==================== pc_sequencer
pc_sequencer, floorplan with the power grid:
Pins as bars on the die edge.
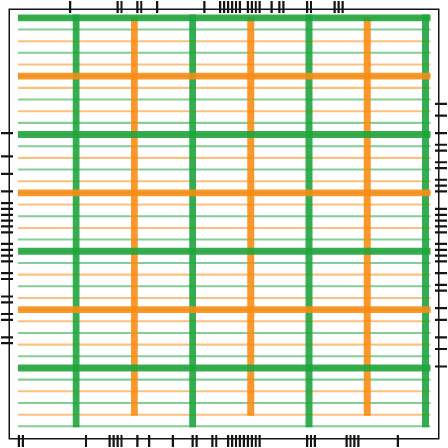
pc_sequencer, sequential cells grouped by signal name:
Other sequential cells in the stronger grey, the rest of the logic in the fainter grey.
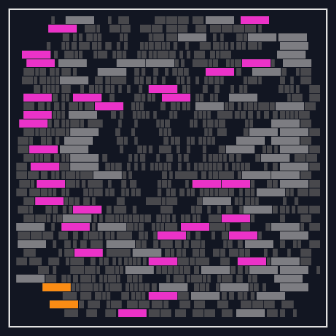
pc_sequencer, logic cells by family:
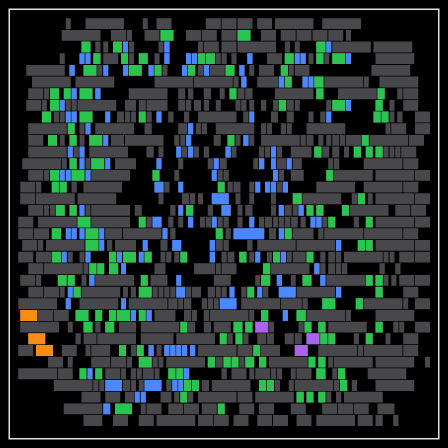
## config.mk

```make
export PLATFORM = sky130hd
export DESIGN_NAME = pc_sequencer
export DESIGN_NICKNAME = d
export VERILOG_FILES = /design/src/rtl/cpu_pkg.sv /design/src/rtl/pc_next_sel.sv /design/src/rtl/pc_sequencer.sv
export SDC_FILE = /design/constraint.sdc
export NUM_CORES = 1
export LEC_CHECK = 0
export ABC_AREA = 1
export CAP_MARGIN = 10
export CORE_MARGIN = 1.5
export CORE_UTILIZATION = 56
export DETAILED_ROUTE_END_ITERATION = 12
export GPL_TIMING_DRIVEN = 1
export PLACE_DENSITY = 0.94
export SLEW_MARGIN = 20
export SYNTH_ARGS = -nofsm -noshare
export SYNTH_HDL_FRONTEND = slang
export SYNTH_SLANG_ARGS = --single-unit
```

## constraint.sdc

```tcl
create_clock -name clk -period 8.2 [get_ports clk]
set_clock_uncertainty 0.1 [all_clocks]
set_input_delay 2.46 -clock clk [delete_from_list [all_inputs] [get_ports clk]]
set_output_delay 2.46 -clock clk [all_outputs]
set_load 0.02 [all_outputs]
```

## src/rtl/cpu_pkg.sv

```systemverilog
// ============================================================================
// Module      : cpu_pkg
// Description : Shared fetch-sequencer types and constants: sequencer state
//               encoding, PC increment and default vector addresses.
// Revision    : 1.0 - initial release
// ============================================================================
`default_nettype none

package cpu_pkg;

  // Fetch sequencer states: BOOT idles one cycle after reset, RUN fetches
  // sequentially, SLOT waits for the delay-slot fetch before redirecting.
  typedef enum logic [1:0] {
    BOOT = 2'd0,
    RUN  = 2'd1,
    SLOT = 2'd2
  } state_e;

  localparam int unsigned PC_INCR          = 4;
  localparam logic [31:0] DEF_RESET_VECTOR = 32'h0000_0000;
  localparam logic [31:0] DEF_EXC_VECTOR   = 32'h0000_0180;

endpackage

`default_nettype wire

```

## src/rtl/pc_next_sel.sv

```systemverilog
// ============================================================================
// Module      : pc_next_sel
// Description : Combinational priority selector for the next PC and sequencer
//               state. Priority: exception > redirect > advance > hold.
// Revision    : 1.0 - initial release
// ============================================================================
`default_nettype none

module pc_next_sel
  import cpu_pkg::*;
#(
  parameter int                    DATA_WIDTH = 32,
  parameter logic [DATA_WIDTH-1:0] EXC_VECTOR = DATA_WIDTH'(DEF_EXC_VECTOR)
) (
  input  state_e                state_i,
  input  logic                  exc_i,
  input  logic                  redirect_i,
  input  logic                  delay_i,
  input  logic                  advance_i,
  input  logic [DATA_WIDTH-1:0] pc_i,
  input  logic [DATA_WIDTH-1:0] pending_i,
  input  logic [DATA_WIDTH-1:0] target_i,
  output logic [DATA_WIDTH-1:0] next_pc_o,
  output state_e                next_state_o,
  output logic                  epc_capture_o,
  output logic                  pend_load_o,
  output logic                  pend_clear_o,
  output logic                  slot_err_o,
  output logic [DATA_WIDTH-1:0] target_aligned_o
);

  logic [DATA_WIDTH-1:0] w_target_aligned;

  // Masking keeps every target word aligned regardless of the low address bits.
  assign w_target_aligned = target_i & ~DATA_WIDTH'(3);
  assign target_aligned_o = w_target_aligned;

  // Priority decode of the next PC, next state and register strobes.
  always_comb begin
    next_pc_o     = pc_i;
    next_state_o  = state_i;
    epc_capture_o = 1'b0;
    pend_load_o   = 1'b0;
    pend_clear_o  = 1'b0;
    slot_err_o    = 1'b0;
    case (state_i)
      BOOT: begin
        // All events are ignored while booting.
        next_state_o = RUN;
      end
      RUN: begin
        if (exc_i) begin
          epc_capture_o = 1'b1;
          pend_clear_o  = 1'b1;
          next_pc_o     = EXC_VECTOR;
        end else if (redirect_i) begin
          if (!delay_i || advance_i) begin
            // Immediate flush, or the delay slot is fetched this very cycle.
            next_pc_o = w_target_aligned;
          end else begin
            pend_load_o  = 1'b1;
            next_state_o = SLOT;
          end
        end else if (advance_i) begin
          next_pc_o = pc_i + DATA_WIDTH'(PC_INCR);
        end
      end
      SLOT: begin
        if (exc_i) begin
          epc_capture_o = 1'b1;
          pend_clear_o  = 1'b1;
          next_pc_o     = EXC_VECTOR;
          next_state_o  = RUN;
        end else begin
          // A branch inside a delay slot is dropped but flagged.
          slot_err_o = redirect_i;
          if (advance_i) begin
            next_pc_o    = pending_i;
            next_state_o = RUN;
          end
        end
      end
      default: begin
        next_state_o = BOOT;
      end
    endcase
  end

endmodule

`default_nettype wire

```

## src/rtl/pc_sequencer.sv

```systemverilog
// ============================================================================
// Module      : pc_sequencer
// Description : Fetch-stage PC owner. Holds PC, pending delay-slot target,
//               EPC and sequencer state; drives the imem request handshake.
// Revision    : 1.0 - initial release
// ============================================================================
`default_nettype none

module pc_sequencer
  import cpu_pkg::*;
#(
  parameter int                    DATA_WIDTH   = 32,
  parameter logic [DATA_WIDTH-1:0] RESET_VECTOR = DATA_WIDTH'(DEF_RESET_VECTOR),
  parameter logic [DATA_WIDTH-1:0] EXC_VECTOR   = DATA_WIDTH'(DEF_EXC_VECTOR)
) (
  input  logic                  clk,
  input  logic                  rst,
  input  logic                  stall,
  input  logic                  redirect_valid,
  input  logic [DATA_WIDTH-1:0] redirect_target,
  input  logic                  redirect_delay,
  input  logic                  exc_valid,
  output logic                  imem_req,
  output logic [DATA_WIDTH-1:0] imem_addr,
  input  logic                  imem_ready,
  output logic [DATA_WIDTH-1:0] epc,
  output logic                  slot_err
);

  state_e                state_q;
  state_e                state_d;
  logic [DATA_WIDTH-1:0] pc_q;
  logic [DATA_WIDTH-1:0] pc_d;
  logic [DATA_WIDTH-1:0] pending_q;
  logic [DATA_WIDTH-1:0] pending_d;
  logic [DATA_WIDTH-1:0] epc_q;
  logic                  slot_err_q;
  logic                  w_advance;
  logic                  w_epc_capture;
  logic                  w_pend_load;
  logic                  w_pend_clear;
  logic                  w_slot_err;
  logic [DATA_WIDTH-1:0] w_target_aligned;

  assign imem_req  = (state_q != BOOT) && !stall;
  assign imem_addr = pc_q;
  assign w_advance = imem_req && imem_ready;
  assign epc       = epc_q;
  assign slot_err  = slot_err_q;

  pc_next_sel #(
    .DATA_WIDTH (DATA_WIDTH),
    .EXC_VECTOR (EXC_VECTOR)
  ) u_next_sel (
    .state_i          (state_q),
    .exc_i            (exc_valid),
    .redirect_i       (redirect_valid),
    .delay_i          (redirect_delay),
    .advance_i        (w_advance),
    .pc_i             (pc_q),
    .pending_i        (pending_q),
    .target_i         (redirect_target),
    .next_pc_o        (pc_d),
    .next_state_o     (state_d),
    .epc_capture_o    (w_epc_capture),
    .pend_load_o      (w_pend_load),
    .pend_clear_o     (w_pend_clear),
    .slot_err_o       (w_slot_err),
    .target_aligned_o (w_target_aligned)
  );

  // Pending target: cleared by an exception, loaded by a deferred redirect.
  always_comb begin
    pending_d = pending_q;
    if (w_pend_clear) begin
      pending_d = '0;
    end else if (w_pend_load) begin
      pending_d = w_target_aligned;
    end
  end

  // Sequencer registers with asynchronous reset.
  always_ff @(posedge clk or posedge rst) begin
    if (rst) begin
      state_q    <= BOOT;
      pc_q       <= RESET_VECTOR;
      pending_q  <= '0;
      epc_q      <= '0;
      slot_err_q <= 1'b0;
    end else begin
      state_q    <= state_d;
      pc_q       <= pc_d;
      pending_q  <= pending_d;
      slot_err_q <= w_slot_err;
      if (w_epc_capture) begin
        epc_q <= pc_q;
      end
    end
  end

endmodule

`default_nettype wire
```

==> flow_summary.json <==
{
  "status": "finished clean",
  "cp-endpoint": "imem_req",
  "yosys_warnings": 0,
  "rr_startpoint": "state_q[0]",
  "firstDrtPassIters": 5,
  "ff2ff_setup_slack_ns": 5.10,
  "critPathMaxFanout": 3,
  "clk_pin_slew_ns": 0.11,
  "cts_tree": "done",
  "finalCritPeriodShare_pct": 75.9,
  "syn_area_mm2": 0.00524,
  "cp-end-kind": "primary output",
  "first_global_vias": 4817,
  "nFlopsAndLatches": 93,
  "yosys_cells": 700,
  "synth_area_per_cell_um2": 7.49,
  "num_rows": 35,
  "drive_above_1_share_pct": 8.87,
  "met3_wirelength_um": 999,
  "critical_path_buf_inv_count": 2,
  "logic_gate_count": 480,
  "async_flop_share_pct": 100,
  "synth_top_cell_by_count": "nand2_1",
  "clkCellAreaFrac_pct": 2.83
}
## Picture notes: 'floorplan with the power grid' of pc_sequencer
| colour | net |
|---|---|
| green | VSS |
| orange | VDD |
met1 rails: 36
met4 straps: 7
rows: 35
met5 straps: 7
signal pins: 105

## Picture notes: 'sequential cells grouped by signal name' of pc_sequencer
| colour | signal | placed flops |
|---|---|---|
| orange | `state_q` | 2 |
| magenta | `pending_q` | 30 |
flop share of the area: 36.3%
Finished Core Util: 70.0%
Power Sequential: 0.834 mW
Flop area: 0.00233 mm^2

## Picture notes: 'logic cells by family' of pc_sequencer
| colour | family | cells |
|---|---|---|
| purple | xor and xnor cells | 3 |
| orange | mux cells | 3 |
| green | aoi and oai cells | 147 |
| blue | nor cells | 126 |

-- sequential cells by signal, summed over array words and instances, names as in the netlist --
signal     count
epc           30
imem_addr     30
pending_q     30
slot_err       1
state_q        2
-- metrics by stage --
step / utilization (%) / setup WS [ns]
floorplan: - / 3.02
CTS: 70.0 / 1.98
finish: 70.0 / 1.98
detailed placement: 68.0 / 1.98
global placement: 68.0 / 2.00
global route: 70.0 / 1.96
-- worst register-to-register path, stage by stage (launching register included) --
cell	delay, ns
dfrtp_1	0.42
inv_1	0.11
ha_1	0.23
nor2_4	0.07
a21boi_2	0.21
nand4_4	0.49
nand2_1	1.07
o22ai_1	0.21

==================== router_input_buffer
router_input_buffer, layout detail:
Window x 24 to 74, y 122 to 172 um. Cells in grey, sequential cells in the stronger grey; small squares are vias.
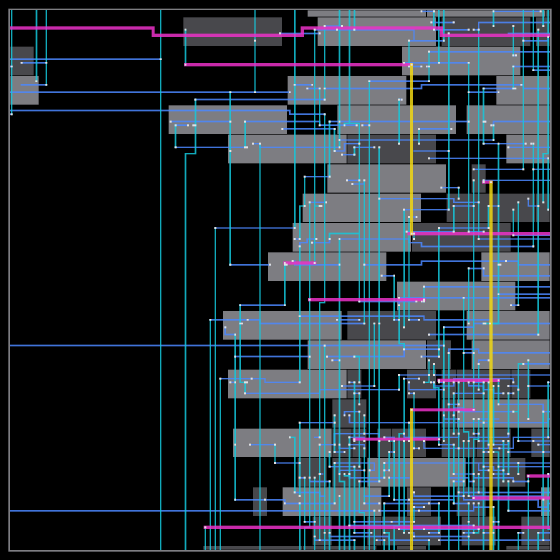
router_input_buffer, clock wiring as the flow saved it:
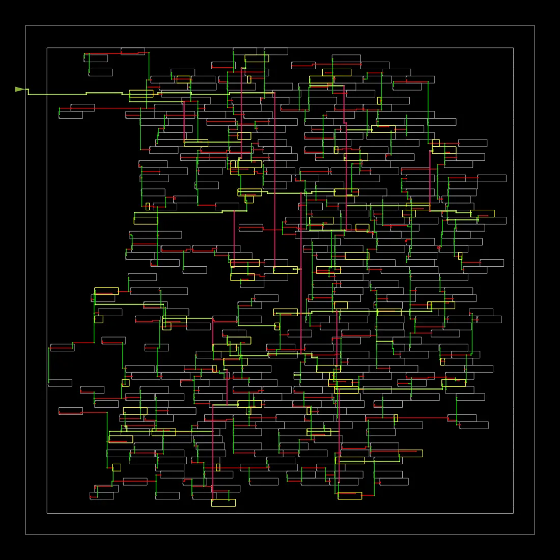
router_input_buffer, floorplan with the power grid:
Pins as bars on the die edge.
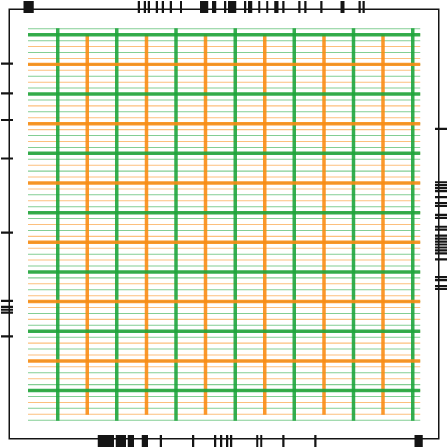
<file path="config.mk">
export PLATFORM = sky130hd
export DESIGN_NAME = router_input_buffer
export DESIGN_NICKNAME = d
export VERILOG_FILES = /design/src/rtl/router_pkg.sv /design/src/rtl/flit_fifo.sv /design/src/rtl/router_input_buffer.sv
export SDC_FILE = /design/constraint.sdc
export NUM_CORES = 1
export LEC_CHECK = 0
export ABC_CLOCK_PERIOD_IN_PS = 4650
export CAP_MARGIN = 20
export CORE_MARGIN = 8
export CORE_UTILIZATION = 45
export DETAILED_ROUTE_END_ITERATION = 8
export PLACE_DENSITY = 0.7
export SLEW_MARGIN = 25
export SYNTH_ARGS = -nofsm -noshare
export SYNTH_HDL_FRONTEND = slang
export SYNTH_SLANG_ARGS = --single-unit
export TNS_END_PERCENT = 5
</file>
<file path="constraint.sdc">
create_clock -name clock -period 4.65 [get_ports clock]
set_input_delay 0.6975 -clock clock [delete_from_list [all_inputs] [get_ports clock]]
set_output_delay 0.6975 -clock clock [all_outputs]
set_load 0.005 [all_outputs]
</file>
<file path="src/rtl/router_pkg.sv">
// Shared types for the NoC router input path: framing states, flit tag bits
// and the default flit width.
package router_pkg;

  localparam int DEFAULT_FLIT_WIDTH = 32;

  typedef enum logic [1:0] {
    WAIT_HEADER = 2'd0,
    WAIT_SIZE   = 2'd1,
    PAYLOAD     = 2'd2
  } frame_state_t;

  typedef struct packed {
    logic sof;
    logic eof;
  } flit_tag_t;

endpackage

</file>
<file path="src/rtl/flit_fifo.sv">
// Flit storage for the router input buffer: circular buffer with
// first-word-fall-through read; push/pop are pre-qualified by the caller.
module flit_fifo #(
  parameter int WIDTH = 34,
  parameter int DEPTH = 8,
  localparam int AW = $clog2(DEPTH)
) (
  input  logic             clock,
  input  logic             reset,
  input  logic             push,
  input  logic [WIDTH-1:0] wr_data,
  input  logic             pop,
  output logic [WIDTH-1:0] rd_data,
  output logic             empty,
  output logic             full,
  output logic [AW:0]      count
);

  logic [WIDTH-1:0] mem [DEPTH];
  logic [AW-1:0]    wr_ptr;
  logic [AW-1:0]    rd_ptr;

  always_ff @(posedge clock) begin
    if (push) mem[wr_ptr] <= wr_data;
  end

  always_ff @(posedge clock or negedge reset) begin
    if (!reset) begin
      wr_ptr <= '0;
      rd_ptr <= '0;
      count  <= '0;
    end else begin
      if (push) wr_ptr <= wr_ptr + AW'(1);
      if (pop)  rd_ptr <= rd_ptr + AW'(1);
      case ({push, pop})
        2'b10:   count <= count + (AW+1)'(1);
        2'b01:   count <= count - (AW+1)'(1);
        default: count <= count;
      endcase
    end
  end

  assign empty = (count == '0);
  assign full  = (count == (AW+1)'(DEPTH));
  // Head reads as zero while empty so the output is defined out of reset.
  assign rd_data = empty ? '0 : mem[rd_ptr];

endmodule

</file>
<file path="src/rtl/router_input_buffer.sv">
// NoC router input port: FWFT flit buffer with packet framing and credit
// flow control. Optional stats counters under ROUTER_IBUF_STATS_EN.
module router_input_buffer
  import router_pkg::*;
#(
  parameter int FLIT_WIDTH = DEFAULT_FLIT_WIDTH,
  parameter int DEPTH      = 8
) (
  input  logic                  clock,
  input  logic                  reset,
  input  logic                  rx,
  input  logic [FLIT_WIDTH-1:0] data_i,
  output logic                  credit_o,
  output logic                  tx,
  output logic [FLIT_WIDTH-1:0] data_o,
  output logic                  sof_o,
  output logic                  eof_o,
  input  logic                  credit_i,
  output logic [FLIT_WIDTH-1:0] dest_o,
  output logic                  overflow_o
`ifdef ROUTER_IBUF_STATS_EN
  ,
  output logic [31:0]           flits_in_o,
  output logic [31:0]           pkts_in_o
`endif
);

  localparam int AW = $clog2(DEPTH);
  // One slot held back: upstream acts on credit a cycle after sampling it.
  localparam logic [AW:0] CREDIT_LIMIT = (AW+1)'(DEPTH - 2);

  logic [AW:0]           count;
  logic                  empty;
  logic                  full;
  logic                  pop;
  logic                  accept;
  flit_tag_t             wr_tag;
  flit_tag_t             rd_tag;
  logic [FLIT_WIDTH+1:0] rd_entry;
  frame_state_t          state;
  frame_state_t          state_next;
  logic [FLIT_WIDTH-1:0] remaining;

  assign tx       = !empty;
  assign pop      = tx && credit_i;
  assign accept   = rx && (!full || pop);
  assign credit_o = (count <= CREDIT_LIMIT);

  flit_fifo #(
    .WIDTH (FLIT_WIDTH + 2),
    .DEPTH (DEPTH)
  ) u_fifo (
    .clock   (clock),
    .reset   (reset),
    .push    (accept),
    .wr_data ({wr_tag, data_i}),
    .pop     (pop),
    .rd_data (rd_entry),
    .empty   (empty),
    .full    (full),
    .count   (count)
  );

  assign {rd_tag, data_o} = rd_entry;
  assign sof_o = rd_tag.sof;
  assign eof_o = rd_tag.eof;

  always_comb begin
    wr_tag     = '0;
    state_next = state;
    case (state)
      WAIT_HEADER: begin
        wr_tag.sof = 1'b1;
        state_next = WAIT_SIZE;
      end
      WAIT_SIZE: begin
        if (data_i == '0) begin
          wr_tag.eof = 1'b1;
          state_next = WAIT_HEADER;
        end else begin
          state_next = PAYLOAD;
        end
      end
      PAYLOAD: begin
        if (remaining == FLIT_WIDTH'(1)) begin
          wr_tag.eof = 1'b1;
          state_next = WAIT_HEADER;
        end
      end
      default: state_next = WAIT_HEADER;
    endcase
  end

  always_ff @(posedge clock or negedge reset) begin
    if (!reset) begin
      state     <= WAIT_HEADER;
      remaining <= '0;
      dest_o    <= '0;
    end else if (accept) begin
      state <= state_next;
      case (state)
        WAIT_HEADER: dest_o    <= data_i;
        WAIT_SIZE:   remaining <= data_i;
        PAYLOAD:     remaining <= (remaining == '0) ? '0 : remaining - FLIT_WIDTH'(1);
        default:     remaining <= remaining;
      endcase
    end
  end

  always_ff @(posedge clock or negedge reset) begin
    if (!reset) begin
      overflow_o <= 1'b0;
    end else if (rx && !accept) begin
      overflow_o <= 1'b1;
    end
  end

`ifdef ROUTER_IBUF_STATS_EN
  always_ff @(posedge clock or negedge reset) begin
    if (!reset) begin
      flits_in_o <= '0;
      pkts_in_o  <= '0;
    end else if (accept) begin
      flits_in_o <= flits_in_o + 32'd1;
      if (wr_tag.eof) pkts_in_o <= pkts_in_o + 32'd1;
    end
  end
`endif

endmodule

</file>
==> flow_summary.json <==
{
  "logic_gate_count": 448,
  "buffer_area_share_pct": 6.96,
  "antenna_left": 0,
  "syn_area_mm2": 0.0146,
  "worst_slack_ns": 0.828,
  "dominant_cells": "registers",
  "drv_slew": 0,
  "synth_cells": 866,
  "syn_nets": 912,
  "grt_pass1_wl_mm": 52.9,
  "placed_cell_area_mm2": 0.0162,
  "top_power_group": "registers",
  "final_util_pct": 54.1,
  "hpwl_mm": 20.3,
  "grtUsageTotal_pct": 17.8,
  "nFlopsAndLatches": 349,
  "cp.required_ns": 3.95,
  "clock_sinks": 349,
  "status": "finished clean",
  "groute.layer.met3.usage_pct": 2.95,
  "ys_types": 63,
  "clockBufferDepth": 3,
  "wl_met1_mm": 15.1
}
Notes on 'layout detail' of router_input_buffer above:
| colour | layer |
|---|---|
| magenta | M3 |
| yellow | M4 |
| cyan | M2 |
| blue | M1 |
most frequent: edfxtp_1 (17), dfrtp_1 (5), mux4_2 (4)
sequential cells in the window: 22
netlist names of flops here include: `u_fifo.mem` (17), `remaining` (5)
cells with their middle in the window: 58

Notes on 'clock wiring as the flow saved it' of router_input_buffer above:
Clock Skew: 0.0114 ns
Layout clock buffers: 52
worst skew pair latency: 0.52 ns

Notes on 'floorplan with the power grid' of router_input_buffer above:
| colour | net |
|---|---|
| green | VSS |
| orange | VDD |
signal pins: 105
rows: 66
met5 straps: 13
met1 rails: 67
met4 straps: 13
chip width: 196 um
worst vdd ir: 0.000339 V
Core Region: 0.0323 mm^2
Die Ht: 196 um

## final timing paths
check                                      start                to  slack [ns]  cells past startpoint
worst max-delay path            u_fifo.rd_ptr[0]        data_o[12]        0.83                      5
worst min-delay path                       reset      remaining[1]        0.33                      1
worst max register to register   u_fifo.count[2]   u_fifo.count[2]        1.76                     11
worst min register to register        overflow_o        overflow_o        0.48                      1
max in group asynchronous                  reset  u_fifo.rd_ptr[0]        3.59                      1
min in group clock                    overflow_o        overflow_o        0.48                      1

==================== serial_add_ctrl_flat
<file path="src/rtl/serial_add_ctrl_if.sv">
// ============================================================================
// Module      : serial_add_ctrl_if
// Description : Requester-side handshake and operand bus for serial_add_ctrl.
//               The sub signal exists only when SERIAL_ADD_SUB_EN is defined.
// Revision    : 1.0 - initial release
// ============================================================================
`default_nettype none

interface serial_add_ctrl_if #(
  parameter int WIDTH = 8
);
  logic             start;
  logic [WIDTH-1:0] a;
  logic [WIDTH-1:0] b;
  logic             Cin;
`ifdef SERIAL_ADD_SUB_EN
  logic             sub;
`endif
  logic             busy;
  logic             done;
  logic [WIDTH-1:0] s;
  logic             Cout;

  modport master (
    output start, a, b, Cin,
`ifdef SERIAL_ADD_SUB_EN
    output sub,
`endif
    input  busy, done, s, Cout
  );

  modport slave (
    input  start, a, b, Cin,
`ifdef SERIAL_ADD_SUB_EN
    input  sub,
`endif
    output busy, done, s, Cout
  );
endinterface

`default_nettype wire

</file>
<file path="src/rtl/serial_add_ctrl.sv">
// ============================================================================
// Module      : serial_add_ctrl
// Description : Bit-serial adder sequencing one fulladder LSB-first over WIDTH
//               bits. Optional subtract mode enabled by SERIAL_ADD_SUB_EN.
// Revision    : 1.0 - initial release
// ============================================================================
`default_nettype none

module fulladder (
  input  wire logic a,
  input  wire logic b,
  input  wire logic Cin,
  output logic      s,
  output logic      Cout
);
  assign s    = a ^ b ^ Cin;
  assign Cout = (a & b) | (a & Cin) | (b & Cin);
endmodule

module serial_add_ctrl #(
  parameter int WIDTH = 8
) (
  input  wire logic         clk,
  input  wire logic         rst,
  serial_add_ctrl_if.slave  bus
);
  localparam int c_CNT_W = (WIDTH > 1) ? $clog2(WIDTH) : 1;
  localparam logic [c_CNT_W-1:0] c_LAST = c_CNT_W'(WIDTH - 1);

  localparam logic [1:0] c_S_IDLE = 2'd0;
  localparam logic [1:0] c_S_RUN  = 2'd1;
  localparam logic [1:0] c_S_DONE = 2'd2;

  logic [1:0]         r_state;
  logic [1:0]         w_state_next;
  logic [WIDTH-1:0]   r_a;
  logic [WIDTH-1:0]   r_b;
  logic [WIDTH-1:0]   r_res;
  logic               r_carry;
  logic [c_CNT_W-1:0] r_cnt;
  logic [WIDTH-1:0]   r_s;
  logic               r_cout;
  logic               w_busy;
  logic               w_done;
  logic               w_b_bit;
  logic               w_cin_init;
  logic               w_sum;
  logic               w_cout;
  logic               w_last;
  logic [WIDTH-1:0]   w_res_next;

`ifdef SERIAL_ADD_SUB_EN
  logic r_sub;
  // Subtraction is A + ~B + 1: invert B per bit and seed the carry with 1.
  assign w_b_bit    = r_b[0] ^ r_sub;
  assign w_cin_init = bus.sub ? 1'b1 : bus.Cin;
`else
  assign w_b_bit    = r_b[0];
  assign w_cin_init = bus.Cin;
`endif

  fulladder u_fa (
    .a    (r_a[0]),
    .b    (w_b_bit),
    .Cin  (r_carry),
    .s    (w_sum),
    .Cout (w_cout)
  );

  assign w_last     = (r_cnt == c_LAST);
  assign w_res_next = (WIDTH'(w_sum) << (WIDTH - 1)) | (r_res >> 1);

  always_ff @(posedge clk) begin
    if (rst) r_state <= c_S_IDLE;
    else     r_state <= w_state_next;
  end

  always_comb begin
    w_state_next = r_state;
    case (r_state)
      c_S_IDLE: if (bus.start) w_state_next = c_S_RUN;
      c_S_RUN:  if (w_last)    w_state_next = c_S_DONE;
      c_S_DONE:                w_state_next = c_S_IDLE;
      default:                 w_state_next = c_S_IDLE;
    endcase
  end

  always_comb begin
    w_busy = 1'b0;
    w_done = 1'b0;
    case (r_state)
      c_S_RUN:  w_busy = 1'b1;
      c_S_DONE: w_done = 1'b1;
      default:  ;
    endcase
  end

  always_ff @(posedge clk) begin
    if (rst) begin
      r_a     <= '0;
      r_b     <= '0;
      r_res   <= '0;
      r_carry <= 1'b0;
      r_cnt   <= '0;
      r_s     <= '0;
      r_cout  <= 1'b0;
`ifdef SERIAL_ADD_SUB_EN
      r_sub   <= 1'b0;
`endif
    end else begin
      case (r_state)
        c_S_IDLE: begin
          if (bus.start) begin
            r_a     <= bus.a;
            r_b     <= bus.b;
            r_carry <= w_cin_init;
            r_cnt   <= '0;
`ifdef SERIAL_ADD_SUB_EN
            r_sub   <= bus.sub;
`endif
          end
        end
        c_S_RUN: begin
          r_a     <= r_a >> 1;
          r_b     <= r_b >> 1;
          r_res   <= w_res_next;
          r_carry <= w_cout;
          r_cnt   <= r_cnt + c_CNT_W'(1);
          // Outputs update only on the edge that completes the operation.
          if (w_last) begin
            r_s    <= w_res_next;
            r_cout <= w_cout;
          end
        end
        default: ;
      endcase
    end
  end

  assign bus.busy = w_busy;
  assign bus.done = w_done;
  assign bus.s    = r_s;
  assign bus.Cout = r_cout;
endmodule

`default_nettype wire

</file>
<file path="src/flat_wrapper.sv">
// flat-port wrapper written by rule: the top's interface ports become plain ports
module serial_add_ctrl_flat 
#(
  parameter int WIDTH = 8
)
  (clk, rst, bus_start, bus_a, bus_b, bus_Cin, bus_busy, bus_done, bus_s, bus_Cout);
  serial_add_ctrl_if #(.WIDTH(WIDTH)) bus_i ();
  input  wire logic clk;
  input  wire logic rst;
  input wire logic [$bits(bus_i.start)-1:0] bus_start;
  input wire logic [$bits(bus_i.a)-1:0] bus_a;
  input wire logic [$bits(bus_i.b)-1:0] bus_b;
  input wire logic [$bits(bus_i.Cin)-1:0] bus_Cin;
  output wire logic [$bits(bus_i.busy)-1:0] bus_busy;
  output wire logic [$bits(bus_i.done)-1:0] bus_done;
  output wire logic [$bits(bus_i.s)-1:0] bus_s;
  output wire logic [$bits(bus_i.Cout)-1:0] bus_Cout;
  assign bus_i.start = bus_start;
  assign bus_i.a = bus_a;
  assign bus_i.b = bus_b;
  assign bus_i.Cin = bus_Cin;
  assign bus_busy = bus_i.busy;
  assign bus_done = bus_i.done;
  assign bus_s = bus_i.s;
  assign bus_Cout = bus_i.Cout;
  serial_add_ctrl #(.WIDTH(WIDTH)) u_core (.clk(clk), .rst(rst), .bus(bus_i));
endmodule
</file>
<file path="config.mk">
export PLATFORM = sky130hd
export DESIGN_NAME = serial_add_ctrl_flat
export DESIGN_NICKNAME = d
export VERILOG_FILES = /design/src/rtl/serial_add_ctrl_if.sv /design/src/rtl/serial_add_ctrl.sv /design/src/flat_wrapper.sv
export SDC_FILE = /design/constraint.sdc
export NUM_CORES = 1
export LEC_CHECK = 0
export ABC_AREA = 1
export CAP_MARGIN = 10
export CORE_MARGIN = 1.5
export CORE_UTILIZATION = 31
export DETAILED_ROUTE_END_ITERATION = 12
export PLACE_DENSITY = 0.6
export SYNTH_ARGS = -nofsm -noshare
export SYNTH_HDL_FRONTEND = slang
export SYNTH_SLANG_ARGS = --single-unit
</file>
<file path="constraint.sdc">
create_clock -name clk -period 1.8 [get_ports clk]
set_clock_uncertainty 0.1 [all_clocks]
set_input_delay 0.36 -clock clk [delete_from_list [all_inputs] [get_ports clk]]
set_output_delay 0.36 -clock clk [all_outputs]
set_load 0.005 [all_outputs]
</file>
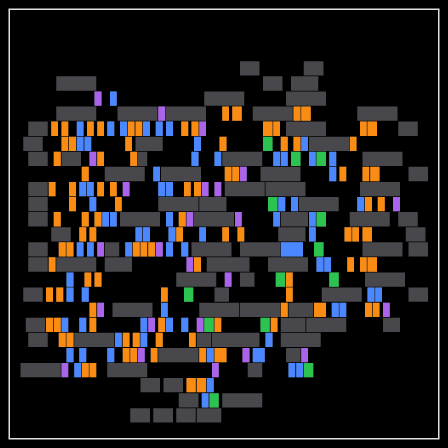
serial_add_ctrl_flat: logic cells by family
| colour | family | cells |
|---|---|---|
| blue | nor cells | 71 |
| purple | inv cells | 24 |
| green | aoi and oai cells | 13 |
| orange | nand cells | 97 |

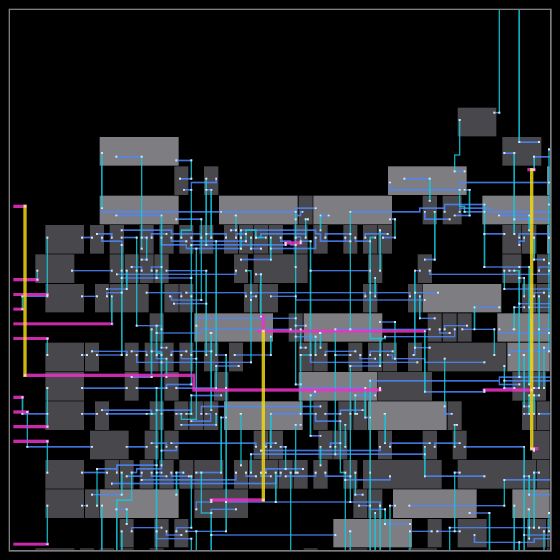
serial_add_ctrl_flat: layout detail
Window x 0 to 50, y 27 to 77 um. Cells in grey, sequential cells in the stronger grey; small squares are vias.
| colour | layer |
|---|---|
| cyan | M2 |
| yellow | M4 |
| magenta | M3 |
| blue | M1 |
sequential cells in the window: 17
cells with their middle in the window: 139
netlist names of flops here include: `u_core.r_a` (8), `u_core.r_b` (3), `u_core.r_res` (2)
most frequent: nand2_1 (47), nor2_1 (35), dfxtp_1 (16)

==> flow_summary.json <==
{
  "synth_area_per_cell_um2": 6.58,
  "power_density_mw_per_mm2": 816,
  "place_congestion": 0.755,
  "comb_area_um2": 774,
  "top_power_group": "registers",
  "period_minus_slack_ns": 1.59,
  "via_count": 1503,
  "first_global_vias": 1420,
  "synthSimpleGateAreaFrac_pct": 38.5,
  "yosys_warnings": 0,
  "cp-endpoint": "bus_s[5]",
  "status": "finished clean",
  "grt_overflow": 0,
  "pwr-share-clk_pct": 33.6,
  "synth_cells": 259,
  "syn_area_mm2": 0.00171,
  "slowest_stage": "clkdlybuf4s50_1"
}
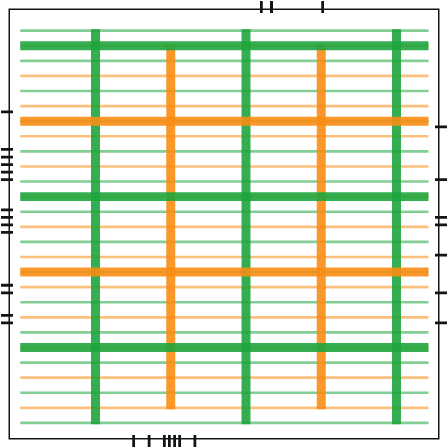
serial_add_ctrl_flat: floorplan with the power grid
Pins as bars on the die edge.
| colour | net |
|---|---|
| orange | VDD |
| green | VSS |
met5 straps: 5
signal pins: 31
met4 straps: 5

## through the flow
stage	setup WS [ns]	cell area, um^2	total power, mW	std cells	hold WS (ns)
after global placement	0.152	2120	1.22	354	0.345
after detailed placement	0.153	2120	1.23	354	0.354
after global routing	0.153	2220	1.93	363	0.385
after floorplan	0.550	1710	1.12	259	0.329
after CTS	0.0270	2220	1.85	363	0.365
final	0.209	2220	1.82	363	0.361
## sequential cells by signal, indices dropped and copies added (netlist names)
name             count
u_core.bus.Cout      1
u_core.bus.s         8
u_core.r_a           8
u_core.r_b           8
u_core.r_carry       1
u_core.r_cnt         3
u_core.r_res         7
u_core.r_state       2

==================== i2c_addr_matcher
--- src/rtl/i2c_addr_matcher_pkg.sv ---
// i2c_addr_matcher_pkg
// Shared definitions for the I2C slave address matcher: the address-phase
// state encoding, the 10-bit header prefix, the general-call byte and the
// maximum number of address slots.
package i2c_addr_matcher_pkg;

    typedef enum logic [2:0] {
        IDLE,
        BYTE1,
        ACK1,
        BYTE2,
        ACK2,
        FINISH
    } state_t;

    localparam logic [4:0] HDR10         = 5'b11110;
    localparam logic [7:0] GEN_CALL_ADDR = 8'h00;
    localparam int         MAX_ADDR      = 8;

endpackage

--- src/rtl/i2c_addr_matcher_bit_counter.sv ---
// i2c_bit_counter
// Counts rising SCL edges within one address byte.
// Ports:
//   clk   - system clock, rising edge
//   rst   - synchronous active-low reset
//   clear - synchronous clear, wins over en
//   en    - increment by one
//   count - current bit count
module i2c_bit_counter (
    input  logic       clk,
    input  logic       rst,
    input  logic       clear,
    input  logic       en,
    output logic [3:0] count
);

    always_ff @(posedge clk) begin
        if (!rst || clear) begin
            count <= '0;
        end else if (en) begin
            count <= count + 4'd1;
        end
    end

endmodule

--- src/rtl/i2c_addr_matcher.sv ---
// i2c_addr_matcher
// Decodes the I2C address phase (7-bit, 10-bit and 10-bit repeated-START
// read) against a table of programmable slave addresses with per-bit masks,
// requests the ACK and reports the selected slot.
//
// Optional feature macro: I2C_GENERAL_CALL_EN adds the gen_call output and
// accepts byte 8'h00 as a general call (match_idx reported as 0).
//
// Ports:
//   FPGA_clk        - system clock, rising edge
//   rst             - synchronous active-low reset
//   SCL, SCL_prev   - synchronised SCL and its one-cycle-delayed copy
//   SDA             - synchronised SDA
//   enable          - high for the duration of a bus transaction
//   addr_table      - per-slot address (7-bit slots use [6:0])
//   addr_mask       - per-slot don't-care bits (1 = ignore)
//   addr_is10       - per-slot 10-bit flag
//   done            - one-cycle pulse at end of address phase
//   selected        - slave addressed, held until enable drops
//   match_idx       - matched slot index
//   rw              - R/W bit of the header byte
//   is_10bit        - match came through the 10-bit path
//   ack_drive       - pull SDA low for the ACK bit
//   gen_call        - general call received (I2C_GENERAL_CALL_EN only)
//
// state  | meaning
// IDLE   | waiting for enable
// BYTE1  | shifting the first address/header byte
// ACK1   | ACK bit after byte 1 (ack_drive high)
// BYTE2  | shifting the low 8 bits of a 10-bit address
// ACK2   | ACK bit after byte 2 (ack_drive high)
// FINISH | done pulsed, result held until enable drops
module i2c_addr_matcher
    import i2c_addr_matcher_pkg::*;
#(
    parameter int NUM_ADDR = 2,
    parameter int IDX_W    = (NUM_ADDR > 1) ? $clog2(NUM_ADDR) : 1
) (
    input  logic                     FPGA_clk,
    input  logic                     rst,
    input  logic                     SCL,
    input  logic                     SCL_prev,
    input  logic                     SDA,
    input  logic                     enable,
    input  logic [NUM_ADDR-1:0][9:0] addr_table,
    input  logic [NUM_ADDR-1:0][9:0] addr_mask,
    input  logic [NUM_ADDR-1:0]      addr_is10,
    output logic                     done,
    output logic                     selected,
    output logic [IDX_W-1:0]         match_idx,
    output logic                     rw,
    output logic                     is_10bit,
    output logic                     ack_drive
`ifdef I2C_GENERAL_CALL_EN
    ,
    output logic                     gen_call
`endif
);

    state_t              state;
    logic                scl_rise;
    logic                scl_fall;
    logic [3:0]          bit_cnt;
    logic                cnt_clear;
    logic                cnt_en;
    logic                shifting;
    logic                byte_end;
    logic [7:0]          byte_sr;
    logic [1:0]          hdr_hi;
    logic                hdr_mode;
    logic                hdr_is10;
    logic                last10_valid;
    logic [IDX_W-1:0]    last_idx;
    logic [IDX_W-1:0]    pend_idx;
    logic                gc_hit;
    logic                hit7;
    logic                hit10;
    logic                rs_hit;
    logic [NUM_ADDR-1:0] hdr_hit;
    logic [IDX_W-1:0]    idx7;
    logic [IDX_W-1:0]    idx10;
    logic                b1_ack;
    logic [IDX_W-1:0]    b1_idx;

    assign scl_rise = SCL & ~SCL_prev;
    assign scl_fall = ~SCL & SCL_prev;
    assign shifting = (state == BYTE1) || (state == BYTE2);
    assign byte_end = (bit_cnt == 4'd8) && scl_fall;
    assign hdr_is10 = (byte_sr[7:3] == HDR10);

    assign cnt_clear = (state == IDLE) || (state == ACK1);
    assign cnt_en    = scl_rise && shifting && (bit_cnt < 4'd8);

    i2c_bit_counter u_bit_counter (
        .clk   (FPGA_clk),
        .rst   (rst),
        .clear (cnt_clear),
        .en    (cnt_en),
        .count (bit_cnt)
    );

`ifdef I2C_GENERAL_CALL_EN
    logic pend_gc;
    assign gc_hit = (byte_sr == GEN_CALL_ADDR);
`else
    assign gc_hit = 1'b0;
`endif

    // Descending scan so the lowest matching index is the one left standing.
    always_comb begin
        hit7    = 1'b0;
        hit10   = 1'b0;
        idx7    = '0;
        idx10   = '0;
        hdr_hit = '0;
        for (int i = NUM_ADDR - 1; i >= 0; i--) begin
            if (!addr_is10[i] &&
                (((byte_sr[7:1] ^ addr_table[i][6:0]) & ~addr_mask[i][6:0]) == 7'd0)) begin
                hit7 = 1'b1;
                idx7 = IDX_W'(i);
            end
            hdr_hit[i] = addr_is10[i] &&
                (((byte_sr[2:1] ^ addr_table[i][9:8]) & ~addr_mask[i][9:8]) == 2'd0);
            if (addr_is10[i] &&
                ((({hdr_hi, byte_sr} ^ addr_table[i]) & ~addr_mask[i]) == 10'd0)) begin
                hit10 = 1'b1;
                idx10 = IDX_W'(i);
            end
        end
    end

    // A 10-bit read header is only served for the slot that completed the
    // preceding 10-bit write, and only if its upper address bits still agree.
    assign rs_hit = last10_valid && hdr_hit[last_idx];

    // First-byte decision. A 10-bit header is matched only against 10-bit
    // slots; any other first byte goes through the 7-bit compare.
    always_comb begin
        b1_ack = 1'b0;
        b1_idx = idx7;
        if (gc_hit) begin
            b1_ack = 1'b1;
            b1_idx = '0;
        end else if (!hdr_is10) begin
            b1_ack = hit7;
        end else if (!byte_sr[0]) begin
            b1_ack = |hdr_hit;
        end else begin
            b1_ack = rs_hit;
            b1_idx = last_idx;
        end
    end

    always_ff @(posedge FPGA_clk) begin
        if (!rst) begin
            state        <= IDLE;
            done         <= 1'b0;
            selected     <= 1'b0;
            match_idx    <= '0;
            rw           <= 1'b0;
            is_10bit     <= 1'b0;
            ack_drive    <= 1'b0;
            last10_valid <= 1'b0;
            last_idx     <= '0;
            pend_idx     <= '0;
            hdr_mode     <= 1'b0;
            hdr_hi       <= '0;
            byte_sr      <= '0;
`ifdef I2C_GENERAL_CALL_EN
            gen_call     <= 1'b0;
            pend_gc      <= 1'b0;
`endif
        end else if (!enable) begin
            state     <= IDLE;
            done      <= 1'b0;
            selected  <= 1'b0;
            ack_drive <= 1'b0;
`ifdef I2C_GENERAL_CALL_EN
            gen_call  <= 1'b0;
`endif
        end else begin
            done <= 1'b0;
            if (cnt_en) begin
                byte_sr <= {byte_sr[6:0], SDA};
            end
            case (state)
                IDLE: begin
                    state     <= BYTE1;
                    selected  <= 1'b0;
                    match_idx <= '0;
                    rw        <= 1'b0;
                    is_10bit  <= 1'b0;
`ifdef I2C_GENERAL_CALL_EN
                    gen_call  <= 1'b0;
`endif
                end
                BYTE1: begin
                    if (byte_end) begin
                        rw       <= byte_sr[0];
                        hdr_hi   <= byte_sr[2:1];
                        hdr_mode <= hdr_is10 && !gc_hit;
`ifdef I2C_GENERAL_CALL_EN
                        pend_gc  <= gc_hit;
`endif
                        if (!hdr_is10 || !b1_ack) begin
                            last10_valid <= 1'b0;
                        end
                        if (b1_ack) begin
                            state     <= ACK1;
                            ack_drive <= 1'b1;
                            pend_idx  <= b1_idx;
                        end else begin
                            state <= FINISH;
                            done  <= 1'b1;
                        end
                    end
                end
                ACK1: begin
                    if (scl_fall) begin
                        ack_drive <= 1'b0;
                        if (hdr_mode && !rw) begin
                            state <= BYTE2;
                        end else begin
                            state     <= FINISH;
                            done      <= 1'b1;
                            selected  <= 1'b1;
                            match_idx <= pend_idx;
                            is_10bit  <= hdr_mode;
`ifdef I2C_GENERAL_CALL_EN
                            gen_call  <= pend_gc;
`endif
                        end
                    end
                end
                BYTE2: begin
                    if (byte_end) begin
                        if (hit10) begin
                            state        <= ACK2;
                            ack_drive    <= 1'b1;
                            pend_idx     <= idx10;
                            last_idx     <= idx10;
                            last10_valid <= 1'b1;
                        end else begin
                            state        <= FINISH;
                            done         <= 1'b1;
                            last10_valid <= 1'b0;
                        end
                    end
                end
                ACK2: begin
                    if (scl_fall) begin
                        ack_drive <= 1'b0;
                        state     <= FINISH;
                        done      <= 1'b1;
                        selected  <= 1'b1;
                        match_idx <= pend_idx;
                        is_10bit  <= 1'b1;
                    end
                end
                FINISH: begin
                    state <= FINISH;
                end
                default: begin
                    state <= IDLE;
                end
            endcase
        end
    end

endmodule

--- config.mk ---
export PLATFORM = sky130hd
export DESIGN_NAME = i2c_addr_matcher
export DESIGN_NICKNAME = d
export VERILOG_FILES = /design/src/rtl/i2c_addr_matcher_pkg.sv /design/src/rtl/i2c_addr_matcher_bit_counter.sv /design/src/rtl/i2c_addr_matcher.sv
export SDC_FILE = /design/constraint.sdc
export NUM_CORES = 1
export LEC_CHECK = 0
export ABC_AREA = 1
export CORE_MARGIN = 10
export CORE_UTILIZATION = 54
export DETAILED_ROUTE_END_ITERATION = 10
export HOLD_SLACK_MARGIN = 0.06
export MAX_ROUTING_LAYER = met4
export PLACE_DENSITY = 0.95
export SYNTH_ARGS = -nofsm -noshare
export SYNTH_HDL_FRONTEND = slang
export SYNTH_HIERARCHICAL = 1
export SYNTH_SLANG_ARGS = --single-unit
--- constraint.sdc ---
create_clock -name FPGA_clk -period 5.3 [get_ports FPGA_clk]
set_clock_uncertainty 0.1 [all_clocks]
set_input_delay 1.325 -clock FPGA_clk [delete_from_list [all_inputs] [get_ports FPGA_clk]]
set_output_delay 1.325 -clock FPGA_clk [all_outputs]
set_load 0.05 [all_outputs]
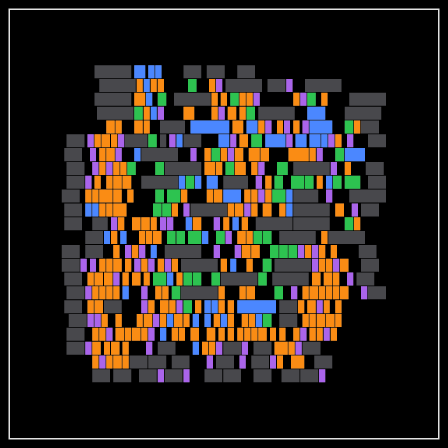
i2c_addr_matcher: logic cells by family
| colour | family | cells |
|---|---|---|
| blue | nor cells | 46 |
| purple | inv cells | 78 |
| orange | nand cells | 197 |
| green | aoi and oai cells | 46 |
multi-input combinational area share: 48.1%
Final Non-Filler Cells: 503
dominant logic cell type in the layout: nand2_1

==> flow_summary.json <==
{
  "edf_count": 0,
  "drc": 0,
  "hold_class": "reg -> reg",
  "top_power_group": "registers",
  "antenna_cells": 0,
  "mux_area_share_pct": 0,
  "power_density_mw_per_mm2": 164,
  "drv_slew": 0,
  "synth_cells": 402,
  "p_comb_share_pct": 29.1,
  "period_minus_slack_ns": 2.97,
  "openroad.warnings": 26,
  "worstMarginPinSlew_ns": 0.494,
  "routed_via_density": 5.29,
  "die_x_um": 84.2,
  "clockBufferDepth": 2,
  "post_cts_resized": 0,
  "worstHoldStart": "match_idx",
  "powerSeq_mw": 0.212,
  "maxCapViolCount": 0,
  "seq_area_um2": 541,
  "area_growth_pct": 27.4,
  "comb_area_mm2": 0.00137,
  "netSwitchingFraction_pct": 30.5,
  "critical_path_buf_inv_count": 1,
  "cp-endpoint": "byte_sr[5]",
  "grt_busiest_layer": "met2",
  "worstHoldPathCells": 2,
  "final_util_pct": 70.9,
  "critPathLaunch": "SCL_prev",
  "drt_iter0_markers": 272,
  "top_area_share_pct": 24.3,
  "status": "finished clean",
  "hold_end": "match_idx"
}
-- state kept, by name, summed over array words and instances (netlist names) --
register	count
ack_drive	1
byte_sr	8
done	1
hdr_hi	2
hdr_mode	1
is_10bit	1
last10_valid	1
last_idx	1
match_idx	1
pend_idx	1
rw	1
selected	1
state	3
u_bit_counter/count	4
-- per-layer routing --
| metal | vias to the layer above | share of wire (%) |
|---|---|---|
| met3 | 17 | 6.7 |
| met1 | 1171 | 43 |
| li1 | 1356 | - |
| met2 | 117 | 48 |
| met4 | 0 | 2.2 |
| met5 | - | 0 |

==================== operand_entry
[src/rtl/operand_entry.sv]
// Keypad front end for the 2:1 selector: builds operands A and B from decimal
// digit strobes, drives the selector Control line and flags completion.
module operand_entry #(
    parameter int WIDTH = 8,
    parameter int RADIX = 10
) (
    input  logic             Clock,
    input  logic             Clear,
    input  logic             DigitValid,
    input  logic [3:0]       Digit,
    input  logic             Next,
    output logic [WIDTH-1:0] OperandA,
    output logic [WIDTH-1:0] OperandB,
    output logic             Select,
    output logic             Ready,
    output logic             Overflow,
    output logic             BadDigit
);

    localparam int CW = WIDTH + 4;
    localparam logic [CW-1:0] LIMIT   = {4'b0000, {WIDTH{1'b1}}};
    localparam logic [CW-1:0] RADIX_W = CW'(RADIX);
    localparam logic [4:0]    RADIX_D = 5'(RADIX);

    typedef enum logic [1:0] {
        ENTER_A = 2'd0,
        ENTER_B = 2'd1,
        DONE    = 2'd2
    } state_t;

    state_t           state_r;
    state_t           state_s;
    logic [WIDTH-1:0] a_s;
    logic [WIDTH-1:0] b_s;
    logic [WIDTH-1:0] cur_s;
    logic [CW-1:0]    cand_s;
    logic             ovf_s;
    logic             bad_s;
    logic             entering_s;

    // Next-state, operand accumulation and flag computation.
    always_comb begin
        state_s    = state_r;
        a_s        = OperandA;
        b_s        = OperandB;
        ovf_s      = Overflow;
        bad_s      = 1'b0;
        cur_s      = OperandA;
        cand_s     = '0;
        entering_s = (state_r == ENTER_A) || (state_r == ENTER_B);

        if (state_r == ENTER_B) begin
            cur_s = OperandB;
        end else begin
            cur_s = OperandA;
        end

        // Full-width candidate so an out-of-range value is detected, never wrapped.
        cand_s = CW'(cur_s) * RADIX_W + CW'(Digit);

        if (entering_s && DigitValid) begin
            if ({1'b0, Digit} >= RADIX_D) begin
                bad_s = 1'b1;
            end else if (cand_s <= LIMIT) begin
                if (state_r == ENTER_B) begin
                    b_s = cand_s[WIDTH-1:0];
                end else begin
                    a_s = cand_s[WIDTH-1:0];
                end
            end else begin
                ovf_s = 1'b1;
            end
        end else begin
            bad_s = 1'b0;
        end

        // The digit above is applied first; a transition then clears Overflow.
        case (state_r)
            ENTER_A: begin
                if (Next) begin
                    state_s = ENTER_B;
                    ovf_s   = 1'b0;
                end else begin
                    state_s = ENTER_A;
                end
            end
            ENTER_B: begin
                if (Next) begin
                    state_s = DONE;
                    ovf_s   = 1'b0;
                end else begin
                    state_s = ENTER_B;
                end
            end
            DONE: begin
                if (Next) begin
                    state_s = ENTER_A;
                    ovf_s   = 1'b0;
                    a_s     = '0;
                    b_s     = '0;
                end else begin
                    state_s = DONE;
                end
            end
            default: begin
                state_s = ENTER_A;
                ovf_s   = 1'b0;
                a_s     = '0;
                b_s     = '0;
            end
        endcase
    end

    // State and output registers; Select/Ready follow the next state directly.
    always_ff @(posedge Clock) begin
        if (Clear) begin
            state_r  <= ENTER_A;
            OperandA <= '0;
            OperandB <= '0;
            Select   <= 1'b0;
            Ready    <= 1'b0;
            Overflow <= 1'b0;
            BadDigit <= 1'b0;
        end else begin
            state_r  <= state_s;
            OperandA <= a_s;
            OperandB <= b_s;
            Select   <= (state_s == ENTER_B);
            Ready    <= (state_s == DONE);
            Overflow <= ovf_s;
            BadDigit <= bad_s;
        end
    end

endmodule

[config.mk]
export PLATFORM = sky130hd
export DESIGN_NAME = operand_entry
export DESIGN_NICKNAME = d
export VERILOG_FILES = /design/src/rtl/operand_entry.sv
export SDC_FILE = /design/constraint.sdc
export NUM_CORES = 1
export LEC_CHECK = 0
export CORE_UTILIZATION = 55
export CTS_CLUSTER_SIZE = 8
export DETAILED_ROUTE_END_ITERATION = 10
export HOLD_SLACK_MARGIN = 0.02
export PLACE_DENSITY = 0.87
export SLEW_MARGIN = 10
export SYNTH_ARGS = -nofsm -noshare
export SYNTH_HDL_FRONTEND = slang
export SYNTH_SLANG_ARGS = --single-unit
[constraint.sdc]
create_clock -name Clock -period 7.85 [get_ports Clock]
set_input_delay 0.785 -clock Clock [delete_from_list [all_inputs] [get_ports Clock]]
set_output_delay 0.785 -clock Clock [all_outputs]
set_load 0.05 [all_outputs]
==> flow_summary.json <==
{
  "syn_area_mm2": 0.00140,
  "logic_gate_count": 116,
  "yosys_warnings": 0,
  "finalCritPeriodShare_pct": 55.5,
  "cp.required_ns": 8.09,
  "post_cts_resized": 0,
  "nets": 199,
  "via_count": 1197,
  "groute.layer.met3.usage_pct": 6.38,
  "clockBufferDepth": 2,
  "placed_cell_area_mm2": 0.00168,
  "numSynthFlops": 22,
  "powerSeq_mw": 0.123,
  "intPower_mw": 0.173,
  "status": "finished clean",
  "synth_area_per_cell_um2": 9.55,
  "worstSkewPairLatency_ns": 0.30,
  "largest_area_cell": "dfxtp_1",
  "grt_use_met2_pct": 46.0,
  "finalHoldViolCount": 0,
  "fmax_mhz": 229,
  "grt_busiest_layer": "met2",
  "hpwl_mm": 2.47,
  "ys_top_cells_by_count": "23 x nand2_1, 22 x dfxtp_1, 15 x ha_1, 15 x mux2i_1",
  "worstHoldPathCells": 1,
  "fin_area_mm2": 0.00170,
  "cp-end-kind": "register",
  "synthSimpleGateAreaFrac_pct": 17.1,
  "power_density_mw_per_mm2": 157,
  "post_cts_buffers": 0,
  "rr_endpoint": "OperandB[4]",
  "drt_iter0_markers": 21,
  "pg_comb_mw": 0.0919,
  "synth_cells": 147
}
[metrics by stage]
step | cells | utilization [%] | setup slack (ns) | power [mW] | hold slack (ns)
3_5_place_dp | 197 | 72.4 | 3.53 | 0.217 | 0.456
2_1_floorplan | 147 | - | 4.07 | 0.193 | 0.599
5_1_grt | 200 | 73.3 | 3.36 | 0.277 | 0.502
3_3_place_gp | 197 | 72.4 | 3.73 | 0.214 | 0.457
6_report | 200 | 73.3 | 3.49 | 0.266 | 0.487
4_1_cts | 200 | 73.3 | 3.51 | 0.266 | 0.488
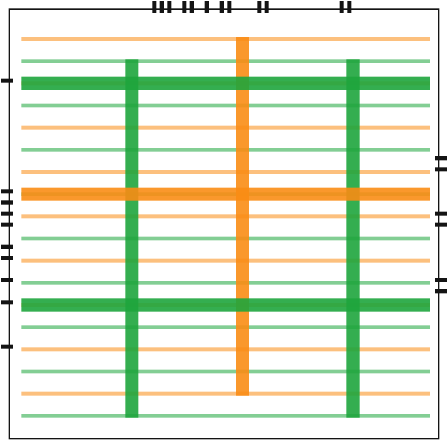
operand_entry: floorplan with the power grid
Pins as bars on the die edge.
| colour | net |
|---|---|
| green | VSS |
| orange | VDD |
rows: 17
signal pins: 28
Die Ht: 52.5 um
Core Region: 0.00232 mm^2
chip width: 52.5 um
worst vdd ir: 0.000160 V

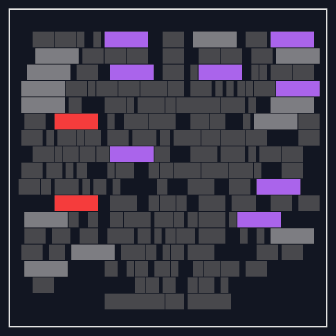
operand_entry: sequential cells grouped by signal name
Other sequential cells in the stronger grey, the rest of the logic in the fainter grey.
| colour | signal | placed flops |
|---|---|---|
| purple | `OperandA` | 8 |
| red | `state_r` | 2 |
not coloured: 12
Flop area: 440 um^2
flop share of the area: 25.9%
Finished Core Util: 73.3%

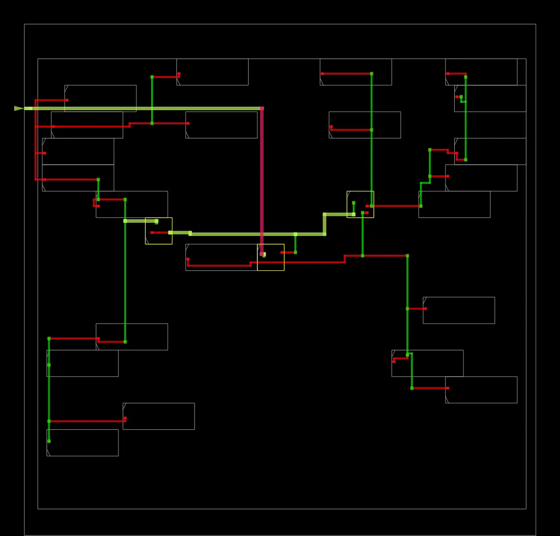
operand_entry: clock wiring as the flow saved it
Layout clock buffers: 3
seq_cells: 22
Clock Skew: 0.00495 ns


==================== audio_sample_out
audio_sample_out, logic cells by family:
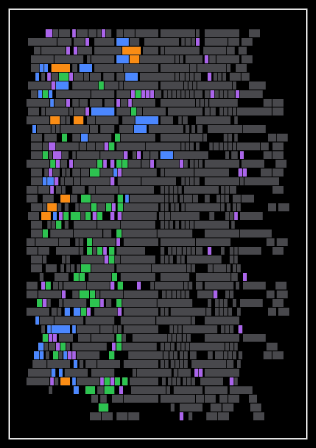
audio_sample_out, clock wiring as the flow saved it:
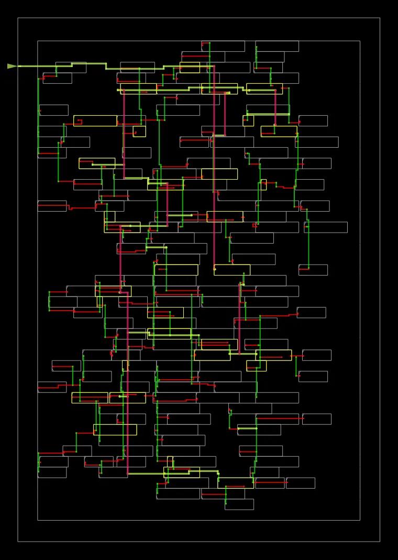
$ cat config.mk
export PLATFORM = sky130hd
export DESIGN_NAME = audio_sample_out
export DESIGN_NICKNAME = d
export VERILOG_FILES = /design/src/rtl/audio_sample_out.sv
export SDC_FILE = /design/constraint.sdc
export NUM_CORES = 1
export LEC_CHECK = 0
export ABC_AREA = 1
export CORE_ASPECT_RATIO = 1.5
export CORE_MARGIN = 5
export CORE_UTILIZATION = 56
export DETAILED_ROUTE_END_ITERATION = 16
export GPL_TIMING_DRIVEN = 0
export PLACE_DENSITY = 0.8
export SETUP_SLACK_MARGIN = 0.3
export SYNTH_ARGS = -nofsm -noshare
export SYNTH_HDL_FRONTEND = slang
export SYNTH_SLANG_ARGS = --single-unit
export TNS_END_PERCENT = 5
$ cat constraint.sdc
create_clock -name clock -period 2.55 [get_ports clock]
set_input_delay 0.51 -clock clock [delete_from_list [all_inputs] [get_ports clock]]
set_output_delay 0.51 -clock clock [all_outputs]
set_load 0.02 [all_outputs]
$ cat src/rtl/audio_sample_out.sv
// audio_sample_out: decimates the drum-centre displacement, applies gain with
// saturation, and streams stereo 16-bit words through a first-word-fall-through FIFO.
module audio_sample_out #(
  parameter int DECIM      = 1,
  parameter int GAIN_SHIFT = 2,
  parameter int DEPTH      = 4
) (
  input  logic        clock,
  input  logic        reset,
  input  logic [17:0] u_center,
  input  logic        step_valid,
  input  logic        audio_ready,
  output logic [31:0] audio_data,
  output logic        audio_valid,
  output logic [4:0]  fifo_count,
  output logic [7:0]  overflow_cnt,
  output logic        sat_flag
);

  localparam int AW = (DEPTH > 1) ? $clog2(DEPTH) : 1;
  localparam int SW = 18 + GAIN_SHIFT;
  localparam logic [7:0] DECIM_LAST = 8'(DECIM - 1);
  localparam logic [4:0] FULL_COUNT = 5'(DEPTH);
  localparam logic signed [SW-1:0] SAT_MAX = SW'(32'sd131071);
  localparam logic signed [SW-1:0] SAT_MIN = SW'(-32'sd131072);

  function automatic logic signed [SW-1:0] scale(input logic [17:0] u);
    logic signed [SW-1:0] ext;
    ext = SW'($signed(u));
    return ext <<< GAIN_SHIFT;
  endfunction

  function automatic logic clamps(input logic signed [SW-1:0] v);
    return (v > SAT_MAX) || (v < SAT_MIN);
  endfunction

  // Clamp to signed 18-bit, then keep bits [17:2] (truncation, no rounding).
  function automatic logic [15:0] to_sample16(input logic signed [SW-1:0] v);
    logic signed [SW-1:0] c;
    if (v > SAT_MAX) begin
      c = SAT_MAX;
    end else if (v < SAT_MIN) begin
      c = SAT_MIN;
    end else begin
      c = v;
    end
    return 16'(c >>> 2);
  endfunction

  logic [7:0]          dec_cnt;
  logic                s1_valid;
  logic [17:0]         s1_data;
  logic [31:0]         mem [DEPTH];
  logic [AW-1:0]       wr_ptr;
  logic [AW-1:0]       rd_ptr;

  logic                capture;
  logic signed [SW-1:0] scaled;
  logic                clip;
  logic [15:0]         sample16;
  logic [31:0]         word;
  logic                pop;
  logic                push;
  logic                drop;
  logic [4:0]          next_count;
  logic [AW-1:0]       next_rd;
  logic [31:0]         next_data;

  // Stage-2 formatting and FIFO next-state; next_data is the head after this edge.
  always_comb begin
    capture  = step_valid && (dec_cnt == DECIM_LAST);
    scaled   = scale(s1_data);
    clip     = s1_valid && clamps(scaled);
    sample16 = to_sample16(scaled);
    word     = {sample16, sample16};
    pop      = audio_valid && audio_ready;
    if (fifo_count == FULL_COUNT) begin
      push = s1_valid && pop;
      drop = s1_valid && !pop;
    end else begin
      push = s1_valid;
      drop = 1'b0;
    end
    next_count = fifo_count + {4'd0, push} - {4'd0, pop};
    next_rd    = rd_ptr + AW'(pop);
    if (next_count == 5'd0) begin
      next_data = 32'd0;
    end else if (push && (next_rd == wr_ptr)) begin
      next_data = word;
    end else begin
      next_data = mem[next_rd];
    end
  end

  // Control state, pipeline valid and registered outputs.
  always_ff @(posedge clock) begin
    if (reset) begin
      dec_cnt      <= 8'd0;
      s1_valid     <= 1'b0;
      s1_data      <= 18'd0;
      wr_ptr       <= '0;
      rd_ptr       <= '0;
      fifo_count   <= 5'd0;
      overflow_cnt <= 8'd0;
      sat_flag     <= 1'b0;
      audio_valid  <= 1'b0;
      audio_data   <= 32'd0;
    end else begin
      if (step_valid) begin
        if (dec_cnt == DECIM_LAST) begin
          dec_cnt <= 8'd0;
        end else begin
          dec_cnt <= dec_cnt + 8'd1;
        end
      end
      s1_valid <= capture;
      if (capture) begin
        s1_data <= u_center;
      end
      if (push) begin
        wr_ptr <= wr_ptr + AW'(1'b1);
      end
      rd_ptr     <= next_rd;
      fifo_count <= next_count;
      if (drop && (overflow_cnt != 8'hFF)) begin
        overflow_cnt <= overflow_cnt + 8'd1;
      end
      if (clip) begin
        sat_flag <= 1'b1;
      end
      audio_valid <= (next_count != 5'd0);
      audio_data  <= next_data;
    end
  end

  // FIFO storage carries no reset; validity is tracked by the pointers.
  always_ff @(posedge clock) begin
    if (push && !reset) begin
      mem[wr_ptr] <= word;
    end
  end

endmodule

==> flow_summary.json <==
{
  "status": "finished clean",
  "wl_per_cell_um": 17.7,
  "largest_area_cell": "edfxtp_1",
  "openroad.warnings": 33,
  "fin_tns_setup_ns": 0,
  "critPathMaxFanout": 5,
  "cts_tree": "done",
  "comb_area_mm2": 0.00219,
  "grt_start_max_net_pins": 17,
  "drt_iter0_markers": 573,
  "powerSeq_mw": 2.54,
  "finClkSkew_ns": 0.0108,
  "final_cells": 892,
  "nNonClkBuffers": 127,
  "p_seq_share_pct": 28.7,
  "root_buffer": "clkbuf_16",
  "seq_area_share_pct": 41.4,
  "layout_top_cell": "nand2_1",
  "critical_path_buf_inv_count": 5,
  "nets": 797,
  "critPathLaunchType": "register",
  "groute.layer.met3.usage_pct": 7.01,
  "comb_share_pct": 28.6,
  "clk_pin_slew_ns": 0.05,
  "finalCritPeriodShare_pct": 93.8,
  "ys_top_cells_by_count": "248 x nand2_1, 64 x edfxtp_1, 63 x inv_1, 62 x dfxtp_1, 29 x a21oi_1",
  "place_congestion": 0.836,
  "grt_overflow": 0,
  "core_area_mm2": 0.0101,
  "antenna_cells": 0,
  "drv_slew": 0,
  "async_flop_share_pct": 0,
  "antenna_left": 0,
  "cp.arrival_ns": 2.71,
  "hold_ws_ns": 0.420,
  "power.switching_mw": 3.13,
  "fin_area_mm2": 0.00766,
  "io_buffers": 67,
  "logic_gate_count": 414
}
Notes on 'logic cells by family' of audio_sample_out above:
| colour | family | cells |
|---|---|---|
| orange | xor and xnor cells | 9 |
| green | aoi and oai cells | 55 |
| purple | inv cells | 76 |
| blue | nor cells | 37 |

Notes on 'clock wiring as the flow saved it' of audio_sample_out above:
Layout clock buffers: 23
worst skew pair latency: 0.42 ns

cell families after synthesis:
family	share of synthesized area, %
AND-OR/OR-AND	5.41
adder cells (fa/ha/maj)	2.98
XOR/XNOR	1.51
buffers and inverters	9.26
flip-flops	55.3
AND/OR/NAND/NOR	25.5
path summary, 6_finish.rpt:
check | slack (ns) | startpoint | end | cells past startpoint
worst max-delay path | 0.16 | fifo_count[3] | audio_data[9] | 16
worst min-delay path | 0.42 | reset | overflow_cnt[4] | 2
worst max register to register | 0.16 | fifo_count[3] | audio_data[9] | 16
worst min register to register | 0.47 | s1_data[14] | s1_data[14] | 2

==================== axi4_lite_req_arbiter_flat
axi4_lite_req_arbiter_flat, layout detail:
Window x 22 to 72, y 117 to 167 um. Cells in grey, sequential cells in the stronger grey; small squares are vias.
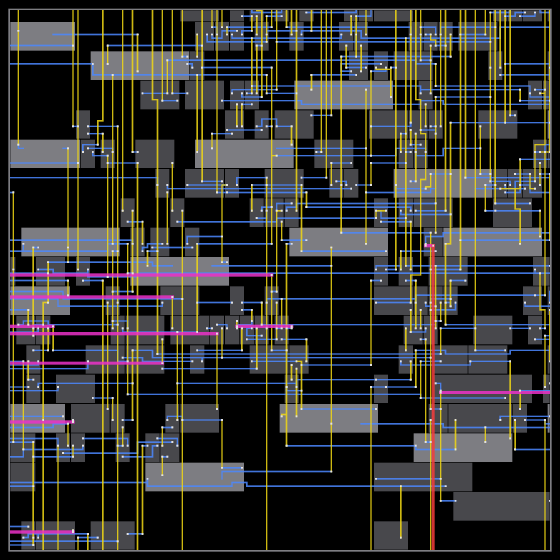
axi4_lite_req_arbiter_flat, floorplan with the power grid:
Pins as bars on the die edge.
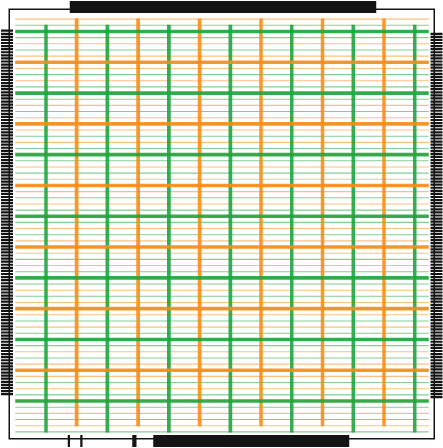
--- src/rtl/axi4_lite_req_arbiter_if.sv ---
// Requester and AXI4-Lite master command/response signals of the request arbiter.
// The slave modport is the arbiter's view; master is the environment's view.
interface axi4_lite_req_arbiter_if #(
    parameter int NUM_REQ = 4
);
    logic [NUM_REQ-1:0]    req_valid;
    logic [NUM_REQ-1:0]    req_write;
    logic [NUM_REQ*32-1:0] req_addr;
    logic [NUM_REQ*32-1:0] req_wdata;
    logic [NUM_REQ*4-1:0]  req_wstrb;
    logic [NUM_REQ-1:0]    req_ready;
    logic [NUM_REQ-1:0]    rsp_valid;
    logic [31:0]           rsp_rdata;
    logic [1:0]            rsp_resp;

    logic                  write_req;
    logic [31:0]           write_addr;
    logic [31:0]           write_data;
    logic [3:0]            write_strb;
    logic                  write_done;
    logic [1:0]            write_resp;
    logic                  read_req;
    logic [31:0]           read_addr;
    logic                  read_done;
    logic [31:0]           read_data;
    logic [1:0]            read_resp;

    modport slave (
        input  req_valid, req_write, req_addr, req_wdata, req_wstrb,
        input  write_done, write_resp, read_done, read_data, read_resp,
        output req_ready, rsp_valid, rsp_rdata, rsp_resp,
        output write_req, write_addr, write_data, write_strb, read_req, read_addr
    );

    modport master (
        output req_valid, req_write, req_addr, req_wdata, req_wstrb,
        output write_done, write_resp, read_done, read_data, read_resp,
        input  req_ready, rsp_valid, rsp_rdata, rsp_resp,
        input  write_req, write_addr, write_data, write_strb, read_req, read_addr
    );
endinterface

--- src/rtl/axi4_lite_req_arbiter.sv ---
// Round-robin arbiter sharing one AXI4-Lite master command port among NUM_REQ requesters.
// Exactly one transaction is outstanding at a time; the response is routed to the granted requester.
module axi4_lite_req_arbiter #(
    parameter  int NUM_REQ = 4,
    localparam int ID_W    = $clog2(NUM_REQ)
) (
    input  logic                   aclk,
    input  logic                   rst_n,
    axi4_lite_req_arbiter_if.slave bus,
    output logic                   busy,
    output logic [ID_W-1:0]        grant_id,
    output logic [15:0]            txn_cnt
);

    typedef enum logic [1:0] {
        IDLE,
        WAIT_WR,
        WAIT_RD
    } state_t;

    state_t          state;
    state_t          state_nxt;
    logic [ID_W-1:0] rr_ptr;
    logic [ID_W-1:0] sel_idx;
    logic            sel_found;
    logic [ID_W:0]   idx_w;
    logic [ID_W-1:0] idx;
    logic            accept;
    logic            complete;
    logic [31:0]     addr_q;
    logic [31:0]     wdata_q;
    logic [3:0]      wstrb_q;

    // Rotating priority search; idx_w carries one spare bit so the wrap works for non-power-of-two NUM_REQ.
    always_comb begin
        sel_found = 1'b0;
        sel_idx   = '0;
        idx_w     = '0;
        idx       = '0;
        for (int unsigned j = 0; j < NUM_REQ; j++) begin
            idx_w = {1'b0, rr_ptr} + (ID_W+1)'(j);
            if (idx_w >= (ID_W+1)'(NUM_REQ)) begin
                idx_w = idx_w - (ID_W+1)'(NUM_REQ);
            end
            idx = idx_w[ID_W-1:0];
            if (!sel_found && bus.req_valid[idx]) begin
                sel_found = 1'b1;
                sel_idx   = idx;
            end
        end
    end

    always_ff @(posedge aclk or negedge rst_n) begin
        if (!rst_n) begin
            state <= IDLE;
        end else begin
            state <= state_nxt;
        end
    end

    always_comb begin
        state_nxt     = state;
        accept        = 1'b0;
        complete      = 1'b0;
        bus.req_ready = '0;
        unique case (state)
            IDLE: begin
                if (sel_found && rst_n) begin
                    accept                 = 1'b1;
                    bus.req_ready[sel_idx] = 1'b1;
                    state_nxt              = bus.req_write[sel_idx] ? WAIT_WR : WAIT_RD;
                end
            end
            WAIT_WR: begin
                if (bus.write_done) begin
                    complete  = 1'b1;
                    state_nxt = IDLE;
                end
            end
            WAIT_RD: begin
                if (bus.read_done) begin
                    complete  = 1'b1;
                    state_nxt = IDLE;
                end
            end
            default: state_nxt = IDLE;
        endcase
    end

    always_ff @(posedge aclk or negedge rst_n) begin
        if (!rst_n) begin
            rr_ptr        <= '0;
            grant_id      <= '0;
            txn_cnt       <= '0;
            addr_q        <= '0;
            wdata_q       <= '0;
            wstrb_q       <= '0;
            bus.write_req <= 1'b0;
            bus.read_req  <= 1'b0;
            bus.rsp_valid <= '0;
            bus.rsp_rdata <= '0;
            bus.rsp_resp  <= '0;
        end else begin
            bus.write_req <= 1'b0;
            bus.read_req  <= 1'b0;
            bus.rsp_valid <= '0;
            if (accept) begin
                grant_id      <= sel_idx;
                addr_q        <= bus.req_addr[{sel_idx, 5'b0} +: 32];
                wdata_q       <= bus.req_wdata[{sel_idx, 5'b0} +: 32];
                wstrb_q       <= bus.req_wstrb[{sel_idx, 2'b0} +: 4];
                bus.write_req <= bus.req_write[sel_idx];
                bus.read_req  <= !bus.req_write[sel_idx];
            end
            if (complete) begin
                bus.rsp_valid[grant_id] <= 1'b1;
                bus.rsp_resp  <= (state == WAIT_WR) ? bus.write_resp : bus.read_resp;
                bus.rsp_rdata <= (state == WAIT_WR) ? 32'h0 : bus.read_data;
                rr_ptr        <= (grant_id == ID_W'(NUM_REQ - 1)) ? '0 : grant_id + 1'b1;
                txn_cnt       <= txn_cnt + 16'd1;
            end
        end
    end

    assign busy           = (state != IDLE);
    assign bus.write_addr = addr_q;
    assign bus.read_addr  = addr_q;
    assign bus.write_data = wdata_q;
    assign bus.write_strb = wstrb_q;

endmodule

--- src/flat_wrapper.sv ---
// flat-port wrapper written by rule: the top's interface ports become plain ports
module axi4_lite_req_arbiter_flat 
#(
    parameter  int NUM_REQ = 4,
    localparam int ID_W    = $clog2(NUM_REQ)
)
  (aclk, rst_n, busy, grant_id, txn_cnt, bus_req_valid, bus_req_write, bus_req_addr, bus_req_wdata, bus_req_wstrb, bus_write_done, bus_write_resp, bus_read_done, bus_read_data, bus_read_resp, bus_req_ready, bus_rsp_valid, bus_rsp_rdata, bus_rsp_resp, bus_write_req, bus_write_addr, bus_write_data, bus_write_strb, bus_read_req, bus_read_addr);
  axi4_lite_req_arbiter_if #(.NUM_REQ(NUM_REQ)) bus_i ();
  input  logic aclk;
  input  logic rst_n;
  output logic busy;
  output logic [ID_W-1:0] grant_id;
  output logic [15:0] txn_cnt;
  input wire logic [$bits(bus_i.req_valid)-1:0] bus_req_valid;
  input wire logic [$bits(bus_i.req_write)-1:0] bus_req_write;
  input wire logic [$bits(bus_i.req_addr)-1:0] bus_req_addr;
  input wire logic [$bits(bus_i.req_wdata)-1:0] bus_req_wdata;
  input wire logic [$bits(bus_i.req_wstrb)-1:0] bus_req_wstrb;
  input wire logic [$bits(bus_i.write_done)-1:0] bus_write_done;
  input wire logic [$bits(bus_i.write_resp)-1:0] bus_write_resp;
  input wire logic [$bits(bus_i.read_done)-1:0] bus_read_done;
  input wire logic [$bits(bus_i.read_data)-1:0] bus_read_data;
  input wire logic [$bits(bus_i.read_resp)-1:0] bus_read_resp;
  output wire logic [$bits(bus_i.req_ready)-1:0] bus_req_ready;
  output wire logic [$bits(bus_i.rsp_valid)-1:0] bus_rsp_valid;
  output wire logic [$bits(bus_i.rsp_rdata)-1:0] bus_rsp_rdata;
  output wire logic [$bits(bus_i.rsp_resp)-1:0] bus_rsp_resp;
  output wire logic [$bits(bus_i.write_req)-1:0] bus_write_req;
  output wire logic [$bits(bus_i.write_addr)-1:0] bus_write_addr;
  output wire logic [$bits(bus_i.write_data)-1:0] bus_write_data;
  output wire logic [$bits(bus_i.write_strb)-1:0] bus_write_strb;
  output wire logic [$bits(bus_i.read_req)-1:0] bus_read_req;
  output wire logic [$bits(bus_i.read_addr)-1:0] bus_read_addr;
  assign bus_i.req_valid = bus_req_valid;
  assign bus_i.req_write = bus_req_write;
  assign bus_i.req_addr = bus_req_addr;
  assign bus_i.req_wdata = bus_req_wdata;
  assign bus_i.req_wstrb = bus_req_wstrb;
  assign bus_i.write_done = bus_write_done;
  assign bus_i.write_resp = bus_write_resp;
  assign bus_i.read_done = bus_read_done;
  assign bus_i.read_data = bus_read_data;
  assign bus_i.read_resp = bus_read_resp;
  assign bus_req_ready = bus_i.req_ready;
  assign bus_rsp_valid = bus_i.rsp_valid;
  assign bus_rsp_rdata = bus_i.rsp_rdata;
  assign bus_rsp_resp = bus_i.rsp_resp;
  assign bus_write_req = bus_i.write_req;
  assign bus_write_addr = bus_i.write_addr;
  assign bus_write_data = bus_i.write_data;
  assign bus_write_strb = bus_i.write_strb;
  assign bus_read_req = bus_i.read_req;
  assign bus_read_addr = bus_i.read_addr;
  axi4_lite_req_arbiter #(.NUM_REQ(NUM_REQ)) u_core (.aclk(aclk), .rst_n(rst_n), .bus(bus_i), .busy(busy), .grant_id(grant_id), .txn_cnt(txn_cnt));
endmodule
--- config.mk ---
export PLATFORM = sky130hd
export DESIGN_NAME = axi4_lite_req_arbiter_flat
export DESIGN_NICKNAME = d
export VERILOG_FILES = /design/src/rtl/axi4_lite_req_arbiter_if.sv /design/src/rtl/axi4_lite_req_arbiter.sv /design/src/flat_wrapper.sv
export SDC_FILE = /design/constraint.sdc
export NUM_CORES = 1
export LEC_CHECK = 0
export ABC_AREA = 1
export ABC_CLOCK_PERIOD_IN_PS = 3100
export CORE_AREA = 2 2 185 187
export DETAILED_ROUTE_END_ITERATION = 16
export DIE_AREA = 0 0 187 189
export GPL_TIMING_DRIVEN = 0
export PLACE_DENSITY = 0.58
export SETUP_SLACK_MARGIN = 0.5
export SYNTH_ARGS = -nofsm -noshare
export SYNTH_HDL_FRONTEND = slang
export SYNTH_SLANG_ARGS = --single-unit
--- constraint.sdc ---
create_clock -name aclk -period 3.1 [get_ports aclk]
set_clock_uncertainty 0.1 [all_clocks]
set_input_delay 0.62 -clock aclk [delete_from_list [all_inputs] [get_ports aclk]]
set_output_delay 0.62 -clock aclk [all_outputs]
set_load 0.005 [all_outputs]
==> flow_summary.json <==
{
  "status": "finished clean",
  "top_power_group": "combinational cells",
  "finalHoldViolCount": 0,
  "clock_power_mw": 2.11,
  "intPower_mw": 7.92,
  "core_area_mm2": 0.0333,
  "worst-path-stages": 12,
  "antenna_found_initial": 3,
  "rr_startpoint": "u_core.rr_ptr[0]",
  "synth_area_per_cell_um2": 6.67,
  "lay_top_cells": "735 x nand2_1, 473 x clkdlybuf4s50_1, 129 x dfrtp_1",
  "hold_buffers": 0,
  "grt_overflow": 0,
  "fp_util_pct": 23.9,
  "area_growth_pct": 79.8
}
## Picture notes: 'layout detail' of axi4_lite_req_arbiter_flat
| colour | layer |
|---|---|
| yellow | M2 |
| magenta | M3 |
| blue | M1 |
| red | M4 |
cells with their middle in the window: 138
netlist names of flops here include: `u_core.bus.write_data` (15)
sequential cells in the window: 15
most frequent: nand2_1 (69), clkdlybuf4s50_1 (29), dfrtp_1 (15)

## Picture notes: 'floorplan with the power grid' of axi4_lite_req_arbiter_flat
| colour | net |
|---|---|
| orange | VDD |
| green | VSS |
met4 straps: 13
signal pins: 483
met5 straps: 13
worst vdd ir: 0.000420 V
Die Ht: 189 um

worst register-to-register path, stage by stage, from the launching register on:
cell      delay [ns]
dfrtp_2         0.45
buf_6           0.16
nand2_1         0.09
nand3_2         0.09
nand2_1         0.10
inv_1           0.04
nand2_1         0.08
nand2_2         0.07
nand2_4         0.09
nand2_8         0.09
buf_4           0.14
buf_4           0.12
buf_4           0.14
clkbuf_2        0.23
nand2_1         0.18
nand2_1         0.08
nand2_1         0.05
nand3_1         0.07

==================== sigmoid_sampler
[config.mk]
export PLATFORM = sky130hd
export DESIGN_NAME = sigmoid_sampler
export DESIGN_NICKNAME = d
export VERILOG_FILES = /design/src/rtl/sigmoid_sampler.sv
export SDC_FILE = /design/constraint.sdc
export NUM_CORES = 1
export LEC_CHECK = 0
export CAP_MARGIN = 5
export CORE_ASPECT_RATIO = 0.7
export CORE_MARGIN = 1.5
export CORE_UTILIZATION = 54
export CTS_CLUSTER_SIZE = 12
export DETAILED_ROUTE_END_ITERATION = 8
export GPL_ROUTABILITY_DRIVEN = 0
export MAX_ROUTING_LAYER = met4
export PLACE_DENSITY = 0.8
export SYNTH_ARGS = -nofsm -noshare
export SYNTH_HDL_FRONTEND = slang
export SYNTH_SLANG_ARGS = --single-unit
[constraint.sdc]
create_clock -name clk -period 2.8 [get_ports clk]
set_clock_uncertainty 0.15 [all_clocks]
set_input_delay 0.56 -clock clk [delete_from_list [all_inputs] [get_ports clk]]
set_output_delay 0.56 -clock clk [all_outputs]
set_load 0.03 [all_outputs]
[src/rtl/sigmoid_sampler.sv]
// sigmoid_sampler
// Stochastic neuron activation stage. The signed fixed-point local field is
// registered (S1), mapped to a firing probability with a clamped
// piecewise-linear sigmoid p = 0.5 + x/8 (S2), and then sampled into a binary
// spin by comparing p with a 16-bit Galois LFSR (S3). The three stages move
// together under a single enable, so a stalled consumer freezes the whole pipe.
//
// Build option: define SIGMOID_SAMPLER_DETERMINISTIC_EN to replace the LFSR
// with the constant 16'h8000, giving a hard threshold at field >= 0 for
// bring-up. The LFSR is not built in that configuration.
//
// FRAC_BITS + 3 must be at least 16 so that the sigmoid shift is non-negative.
module sigmoid_sampler #(
    parameter int          PRECISION_BITS = 32,
    parameter int          FRAC_BITS      = 16,
    parameter logic [15:0] LFSR_SEED      = 16'hACE1,
    parameter int          RBM_CLOCK_FREQ = 50_000_000
) (
    input  logic                      clk,
    input  logic                      rst,
    input  logic [PRECISION_BITS-1:0] field_in,
    input  logic                      field_valid,
    output logic                      field_ready,
    output logic                      spin_out,
    output logic [15:0]               prob_out,
    output logic                      spin_valid,
    input  logic                      spin_ready
);

    // Right shift that turns a field with FRAC_BITS fractional bits into x/8
    // expressed in Q0.16.
    localparam int SHIFT = FRAC_BITS + 3 - 16;

    // 0.5 in Q0.16, widened to the signed intermediate width.
    localparam logic signed [PRECISION_BITS:0] P_HALF =
        {{(PRECISION_BITS-16){1'b0}}, 17'h08000};

    // Clamped sigmoid: p = (field >>> SHIFT) + 0.5, saturated to [0, 0xFFFF].
    function automatic logic [15:0] sigmoid_pwl(input logic [PRECISION_BITS-1:0] f);
        logic signed [PRECISION_BITS:0] t;
        logic signed [PRECISION_BITS:0] p;
        logic [15:0]                    res;
        t = $signed({f[PRECISION_BITS-1], f}) >>> SHIFT;
        p = t + P_HALF;
        if (p[PRECISION_BITS]) begin
            res = 16'h0000;
        end else if (|p[PRECISION_BITS-1:16]) begin
            res = 16'hFFFF;
        end else begin
            res = p[15:0];
        end
        return res;
    endfunction

    logic                      w_en;
    logic [15:0]               w_p_next;
    logic [15:0]               w_threshold;
    logic                      w_spin_next;

    logic                      r_s1_valid;
    logic [PRECISION_BITS-1:0] r_s1_field;
    logic                      r_s2_valid;
    logic [15:0]               r_s2_p;
    logic                      r_s3_valid;
    logic                      r_s3_spin;
    logic [15:0]               r_s3_prob;

    // Configuration values that only document the build; kept visible here so
    // they are not reported as dangling.
    logic w_unused_cfg;
    assign w_unused_cfg = ^{LFSR_SEED, RBM_CLOCK_FREQ};

    // Pipeline enable: advance when the output slot is empty or being drained.
    always_comb begin
        w_en        = 1'b0;
        field_ready = 1'b0;
        w_en        = !r_s3_valid || spin_ready;
        field_ready = w_en && !rst;
    end

    // Sigmoid of the field currently held in S1.
    always_comb begin
        w_p_next = 16'h0000;
        w_p_next = sigmoid_pwl(r_s1_field);
    end

    // Spin decision: fire when the random threshold does not exceed p.
    always_comb begin
        w_spin_next = 1'b0;
        if (w_threshold <= r_s2_p) begin
            w_spin_next = 1'b1;
        end else begin
            w_spin_next = 1'b0;
        end
    end

`ifdef SIGMOID_SAMPLER_DETERMINISTIC_EN
    // Fixed mid-scale threshold: spin is 1 exactly when field >= 0.
    always_comb begin
        w_threshold = 16'h8000;
    end
`else
    // A zero seed would lock the LFSR, so it is replaced by 1.
    localparam logic [15:0] LFSR_INIT = (LFSR_SEED == 16'h0000) ? 16'h0001 : LFSR_SEED;

    // Galois step for x^16 + x^14 + x^13 + x^11 + 1 (right-shifting form).
    function automatic logic [15:0] lfsr_next(input logic [15:0] s);
        logic [15:0] n;
        n = {1'b0, s[15:1]};
        if (s[0]) begin
            n = n ^ 16'hB400;
        end else begin
            n = n;
        end
        return n;
    endfunction

    logic [15:0] r_lfsr;
    logic        w_lfsr_step;

    // The LFSR moves only when a valid sample leaves S2, so each real sample
    // consumes exactly one random value and bubbles/stalls consume none.
    always_comb begin
        w_lfsr_step = 1'b0;
        w_lfsr_step = w_en && r_s2_valid;
    end

    // LFSR state; reloads the seed on reset.
    always_ff @(posedge clk) begin
        if (rst) begin
            r_lfsr <= LFSR_INIT;
        end else if (w_lfsr_step) begin
            r_lfsr <= lfsr_next(r_lfsr);
        end
    end

    // The comparison uses the pre-step LFSR value of this cycle.
    always_comb begin
        w_threshold = 16'h0000;
        w_threshold = r_lfsr;
    end
`endif

    // Three-stage pipeline; bubbles travel with the data, everything holds on stall.
    always_ff @(posedge clk) begin
        if (rst) begin
            r_s1_valid <= 1'b0;
            r_s1_field <= '0;
            r_s2_valid <= 1'b0;
            r_s2_p     <= 16'h0000;
            r_s3_valid <= 1'b0;
            r_s3_spin  <= 1'b0;
            r_s3_prob  <= 16'h0000;
        end else if (w_en) begin
            r_s1_valid <= field_valid;
            r_s1_field <= field_in;
            r_s2_valid <= r_s1_valid;
            r_s2_p     <= w_p_next;
            r_s3_valid <= r_s2_valid;
            r_s3_spin  <= w_spin_next;
            r_s3_prob  <= r_s2_p;
        end
    end

    assign spin_out   = r_s3_spin;
    assign prob_out   = r_s3_prob;
    assign spin_valid = r_s3_valid;

endmodule

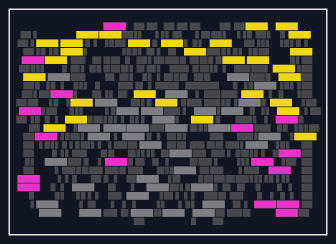
sigmoid_sampler: sequential cells grouped by signal name
Other sequential cells in the stronger grey, the rest of the logic in the fainter grey.
| colour | signal | placed flops |
|---|---|---|
| yellow | `r_s1_field` | 29 |
| magenta | `prob_out` | 16 |
not coloured: 36

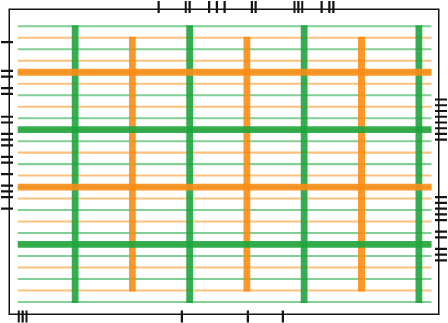
sigmoid_sampler: floorplan with the power grid
Pins as bars on the die edge.
| colour | net |
|---|---|
| orange | VDD |
| green | VSS |
met4 straps: 7
signal pins: 55
rows: 24
met1 rails: 25
met5 straps: 4
Die Ht: 71.9 um
worst vdd ir: 0.000271 V

==> flow_summary.json <==
{
  "status": "finished clean",
  "critPathMaxFanout": 2,
  "clock_sinks": 81,
  "dominant_cells": "combinational gates",
  "root_buffer": "clkbuf_8",
  "ys_area_mm2": 0.00366,
  "routed_via_density": 5.40,
  "worstSkewPairLatency_ns": 0.35,
  "via_count": 3125,
  "top_area_share_pct": 44.3,
  "synthTopCellsByArea": "dfxtp_1 44%, nand2_1 14%, a21oi_1 9.7%",
  "flop_cell": "dfxtp_1",
  "maxCapViolCount": 0,
  "h-tree-depth": 3,
  "worstHoldPathCells": 2,
  "fmax_mhz": 378,
  "firstDrtPassIters": 4,
  "placed_cell_area_mm2": 0.00420
}
## logic make-up after synthesis
kind of cell               after synthesis  synth area share [%]
buffers and inverters                   48                  5.57
AOI/OAI and AO/OA                      116                  22.0
and+or+nand+nor                        175                  20.4
xor gates and xnor gates                 7                  1.68
muxes                                    1                 0.274
adders and majority gates               17                  5.81
DFF                                     81                  44.3
## worst max-delay path, stage by stage
cell and delay [ns]:
clkdlybuf4s50_1 0.51, nor2b_4 0.05, nor2_1 0.12, clkdlybuf4s50_1 0.69

==================== wb_gpio_slave
`src/rtl/wb_gpio_pkg.sv`:
```
// Shared constants for the Wishbone GPIO slave: register map, ID, reset values
// and the split of the IO vector into a 32-bit low word and a narrow high word.
package wb_gpio_pkg;

    localparam int GPIO_NUM_IO = 38;
    localparam int LO_WIDTH    = 32;

    localparam logic [7:0] OFF_OUT_LO = 8'h00;
    localparam logic [7:0] OFF_OUT_HI = 8'h04;
    localparam logic [7:0] OFF_OEB_LO = 8'h08;
    localparam logic [7:0] OFF_OEB_HI = 8'h0C;
    localparam logic [7:0] OFF_IN_LO  = 8'h10;
    localparam logic [7:0] OFF_IN_HI  = 8'h14;
    localparam logic [7:0] OFF_IEN_LO = 8'h18;
    localparam logic [7:0] OFF_IEN_HI = 8'h1C;
    localparam logic [7:0] OFF_IST_LO = 8'h20;
    localparam logic [7:0] OFF_IST_HI = 8'h24;
    localparam logic [7:0] OFF_ID     = 8'h28;

    localparam logic [31:0] GPIO_ID = 32'h4750_494F;

    // Pads come out of reset as inputs with their output data low.
    localparam logic [GPIO_NUM_IO-1:0] OUT_RST_VAL = '0;
    localparam logic [GPIO_NUM_IO-1:0] OEB_RST_VAL = '1;

    // Edge detection stays masked until the arm counter reaches this value.
    localparam logic [1:0] ARM_DONE = 2'd3;

    // Width of the high word for a given IO count.
    function automatic int hi_width(input int num_io);
        return num_io - LO_WIDTH;
    endfunction

    // Expand the four byte enables into a 32-bit bit mask.
    function automatic logic [31:0] sel_to_mask(input logic [3:0] sel);
        return {{8{sel[3]}}, {8{sel[2]}}, {8{sel[1]}}, {8{sel[0]}}};
    endfunction

    // Replace only the masked bits of a register word.
    function automatic logic [31:0] merge_bytes(input logic [31:0] old_val,
                                                input logic [31:0] new_val,
                                                input logic [31:0] mask);
        return (old_val & ~mask) | (new_val & mask);
    endfunction

endpackage

```
`src/rtl/gpio_sync_edge.sv`:
```
// Brings asynchronous pad inputs into the clock domain and flags rising edges.
// Edges are masked for the first few cycles after reset so that pins already
// high while reset is held do not look like fresh edges.
module gpio_sync_edge
    import wb_gpio_pkg::*;
#(
    parameter int WIDTH  = 38,
    parameter int STAGES = 2
) (
    input  logic             clk,
    input  logic             rst_n,
    input  logic [WIDTH-1:0] din,
    output logic [WIDTH-1:0] sync,
    output logic [WIDTH-1:0] rise
);

    logic [STAGES-1:0][WIDTH-1:0] chain_q;
    logic [WIDTH-1:0]             prev_q;
    logic [1:0]                   arm_cnt;

    // Synchroniser chain, previous-value flop and the post-reset arm counter.
    always_ff @(posedge clk or negedge rst_n) begin
        if (!rst_n) begin
            chain_q <= '0;
            prev_q  <= '0;
            arm_cnt <= 2'd0;
        end else begin
            chain_q[0] <= din;
            for (int i = 1; i < STAGES; i++) begin
                chain_q[i] <= chain_q[i-1];
            end
            prev_q <= chain_q[STAGES-1];
            if (arm_cnt != ARM_DONE) begin
                arm_cnt <= arm_cnt + 2'd1;
            end
        end
    end

    assign sync = chain_q[STAGES-1];
    assign rise = sync & ~prev_q & {WIDTH{arm_cnt == ARM_DONE}};

endmodule

```
`src/rtl/wb_gpio_slave.sv`:
```
// Wishbone classic slave exposing the user IOs as output, output-enable,
// synchronised input and rising-edge interrupt registers.
module wb_gpio_slave
    import wb_gpio_pkg::*;
#(
    parameter logic [31:0] BASE_ADDR   = 32'h3000_0000,
    parameter int          NUM_IO      = GPIO_NUM_IO,
    parameter int          SYNC_STAGES = 2
) (
    input  logic              wb_clk_i,
    input  logic              wb_rst_n_i,
    input  logic              wbs_cyc_i,
    input  logic              wbs_stb_i,
    input  logic              wbs_we_i,
    input  logic [3:0]        wbs_sel_i,
    input  logic [31:0]       wbs_adr_i,
    input  logic [31:0]       wbs_dat_i,
    output logic              wbs_ack_o,
    output logic [31:0]       wbs_dat_o,
    input  logic [NUM_IO-1:0] io_in,
    output logic [NUM_IO-1:0] io_out,
    output logic [NUM_IO-1:0] io_oeb,
    output logic [2:0]        user_irq
);

    localparam int HI_W = hi_width(NUM_IO);

    logic              hit, req, wr, ack_q, irq_q;
    logic [7:0]        offset;
    logic [31:0]       wmask, rdata, dat_q;
    logic [NUM_IO-1:0] out_q, oeb_q, ien_q, ist_q;
    logic [NUM_IO-1:0] out_next, oeb_next, ien_next, ist_next, w1c;
    logic [NUM_IO-1:0] in_sync, rise;

    assign hit    = (wbs_adr_i[31:8] == BASE_ADDR[31:8]);
    assign req    = wbs_cyc_i & wbs_stb_i & hit & ~ack_q;
    assign wr     = req & wbs_we_i;
    assign offset = wbs_adr_i[7:0];
    assign wmask  = sel_to_mask(wbs_sel_i);

    gpio_sync_edge #(
        .WIDTH  (NUM_IO),
        .STAGES (SYNC_STAGES)
    ) u_sync_edge (
        .clk   (wb_clk_i),
        .rst_n (wb_rst_n_i),
        .din   (io_in),
        .sync  (in_sync),
        .rise  (rise)
    );

    // Next value of every writable register, honouring byte enables.
    always_comb begin
        out_next = out_q;
        oeb_next = oeb_q;
        ien_next = ien_q;
        w1c      = '0;
        if (wr) begin
            case (offset)
                OFF_OUT_LO: out_next[LO_WIDTH-1:0] = merge_bytes(out_q[LO_WIDTH-1:0], wbs_dat_i, wmask);
                OFF_OUT_HI: out_next[NUM_IO-1:LO_WIDTH] = (out_q[NUM_IO-1:LO_WIDTH] & ~wmask[HI_W-1:0])
                                                        | (wbs_dat_i[HI_W-1:0] & wmask[HI_W-1:0]);
                OFF_OEB_LO: oeb_next[LO_WIDTH-1:0] = merge_bytes(oeb_q[LO_WIDTH-1:0], wbs_dat_i, wmask);
                OFF_OEB_HI: oeb_next[NUM_IO-1:LO_WIDTH] = (oeb_q[NUM_IO-1:LO_WIDTH] & ~wmask[HI_W-1:0])
                                                        | (wbs_dat_i[HI_W-1:0] & wmask[HI_W-1:0]);
                OFF_IEN_LO: ien_next[LO_WIDTH-1:0] = merge_bytes(ien_q[LO_WIDTH-1:0], wbs_dat_i, wmask);
                OFF_IEN_HI: ien_next[NUM_IO-1:LO_WIDTH] = (ien_q[NUM_IO-1:LO_WIDTH] & ~wmask[HI_W-1:0])
                                                        | (wbs_dat_i[HI_W-1:0] & wmask[HI_W-1:0]);
                OFF_IST_LO: w1c[LO_WIDTH-1:0] = wbs_dat_i & wmask;
                OFF_IST_HI: w1c[NUM_IO-1:LO_WIDTH] = wbs_dat_i[HI_W-1:0] & wmask[HI_W-1:0];
                default: ;
            endcase
        end
        // A new edge outranks a clear landing on the same bit in the same cycle.
        ist_next = (ist_q & ~w1c) | (rise & ien_q);
    end

    // Read mux; high words are zero-extended and unmapped offsets read zero.
    always_comb begin
        rdata = '0;
        case (offset)
            OFF_OUT_LO: rdata = out_q[LO_WIDTH-1:0];
            OFF_OUT_HI: rdata[HI_W-1:0] = out_q[NUM_IO-1:LO_WIDTH];
            OFF_OEB_LO: rdata = oeb_q[LO_WIDTH-1:0];
            OFF_OEB_HI: rdata[HI_W-1:0] = oeb_q[NUM_IO-1:LO_WIDTH];
            OFF_IN_LO:  rdata = in_sync[LO_WIDTH-1:0];
            OFF_IN_HI:  rdata[HI_W-1:0] = in_sync[NUM_IO-1:LO_WIDTH];
            OFF_IEN_LO: rdata = ien_q[LO_WIDTH-1:0];
            OFF_IEN_HI: rdata[HI_W-1:0] = ien_q[NUM_IO-1:LO_WIDTH];
            OFF_IST_LO: rdata = ist_q[LO_WIDTH-1:0];
            OFF_IST_HI: rdata[HI_W-1:0] = ist_q[NUM_IO-1:LO_WIDTH];
            OFF_ID:     rdata = GPIO_ID;
            default: ;
        endcase
    end

    // Bus handshake, register state and the registered interrupt line.
    always_ff @(posedge wb_clk_i or negedge wb_rst_n_i) begin
        if (!wb_rst_n_i) begin
            ack_q <= 1'b0;
            dat_q <= '0;
            out_q <= OUT_RST_VAL;
            oeb_q <= OEB_RST_VAL;
            ien_q <= '0;
            ist_q <= '0;
            irq_q <= 1'b0;
        end else begin
            ack_q <= req;
            dat_q <= (req && !wbs_we_i) ? rdata : '0;
            out_q <= out_next;
            oeb_q <= oeb_next;
            ien_q <= ien_next;
            ist_q <= ist_next;
            irq_q <= |(ist_next & ien_next);
        end
    end

    assign wbs_ack_o = ack_q;
    assign wbs_dat_o = dat_q;
    assign io_out    = out_q;
    assign io_oeb    = oeb_q;
    assign user_irq  = {2'b00, irq_q};

endmodule

```
`config.mk`:
```
export PLATFORM = sky130hd
export DESIGN_NAME = wb_gpio_slave
export DESIGN_NICKNAME = d
export VERILOG_FILES = /design/src/rtl/wb_gpio_pkg.sv /design/src/rtl/gpio_sync_edge.sv /design/src/rtl/wb_gpio_slave.sv
export SDC_FILE = /design/constraint.sdc
export NUM_CORES = 1
export LEC_CHECK = 0
export ABC_AREA = 1
export CAP_MARGIN = 20
export CORE_ASPECT_RATIO = 0.75
export CORE_MARGIN = 8
export CORE_UTILIZATION = 53
export DETAILED_ROUTE_END_ITERATION = 12
export PLACE_DENSITY = 0.81
export SYNTH_ARGS = -nofsm -noshare
export SYNTH_HDL_FRONTEND = slang
export SYNTH_SLANG_ARGS = --single-unit
```
`constraint.sdc`:
```
create_clock -name wb_clk_i -period 2.7 [get_ports wb_clk_i]
set_clock_uncertainty 0.2 [all_clocks]
set_input_delay 0.81 -clock wb_clk_i [delete_from_list [all_inputs] [get_ports wb_clk_i]]
set_output_delay 0.81 -clock wb_clk_i [all_outputs]
set_load 0.03 [all_outputs]
```
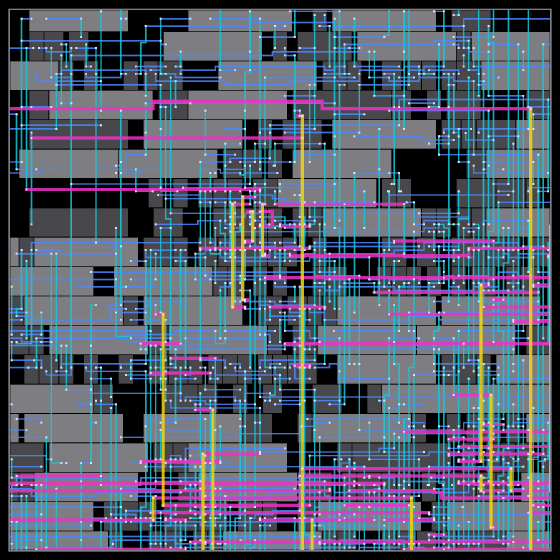
wb_gpio_slave: layout detail
Window x 24 to 74, y 88 to 138 um. Cells in grey, sequential cells in the stronger grey; small squares are vias.
| colour | layer |
|---|---|
| blue | M1 |
| cyan | M2 |
| magenta | M3 |
| yellow | M4 |
netlist names of flops here include: `u_sync_edge.sync` (8), `ist_q` (7), `u_sync_edge.prev_q` (7)
most frequent: nand2_1 (68), dfrtp_1 (40), nor2_1 (16)
cells with their middle in the window: 221
sequential cells in the window: 47

==> flow_summary.json <==
{
  "grtUsageMet1_pct": 38.5,
  "worstMarginPinSlew_ns": 0.575,
  "yosys_cells": 1405,
  "io_buffers": 220,
  "leakagePower_nw": 8.56,
  "yosys_warnings": 0,
  "cts_tree": "done",
  "final_util_pct": 75.3,
  "cp-endpoint": "io_out[12]",
  "finalPower_mw": 9.26,
  "post_cts_resized": 44,
  "rr_startpoint": "wbs_ack_o",
  "grt_overflow": 0,
  "ys_top_cells_by_count": "419 x nand2_1, 264 x dfrtp_1, 123 x inv_1, 120 x nor2_1, 83 x o21ai_0",
  "crit_path_cell_trace": "clkdlybuf4s50_1",
  "die_area_mm2": 0.0292,
  "n_fill_cell": 1537,
  "finalCritPeriodShare_pct": 99.6,
  "seq_area_share_pct": 42.6,
  "hpwl_mm": 30.0,
  "finalHoldViolCount": 0,
  "cp.arrival_ns": 1.68,
  "top_area_share_pct": 52.0,
  "buffer_area_share_pct": 21.6,
  "routed_wl_mm": 42.9,
  "via_count": 12000,
  "numSynthFlops": 302,
  "synth_cells": 1405,
  "status": "finished clean",
  "grt_pass1_wl_mm": 64.9,
  "hold_class": "in -> async",
  "synth_top_cell_by_count": "nand2_1",
  "worst_slack_ns": 0.0107,
  "synthTopCellsByArea": "dfrtp_1 52%, nand2_1 12%, dfstp_2 7.9%"
}
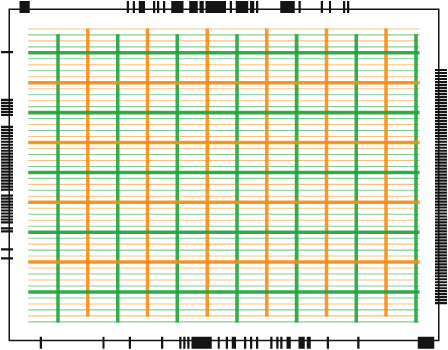
wb_gpio_slave: floorplan with the power grid
Pins as bars on the die edge.
| colour | net |
|---|---|
| green | VSS |
| orange | VDD |
signal pins: 223
rows: 49
met5 straps: 9
met4 straps: 13
Die Ht: 150 um
worst vdd ir: 0.000429 V

==> routing by layer <==
| layer | share of wire (%) | wire length [um] |
|---|---|---|
| met1 | 41 | 17500 |
| met2 | 45 | 19100 |
| met3 | 11 | 4710 |
| met4 | 3.4 | 1460 |
| met5 | 0 | 0 |
==> report_power, final <==
part | internal [mW] | switching, mW | total, mW
Clock | 2.34 | 1.73 | 4.08
Sequential | 4.61 | 0.0423 | 4.66
Combinational | 0.233 | 0.297 | 0.530
Total | 7.19 | 2.07 | 9.26

==================== spi_master_fifo
spi_master_fifo, sequential cells grouped by signal name:
Other sequential cells in the stronger grey, the rest of the logic in the fainter grey.
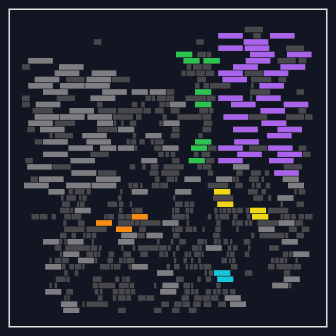
spi_master_fifo, floorplan with the power grid:
Pins as bars on the die edge.
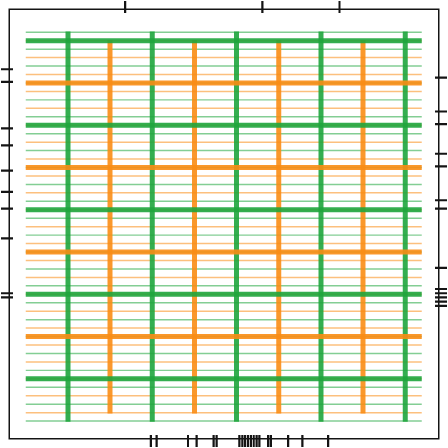
spi_master_fifo, logic cells by family:
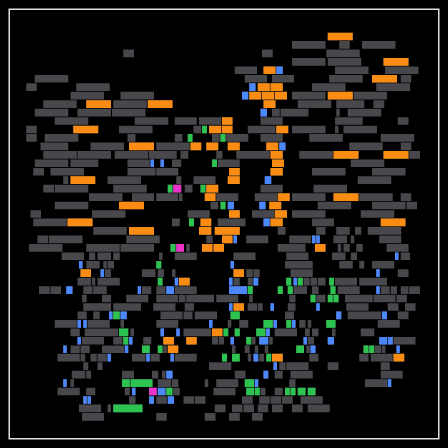
$ cat config.mk
export PLATFORM = sky130hd
export DESIGN_NAME = spi_master_fifo
export DESIGN_NICKNAME = d
export VERILOG_FILES = /design/src/rtl/spi_master_fifo.sv
export SDC_FILE = /design/constraint.sdc
export NUM_CORES = 1
export LEC_CHECK = 0
export CAP_MARGIN = 20
export CORE_MARGIN = 5
export CORE_UTILIZATION = 35
export DETAILED_ROUTE_END_ITERATION = 8
export PLACE_DENSITY_LB_ADDON = 0.1
export RECOVER_POWER = 100
export SKIP_CTS_REPAIR_TIMING = 1
export SYNTH_ARGS = -nofsm -noshare
export SYNTH_HDL_FRONTEND = slang
export SYNTH_SLANG_ARGS = --single-unit
export TNS_END_PERCENT = 5
$ cat constraint.sdc
create_clock -name clk -period 11.7 [get_ports clk]
set_input_delay 3.51 -clock clk [delete_from_list [all_inputs] [get_ports clk]]
set_output_delay 3.51 -clock clk [all_outputs]
set_load 0.01 [all_outputs]
$ cat src/rtl/spi_master_fifo.sv
// spi_master_fifo: parametrised SPI master engine with TX/RX FIFOs,
// back-to-back continuous transfers and a sticky RX overflow flag.
// Optional build macro SPI_LOOPBACK_EN adds input loopback_en, which routes
// the internal mosi register into the receive path in place of miso.
module spi_master_fifo #(
    parameter int unsigned DATA_WIDTH = 8,
    parameter int unsigned NUM_SS     = 4,
    parameter int unsigned FIFO_DEPTH = 4,
    parameter int unsigned SS_W       = (NUM_SS > 1) ? $clog2(NUM_SS) : 1
) (
    input  logic                  clk,
    input  logic                  rst,
    input  logic                  spe,
    input  logic                  cpol,
    input  logic                  cpha,
    input  logic                  lsbfe,
    input  logic [2:0]            spr,
    input  logic                  cont,
    input  logic [SS_W-1:0]       ss_sel,
    input  logic                  tx_wr_en,
    input  logic [DATA_WIDTH-1:0] tx_data,
    output logic                  tx_full,
    output logic                  tx_empty,
    input  logic                  rx_rd_en,
    output logic [DATA_WIDTH-1:0] rx_data,
    output logic                  rx_empty,
    output logic                  rx_full,
    output logic                  rx_ovf,
    input  logic                  rx_ovf_clr,
    output logic                  spif,
    output logic                  busy,
    output logic                  sck,
    output logic                  mosi,
    input  logic                  miso,
`ifdef SPI_LOOPBACK_EN
    input  logic                  loopback_en,
`endif
    output logic [NUM_SS-1:0]     ss_n
);
    localparam int unsigned AW = $clog2(FIFO_DEPTH);
    localparam int unsigned CW = AW + 1;
    localparam int unsigned EW = $clog2(2 * DATA_WIDTH);
    localparam int unsigned BW = 8;

    typedef enum logic [1:0] {S_IDLE, S_LEAD, S_XFER, S_TRAIL} state_t;

    state_t                r_state, w_state_nxt;
    logic [DATA_WIDTH-1:0] r_tx_mem [FIFO_DEPTH];
    logic [DATA_WIDTH-1:0] r_rx_mem [FIFO_DEPTH];
    logic [AW-1:0]         r_tx_wp, r_tx_rp, r_rx_wp, r_rx_rp;
    logic [CW-1:0]         r_tx_cnt, r_rx_cnt;
    logic [BW-1:0]         r_cnt;
    logic [EW-1:0]         r_edge;
    logic [DATA_WIDTH-1:0] r_tx_sh, r_rx_sh;
    logic                  r_mosi, r_sck, r_spif, r_ovf;
    logic [NUM_SS-1:0]     r_ss_n;
    logic                  r_cpol, r_cpha, r_lsbfe, r_cont;
    logic [2:0]            r_spr;

    logic                  w_pop, w_rx_wr, w_done, w_entry, w_abort;
    logic                  w_tx_push, w_rx_push, w_rx_pop;
    logic [8:0]            w_half;
    logic [BW-1:0]         w_term;
    logic                  w_tick, w_xtick, w_odd, w_last, w_sample, w_drive, w_sdi;
    logic [DATA_WIDTH-1:0] w_tx_head, w_tx_shift, w_rx_shift, w_rx_word;
    logic [NUM_SS-1:0]     w_ss_dec;

    function automatic logic first_bit(input logic [DATA_WIDTH-1:0] w, input logic lsb);
        return lsb ? w[0] : w[DATA_WIDTH-1];
    endfunction

`ifdef SPI_LOOPBACK_EN
    assign w_sdi = loopback_en ? r_mosi : miso;
`else
    assign w_sdi = miso;
`endif

    assign tx_full  = (r_tx_cnt == CW'(FIFO_DEPTH));
    assign tx_empty = (r_tx_cnt == '0);
    assign rx_full  = (r_rx_cnt == CW'(FIFO_DEPTH));
    assign rx_empty = (r_rx_cnt == '0);
    assign rx_data  = r_rx_mem[r_rx_rp];
    assign w_tx_head = r_tx_mem[r_tx_rp];

    // Full/empty are judged before any same-cycle pop or push.
    assign w_tx_push = tx_wr_en && !tx_full;
    assign w_rx_push = w_rx_wr && !rx_full;
    assign w_rx_pop  = rx_rd_en && !rx_empty;

    assign w_half   = 9'(9'd1 << (4'(r_spr) + 4'd1));
    assign w_term   = BW'(w_half - 9'd1);
    assign w_tick   = (r_cnt == w_term);
    assign w_xtick  = (r_state == S_XFER) && w_tick && spe;
    assign w_odd    = ~r_edge[0];
    assign w_last   = (r_edge == EW'(2 * DATA_WIDTH - 1));
    assign w_sample = w_xtick && (r_cpha ? !w_odd : w_odd);
    assign w_drive  = w_xtick && (r_cpha ? w_odd : (!w_odd && !w_last));

    assign w_tx_shift = r_lsbfe ? (r_tx_sh >> 1) : (r_tx_sh << 1);
    assign w_rx_shift = r_lsbfe ? {w_sdi, r_rx_sh[DATA_WIDTH-1:1]}
                                : {r_rx_sh[DATA_WIDTH-2:0], w_sdi};
    assign w_rx_word  = w_sample ? w_rx_shift : r_rx_sh;

    assign busy = (r_state != S_IDLE);
    assign spif = r_spif;
    assign sck  = r_sck;
    assign mosi = r_mosi;
    assign ss_n = r_ss_n;
    assign rx_ovf = r_ovf;

    // Active-low one-hot decode of the requested slave.
    always_comb begin
        w_ss_dec = '1;
        for (int i = 0; i < int'(NUM_SS); i++) begin
            if (SS_W'(i) == ss_sel) w_ss_dec[i] = 1'b0;
        end
    end

    // FSM state register.
    always_ff @(posedge clk) begin
        if (rst) r_state <= S_IDLE;
        else     r_state <= w_state_nxt;
    end

    // FSM next state and per-cycle control strobes.
    always_comb begin
        w_state_nxt = r_state;
        w_pop       = 1'b0;
        w_rx_wr     = 1'b0;
        w_done      = 1'b0;
        w_entry     = 1'b0;
        w_abort     = 1'b0;
        if (r_state != S_IDLE && !spe) begin
            w_abort     = 1'b1;
            w_entry     = 1'b1;
            w_state_nxt = S_IDLE;
        end else begin
            case (r_state)
                S_IDLE: if (spe && !tx_empty) begin
                    w_pop       = 1'b1;
                    w_entry     = 1'b1;
                    w_state_nxt = S_LEAD;
                end
                S_LEAD: if (w_tick) begin
                    w_entry     = 1'b1;
                    w_state_nxt = S_XFER;
                end
                S_XFER: if (w_tick && w_last) begin
                    w_rx_wr = 1'b1;
                    w_done  = 1'b1;
                    w_entry = 1'b1;
                    if (r_cont && !tx_empty) begin
                        w_pop       = 1'b1;
                        w_state_nxt = S_XFER;
                    end else begin
                        w_state_nxt = S_TRAIL;
                    end
                end
                S_TRAIL: if (w_tick) begin
                    w_entry     = 1'b1;
                    w_state_nxt = S_IDLE;
                end
                default: w_state_nxt = S_IDLE;
            endcase
        end
    end

    // FIFO storage arrays (no reset needed, guarded by counts).
    always_ff @(posedge clk) begin
        if (w_tx_push) r_tx_mem[r_tx_wp] <= tx_data;
        if (w_rx_push) r_rx_mem[r_rx_wp] <= w_rx_word;
    end

    // FIFO pointers, counts and sticky overflow.
    always_ff @(posedge clk) begin
        if (rst) begin
            r_tx_wp  <= '0;
            r_tx_rp  <= '0;
            r_tx_cnt <= '0;
            r_rx_wp  <= '0;
            r_rx_rp  <= '0;
            r_rx_cnt <= '0;
            r_ovf    <= 1'b0;
        end else begin
            if (w_tx_push) r_tx_wp <= r_tx_wp + AW'(1);
            if (w_pop)     r_tx_rp <= r_tx_rp + AW'(1);
            if (w_tx_push && !w_pop)      r_tx_cnt <= r_tx_cnt + CW'(1);
            else if (!w_tx_push && w_pop) r_tx_cnt <= r_tx_cnt - CW'(1);
            if (w_rx_push) r_rx_wp <= r_rx_wp + AW'(1);
            if (w_rx_pop)  r_rx_rp <= r_rx_rp + AW'(1);
            if (w_rx_push && !w_rx_pop)      r_rx_cnt <= r_rx_cnt + CW'(1);
            else if (!w_rx_push && w_rx_pop) r_rx_cnt <= r_rx_cnt - CW'(1);
            if (rx_ovf_clr)                r_ovf <= 1'b0;
            else if (w_rx_wr && rx_full)   r_ovf <= 1'b1;
        end
    end

    // Baud/edge counters, shift registers, latched config and pad outputs.
    always_ff @(posedge clk) begin
        if (rst) begin
            r_cnt   <= '0;
            r_edge  <= '0;
            r_tx_sh <= '0;
            r_rx_sh <= '0;
            r_mosi  <= 1'b0;
            r_sck   <= 1'b0;
            r_ss_n  <= '1;
            r_spif  <= 1'b0;
            r_cpol  <= 1'b0;
            r_cpha  <= 1'b0;
            r_lsbfe <= 1'b0;
            r_cont  <= 1'b0;
            r_spr   <= '0;
        end else begin
            r_spif <= w_done;
            r_cnt  <= (w_entry || w_tick) ? '0 : r_cnt + BW'(1);
            if (w_entry)      r_edge <= '0;
            else if (w_xtick) r_edge <= r_edge + EW'(1);

            if (w_pop) begin
                r_cpol  <= cpol;
                r_cpha  <= cpha;
                r_lsbfe <= lsbfe;
                r_spr   <= spr;
                r_cont  <= cont;
                r_tx_sh <= w_tx_head;
                if (!cpha) r_mosi <= first_bit(w_tx_head, lsbfe);
            end else if (w_drive) begin
                r_tx_sh <= w_tx_shift;
                r_mosi  <= r_cpha ? first_bit(r_tx_sh, r_lsbfe) : first_bit(w_tx_shift, r_lsbfe);
            end

            if (w_sample) r_rx_sh <= w_rx_shift;

            if (r_state == S_IDLE || w_abort) r_sck <= cpol;
            else if (w_xtick)                 r_sck <= w_odd ? ~r_cpol : r_cpol;

            if (w_state_nxt == S_IDLE)               r_ss_n <= '1;
            else if (r_state == S_IDLE && w_pop)     r_ss_n <= w_ss_dec;
        end
    end
endmodule

==> flow_summary.json <==
{
  "status": "finished, violations left",
  "violations": "max-capacitance violations, max-slew violations",
  "cp-end-kind": "register",
  "hold_class": "reg -> reg",
  "maxCapViolCount": 1,
  "finalHoldViolCount": 0,
  "ios": 45,
  "die_area_mm2": 0.0190,
  "finalCritPeriodShare_pct": 59.0,
  "drc": 0,
  "drive_above_1_share_pct": 13.3,
  "drv_slew": 46,
  "grt_pass1_wl_mm": 18.5,
  "synth_cells": 457,
  "worst_slack_ns": 4.80,
  "path_delay_family": "buffers and inverters",
  "flop_cell": "edfxtp_1",
  "syn_area_mm2": 0.00571,
  "slowest_stage": "clkbuf_1",
  "cpPeakStageDelay_ns": 0.84,
  "clk_pin_slew_ns": 0.05,
  "syn_nets": 496,
  "rr_worst_depth": 12,
  "numSynthFlops": 127,
  "critPathLaunchType": "input pin",
  "critPathLaunch": "spe",
  "worstHoldPathCells": 2,
  "rr_endpoint": "r_rx_cnt[2]",
  "nets": 539,
  "ff2ff_setup_slack_ns": 7.04,
  "pg_comb_mw": 0.335
}
## Picture notes: 'sequential cells grouped by signal name' of spi_master_fifo
| colour | signal | placed flops |
|---|---|---|
| cyan | `r_state` | 2 |
| yellow | `r_edge` | 4 |
| purple | `r_rx_mem` | 32 |
| green | `r_rx_sh` | 8 |
| orange | `r_tx_cnt` | 3 |
Flop area: 0.00318 mm^2
flop share of the area: 45.9%
Finished Core Util: 43.5%
Power Sequential: 0.578 mW

## Picture notes: 'floorplan with the power grid' of spi_master_fifo
| colour | net |
|---|---|
| green | VSS |
| orange | VDD |
met5 straps: 9
rows: 46
met1 rails: 47
met4 straps: 9
worst vdd ir: 0.000120 V
chip width: 138 um
Core Region: 0.0159 mm^2
Die Ht: 138 um

## Picture notes: 'logic cells by family' of spi_master_fifo
| colour | family | cells |
|---|---|---|
| blue | nor cells | 71 |
| orange | mux cells | 60 |
| green | aoi and oai cells | 51 |
| magenta | non-inverting ao/oa cells | 3 |
multi-input combinational area share: 33.9%
Final Non-Filler Cells: 729
dominant logic cell type in the layout: edfxtp_1

[cells by family after synthesis]
family          after synthesis  share of synthesized area, %
mux                          60                          14.7
compound gates               54                          6.25
fa+ha+maj                    15                          3.55
buf+inv                      39                          2.85
flops                       127                          55.8
xor+xnor                     19                          2.91
simple gates                143                          14.0
[final cells by class]
type                    instances  area, um^2  share of cell area, %
repair buffers                 46         448                   6.46
flip-flops and latches        127        3180                   45.9
multi-input cells             291        2350                   33.9
inverters                      17        63.8                  0.920
well taps                     216         270                   3.90
clock inverters                13         188                   2.71
clock buffers                  19         433                   6.24

==================== fetch_ctrl
fetch_ctrl, sequential cells grouped by signal name:
Other sequential cells in the stronger grey, the rest of the logic in the fainter grey.
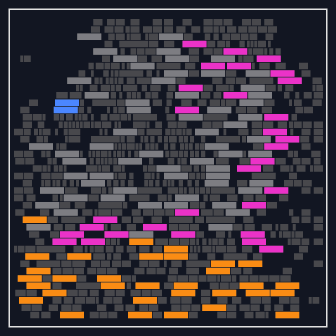
fetch_ctrl, logic cells by family:
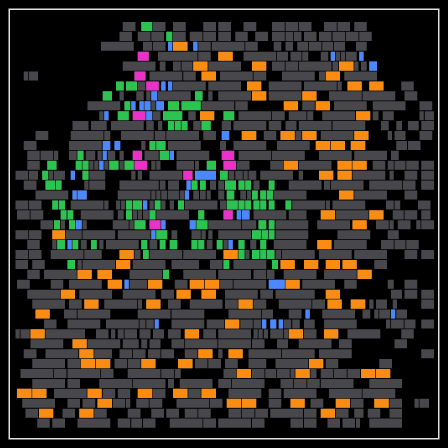
**src/rtl/fetch_ctrl.sv**
```systemverilog
// fetch_ctrl: instruction-fetch sequencer for the pipelined RV32I core.
// Issues one word fetch at a time to a variable-latency imem over a
// req/gnt/rvalid handshake. Returned words go into a one-entry buffer that
// feeds the Fetch/Decode register. Execute-stage redirects retarget fetch and
// discard any response that is still in flight.
// Optional build macro FETCH_PERF_CNT_EN adds o_fetch_wait_cnt, a saturating
// count of cycles spent waiting on the memory.

`ifndef XLEN
`define XLEN 32
`endif

module fetch_ctrl #(
   parameter logic [`XLEN-1:0] RESET_PC = 32'h0000_0000
) (
   input  logic              i_clk,
   input  logic              i_rst,
   input  logic              i_redirect,
   input  logic [`XLEN-1:0]  i_redirect_pc,
   input  logic              i_StallD,
   output logic              o_imem_req,
   output logic [`XLEN-1:0]  o_imem_addr,
   input  logic              i_imem_gnt,
   input  logic              i_imem_rvalid,
   input  logic [`XLEN-1:0]  i_imem_rdata,
   output logic [`XLEN-1:0]  o_instrF,
   output logic [`XLEN-1:0]  o_PCF,
   output logic [`XLEN-1:0]  o_PCPlus4F,
   output logic              o_StallD_en,
   output logic              o_FlushD_CLR
`ifdef FETCH_PERF_CNT_EN
   ,
   output logic [31:0]       o_fetch_wait_cnt
`endif
);

   localparam logic [1:0] IDLE    = 2'd0;
   localparam logic [1:0] REQ     = 2'd1;
   localparam logic [1:0] WAIT    = 2'd2;
   localparam logic [1:0] DISCARD = 2'd3;

   logic [1:0]        state;
   logic [`XLEN-1:0]  next_pc;
   logic [`XLEN-1:0]  inflight_pc;
   logic              buf_valid;
   logic [`XLEN-1:0]  buf_instr;
   logic [`XLEN-1:0]  buf_pc;

   logic              consume;
   logic              req;
   logic              load;
   logic [`XLEN-1:0]  redirect_target;

   // Handshake and buffer-control terms shared by the state machine and buffer
   always_comb begin
      redirect_target = i_redirect_pc & ~32'd3;
      consume         = buf_valid && !i_StallD;
      req             = (state == REQ) && !i_redirect && (!buf_valid || consume);
      load            = (state == WAIT) && i_imem_rvalid && !i_redirect;
   end

   // Fetch sequencer: tracks the single outstanding request and the next fetch address
   always_ff @(posedge i_clk or posedge i_rst) begin
      if (i_rst) begin
         state       <= IDLE;
         next_pc     <= RESET_PC;
         inflight_pc <= '0;
      end else begin
         case (state)
            IDLE: begin
               state <= REQ;
            end
            REQ: begin
               if (i_redirect) begin
                  next_pc <= redirect_target;
               end else if (req && i_imem_gnt) begin
                  inflight_pc <= next_pc;
                  next_pc     <= next_pc + 32'd4;
                  state       <= WAIT;
               end
            end
            WAIT: begin
               if (i_imem_rvalid) begin
                  if (i_redirect) begin
                     next_pc <= redirect_target;
                  end
                  state <= REQ;
               end else if (i_redirect) begin
                  next_pc <= redirect_target;
                  state   <= DISCARD;
               end
            end
            DISCARD: begin
               if (i_redirect) begin
                  next_pc <= redirect_target;
               end
               if (i_imem_rvalid) begin
                  state <= REQ;
               end
            end
            default: begin
               state <= IDLE;
            end
         endcase
      end
   end

   // One-entry buffer: redirect empties it, a load beats a same-cycle consume
   always_ff @(posedge i_clk or posedge i_rst) begin
      if (i_rst) begin
         buf_valid <= 1'b0;
         buf_instr <= '0;
         buf_pc    <= '0;
      end else if (i_redirect) begin
         buf_valid <= 1'b0;
      end else if (load) begin
         buf_valid <= 1'b1;
         buf_instr <= i_imem_rdata;
         buf_pc    <= inflight_pc;
      end else if (consume) begin
         buf_valid <= 1'b0;
      end
   end

   // Outputs toward imem and the Fetch/Decode register
   always_comb begin
      o_imem_req   = req;
      o_imem_addr  = next_pc;
      o_instrF     = buf_instr;
      o_PCF        = buf_pc;
      o_PCPlus4F   = buf_pc + 32'd4;
      o_StallD_en  = i_StallD;
      o_FlushD_CLR = i_redirect || (!buf_valid && !i_StallD);
   end

`ifdef FETCH_PERF_CNT_EN
   logic wait_cycle;

   // A wait cycle is one spent on an outstanding response or an ungranted request
   always_comb begin
      wait_cycle = (state == WAIT) || (state == DISCARD) || (req && !i_imem_gnt);
   end

   // Saturating counter of memory wait cycles
   always_ff @(posedge i_clk or posedge i_rst) begin
      if (i_rst) begin
         o_fetch_wait_cnt <= '0;
      end else if (wait_cycle && (o_fetch_wait_cnt != 32'hFFFF_FFFF)) begin
         o_fetch_wait_cnt <= o_fetch_wait_cnt + 32'd1;
      end
   end
`endif

endmodule

```
**config.mk**
```make
export PLATFORM = sky130hd
export DESIGN_NAME = fetch_ctrl
export DESIGN_NICKNAME = d
export VERILOG_FILES = /design/src/rtl/fetch_ctrl.sv
export SDC_FILE = /design/constraint.sdc
export NUM_CORES = 1
export LEC_CHECK = 0
export CORE_UTILIZATION = 46
export CTS_CLUSTER_DIAMETER = 50
export DETAILED_ROUTE_END_ITERATION = 8
export GPL_TIMING_DRIVEN = 0
export PLACE_DENSITY = 0.8
export RECOVER_POWER = 25
export SLEW_MARGIN = 15
export SYNTH_ARGS = -nofsm -noshare
export SYNTH_HDL_FRONTEND = slang
export SYNTH_SLANG_ARGS = --single-unit
```
**constraint.sdc**
```tcl
create_clock -name i_clk -period 4.6 [get_ports i_clk]
set_input_delay 0.46 -clock i_clk [delete_from_list [all_inputs] [get_ports i_clk]]
set_output_delay 0.46 -clock i_clk [all_outputs]
set_load 0.05 [all_outputs]
```
==> flow_summary.json <==
{
  "status": "finished, violations left",
  "violations": "max-capacitance violations, max-slew violations",
  "post_cts_resized": 0,
  "ys_sh_aoi_pct": 10.5,
  "period_minus_slack_ns": 3.78,
  "dr_wl_met2_mm": 9.18,
  "drive_above_1_share_pct": 19.4,
  "ys_seq_share_pct": 51.1,
  "mux_area_share_pct": 16.9,
  "top_power_group": "combinational cells",
  "power.switching_mw": 3.59,
  "clk_pin_slew_ns": 0.05,
  "clkCellAreaFrac_pct": 7.45,
  "finalPower_mw": 7.64,
  "syn_area_mm2": 0.00612,
  "num_rows": 41,
  "synthTopCellsByArea": "dfrtp_1 51%, mux2_2 17%, xnor2_1 3.1%",
  "path_delay_family": "simple AND/OR/NAND/NOR gates",
  "grt_use_met2_pct": 45.2,
  "intPower_mw": 4.05,
  "yosys_cells": 545,
  "flop_cell": "dfrtp_1",
  "dominant_cells": "registers",
  "drc": 0,
  "hold_end": "inflight_pc[16]",
  "core_area_mm2": 0.0128,
  "maxCapViolCount": 2,
  "slowest_stage": "nor4_2",
  "clkbuf_count": 28,
  "crit_path_cell_trace": "and3_1 -> nand2_1 -> nor4_2 -> nand4_1 -> xnor2_1 -> clkdlybuf4s50_1",
  "hold_ws_ns": 0.485,
  "worstHoldStart": "inflight_pc[16]",
  "placed_cell_area_mm2": 0.00831,
  "drv_slew": 128,
  "worstSkewPairLatency_ns": 0.42,
  "synth_area_per_cell_um2": 11.2,
  "critPathMaxFanout": 8
}
About 'sequential cells grouped by signal name' of fetch_ctrl:
| colour | signal | placed flops |
|---|---|---|
| orange | `o_instrF` | 32 |
| blue | `state` | 2 |
| magenta | `o_PCF` | 30 |
flop share of the area: 34.9%
Flop area: 0.00313 mm^2
Finished Core Util: 69.8%

About 'logic cells by family' of fetch_ctrl:
| colour | family | cells |
|---|---|---|
| blue | nor cells | 43 |
| orange | mux cells | 92 |
| magenta | non-inverting ao/oa cells | 11 |
| green | aoi and oai cells | 89 |

==> layout by cell type (no fill, tap or decap), types with 7 or more instances in the layout <==
master	count
o21ai_0	26
and3_1	9
nand2_1	37
clkbuf_16	17
nor3_1	7
buf_2	8
clkbuf_8	8
xnor2_1	22
nand3_1	30
clkdlybuf4s50_1	191
dfrtp_1	125
nand4_1	11
buf_4	7
mux2_2	91
clkbuf_1	22
a21oi_1	30
inv_1	8
nor2_1	28
==> worst min-delay path, cell delays in order, from the launching register on <==
cell and delay, ns:
dfrtp_1 0.33, nand2_1 0.05, o21ai_0 0.06


==> screenshots <==
Clock wiring as the flow saved it.
shot_01.png
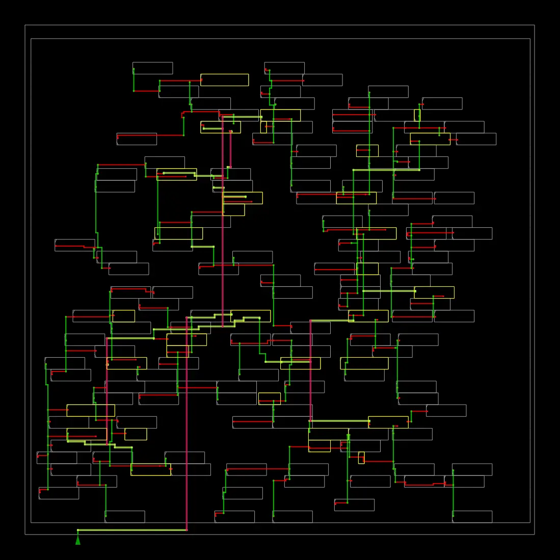
shot_02.png
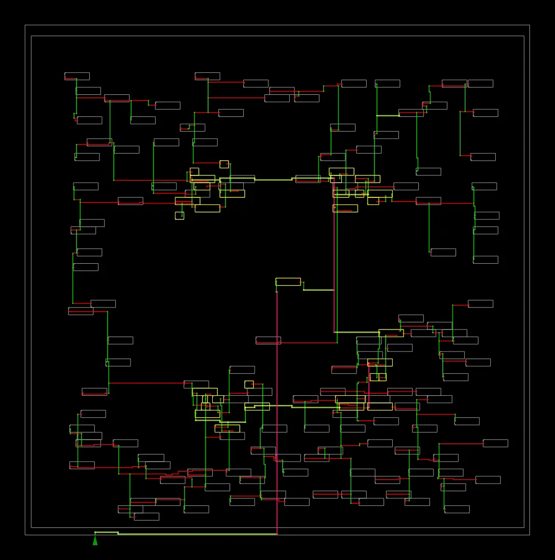
shot_03.png
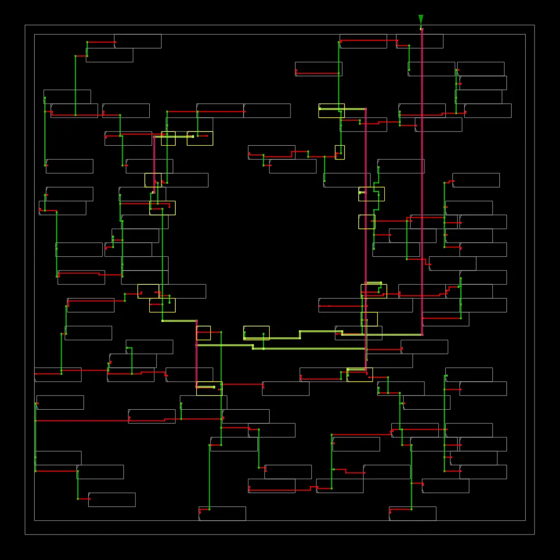
shot_04.png
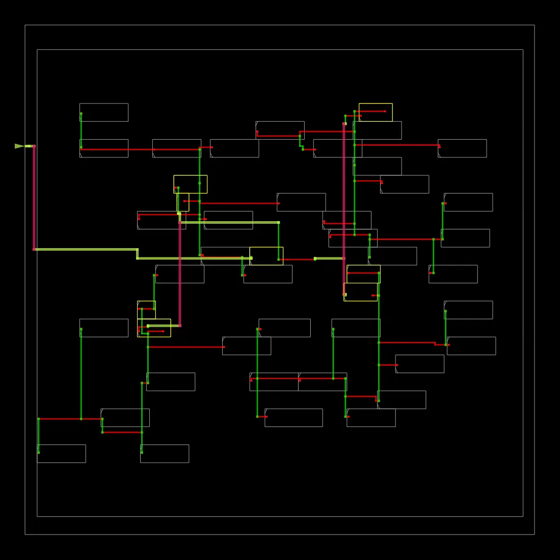
shot_05.png
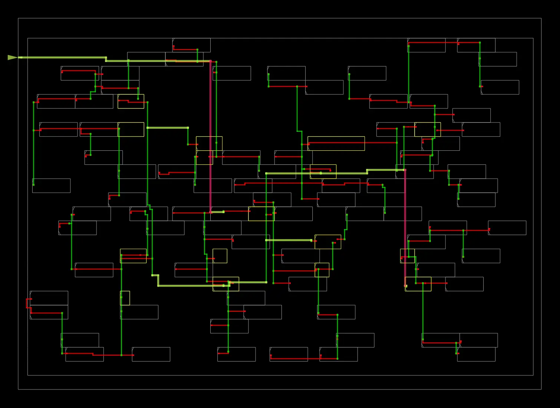
shot_06.png
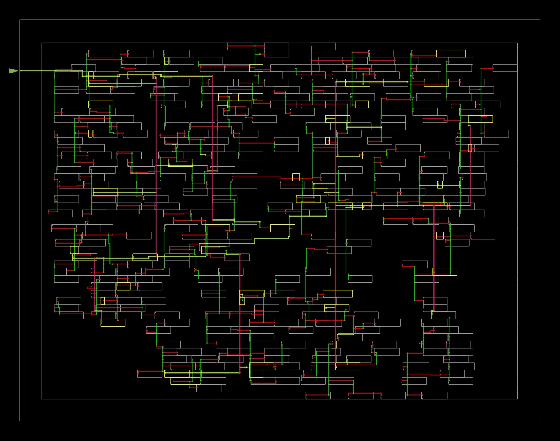
- fewest sequential cells: shot_04.png
- most sequential cells: shot_06.png
sigmoid_sampler is shot_05.png.
fetch_ctrl is shot_01.png.
serial_add_ctrl_flat is shot_04.png.
wb_gpio_slave is shot_06.png.
pc_sequencer is shot_03.png.
axi4_lite_req_arbiter_flat is shot_02.png.


## Gallery

Placement by cell class.
panel A
The bar under the picture is 50 um long. Fill, decap, tap and diode cells in grey.
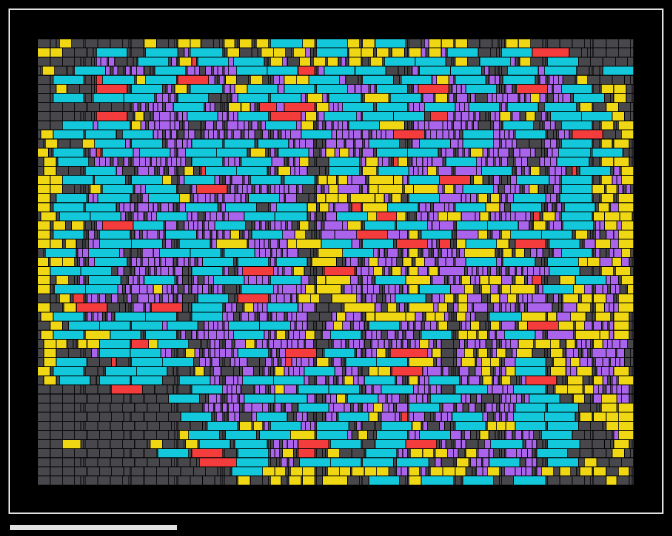
panel B
The bar under the picture is 20 um long. Fill, decap, tap and diode cells in grey.
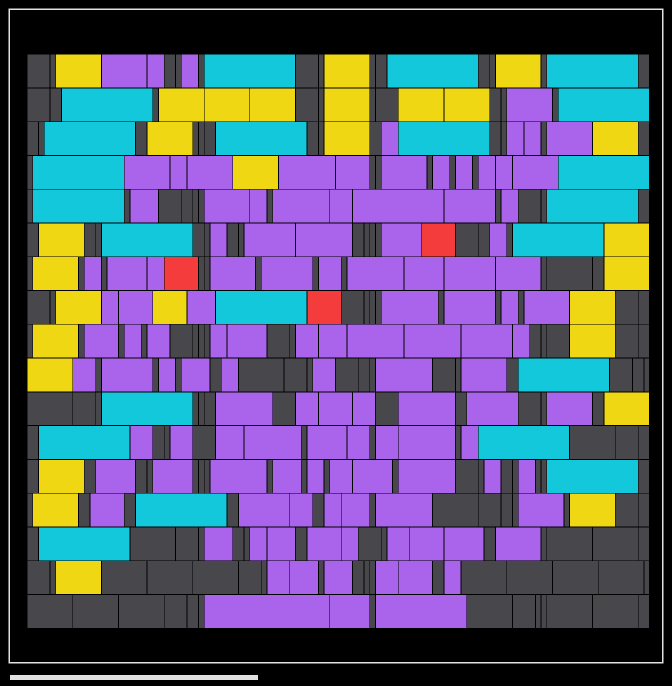
panel C
The bar under the picture is 20 um long. Fill, decap, tap and diode cells in grey.
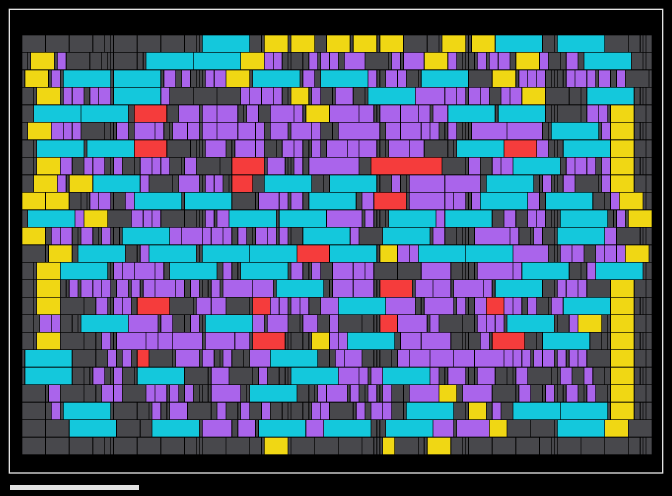
panel B -> operand_entry
panel A -> wb_gpio_slave
panel C -> sigmoid_sampler
The one with the fewest sequential cells is panel B.

Power is estimated from default activity; no workload was simulated.
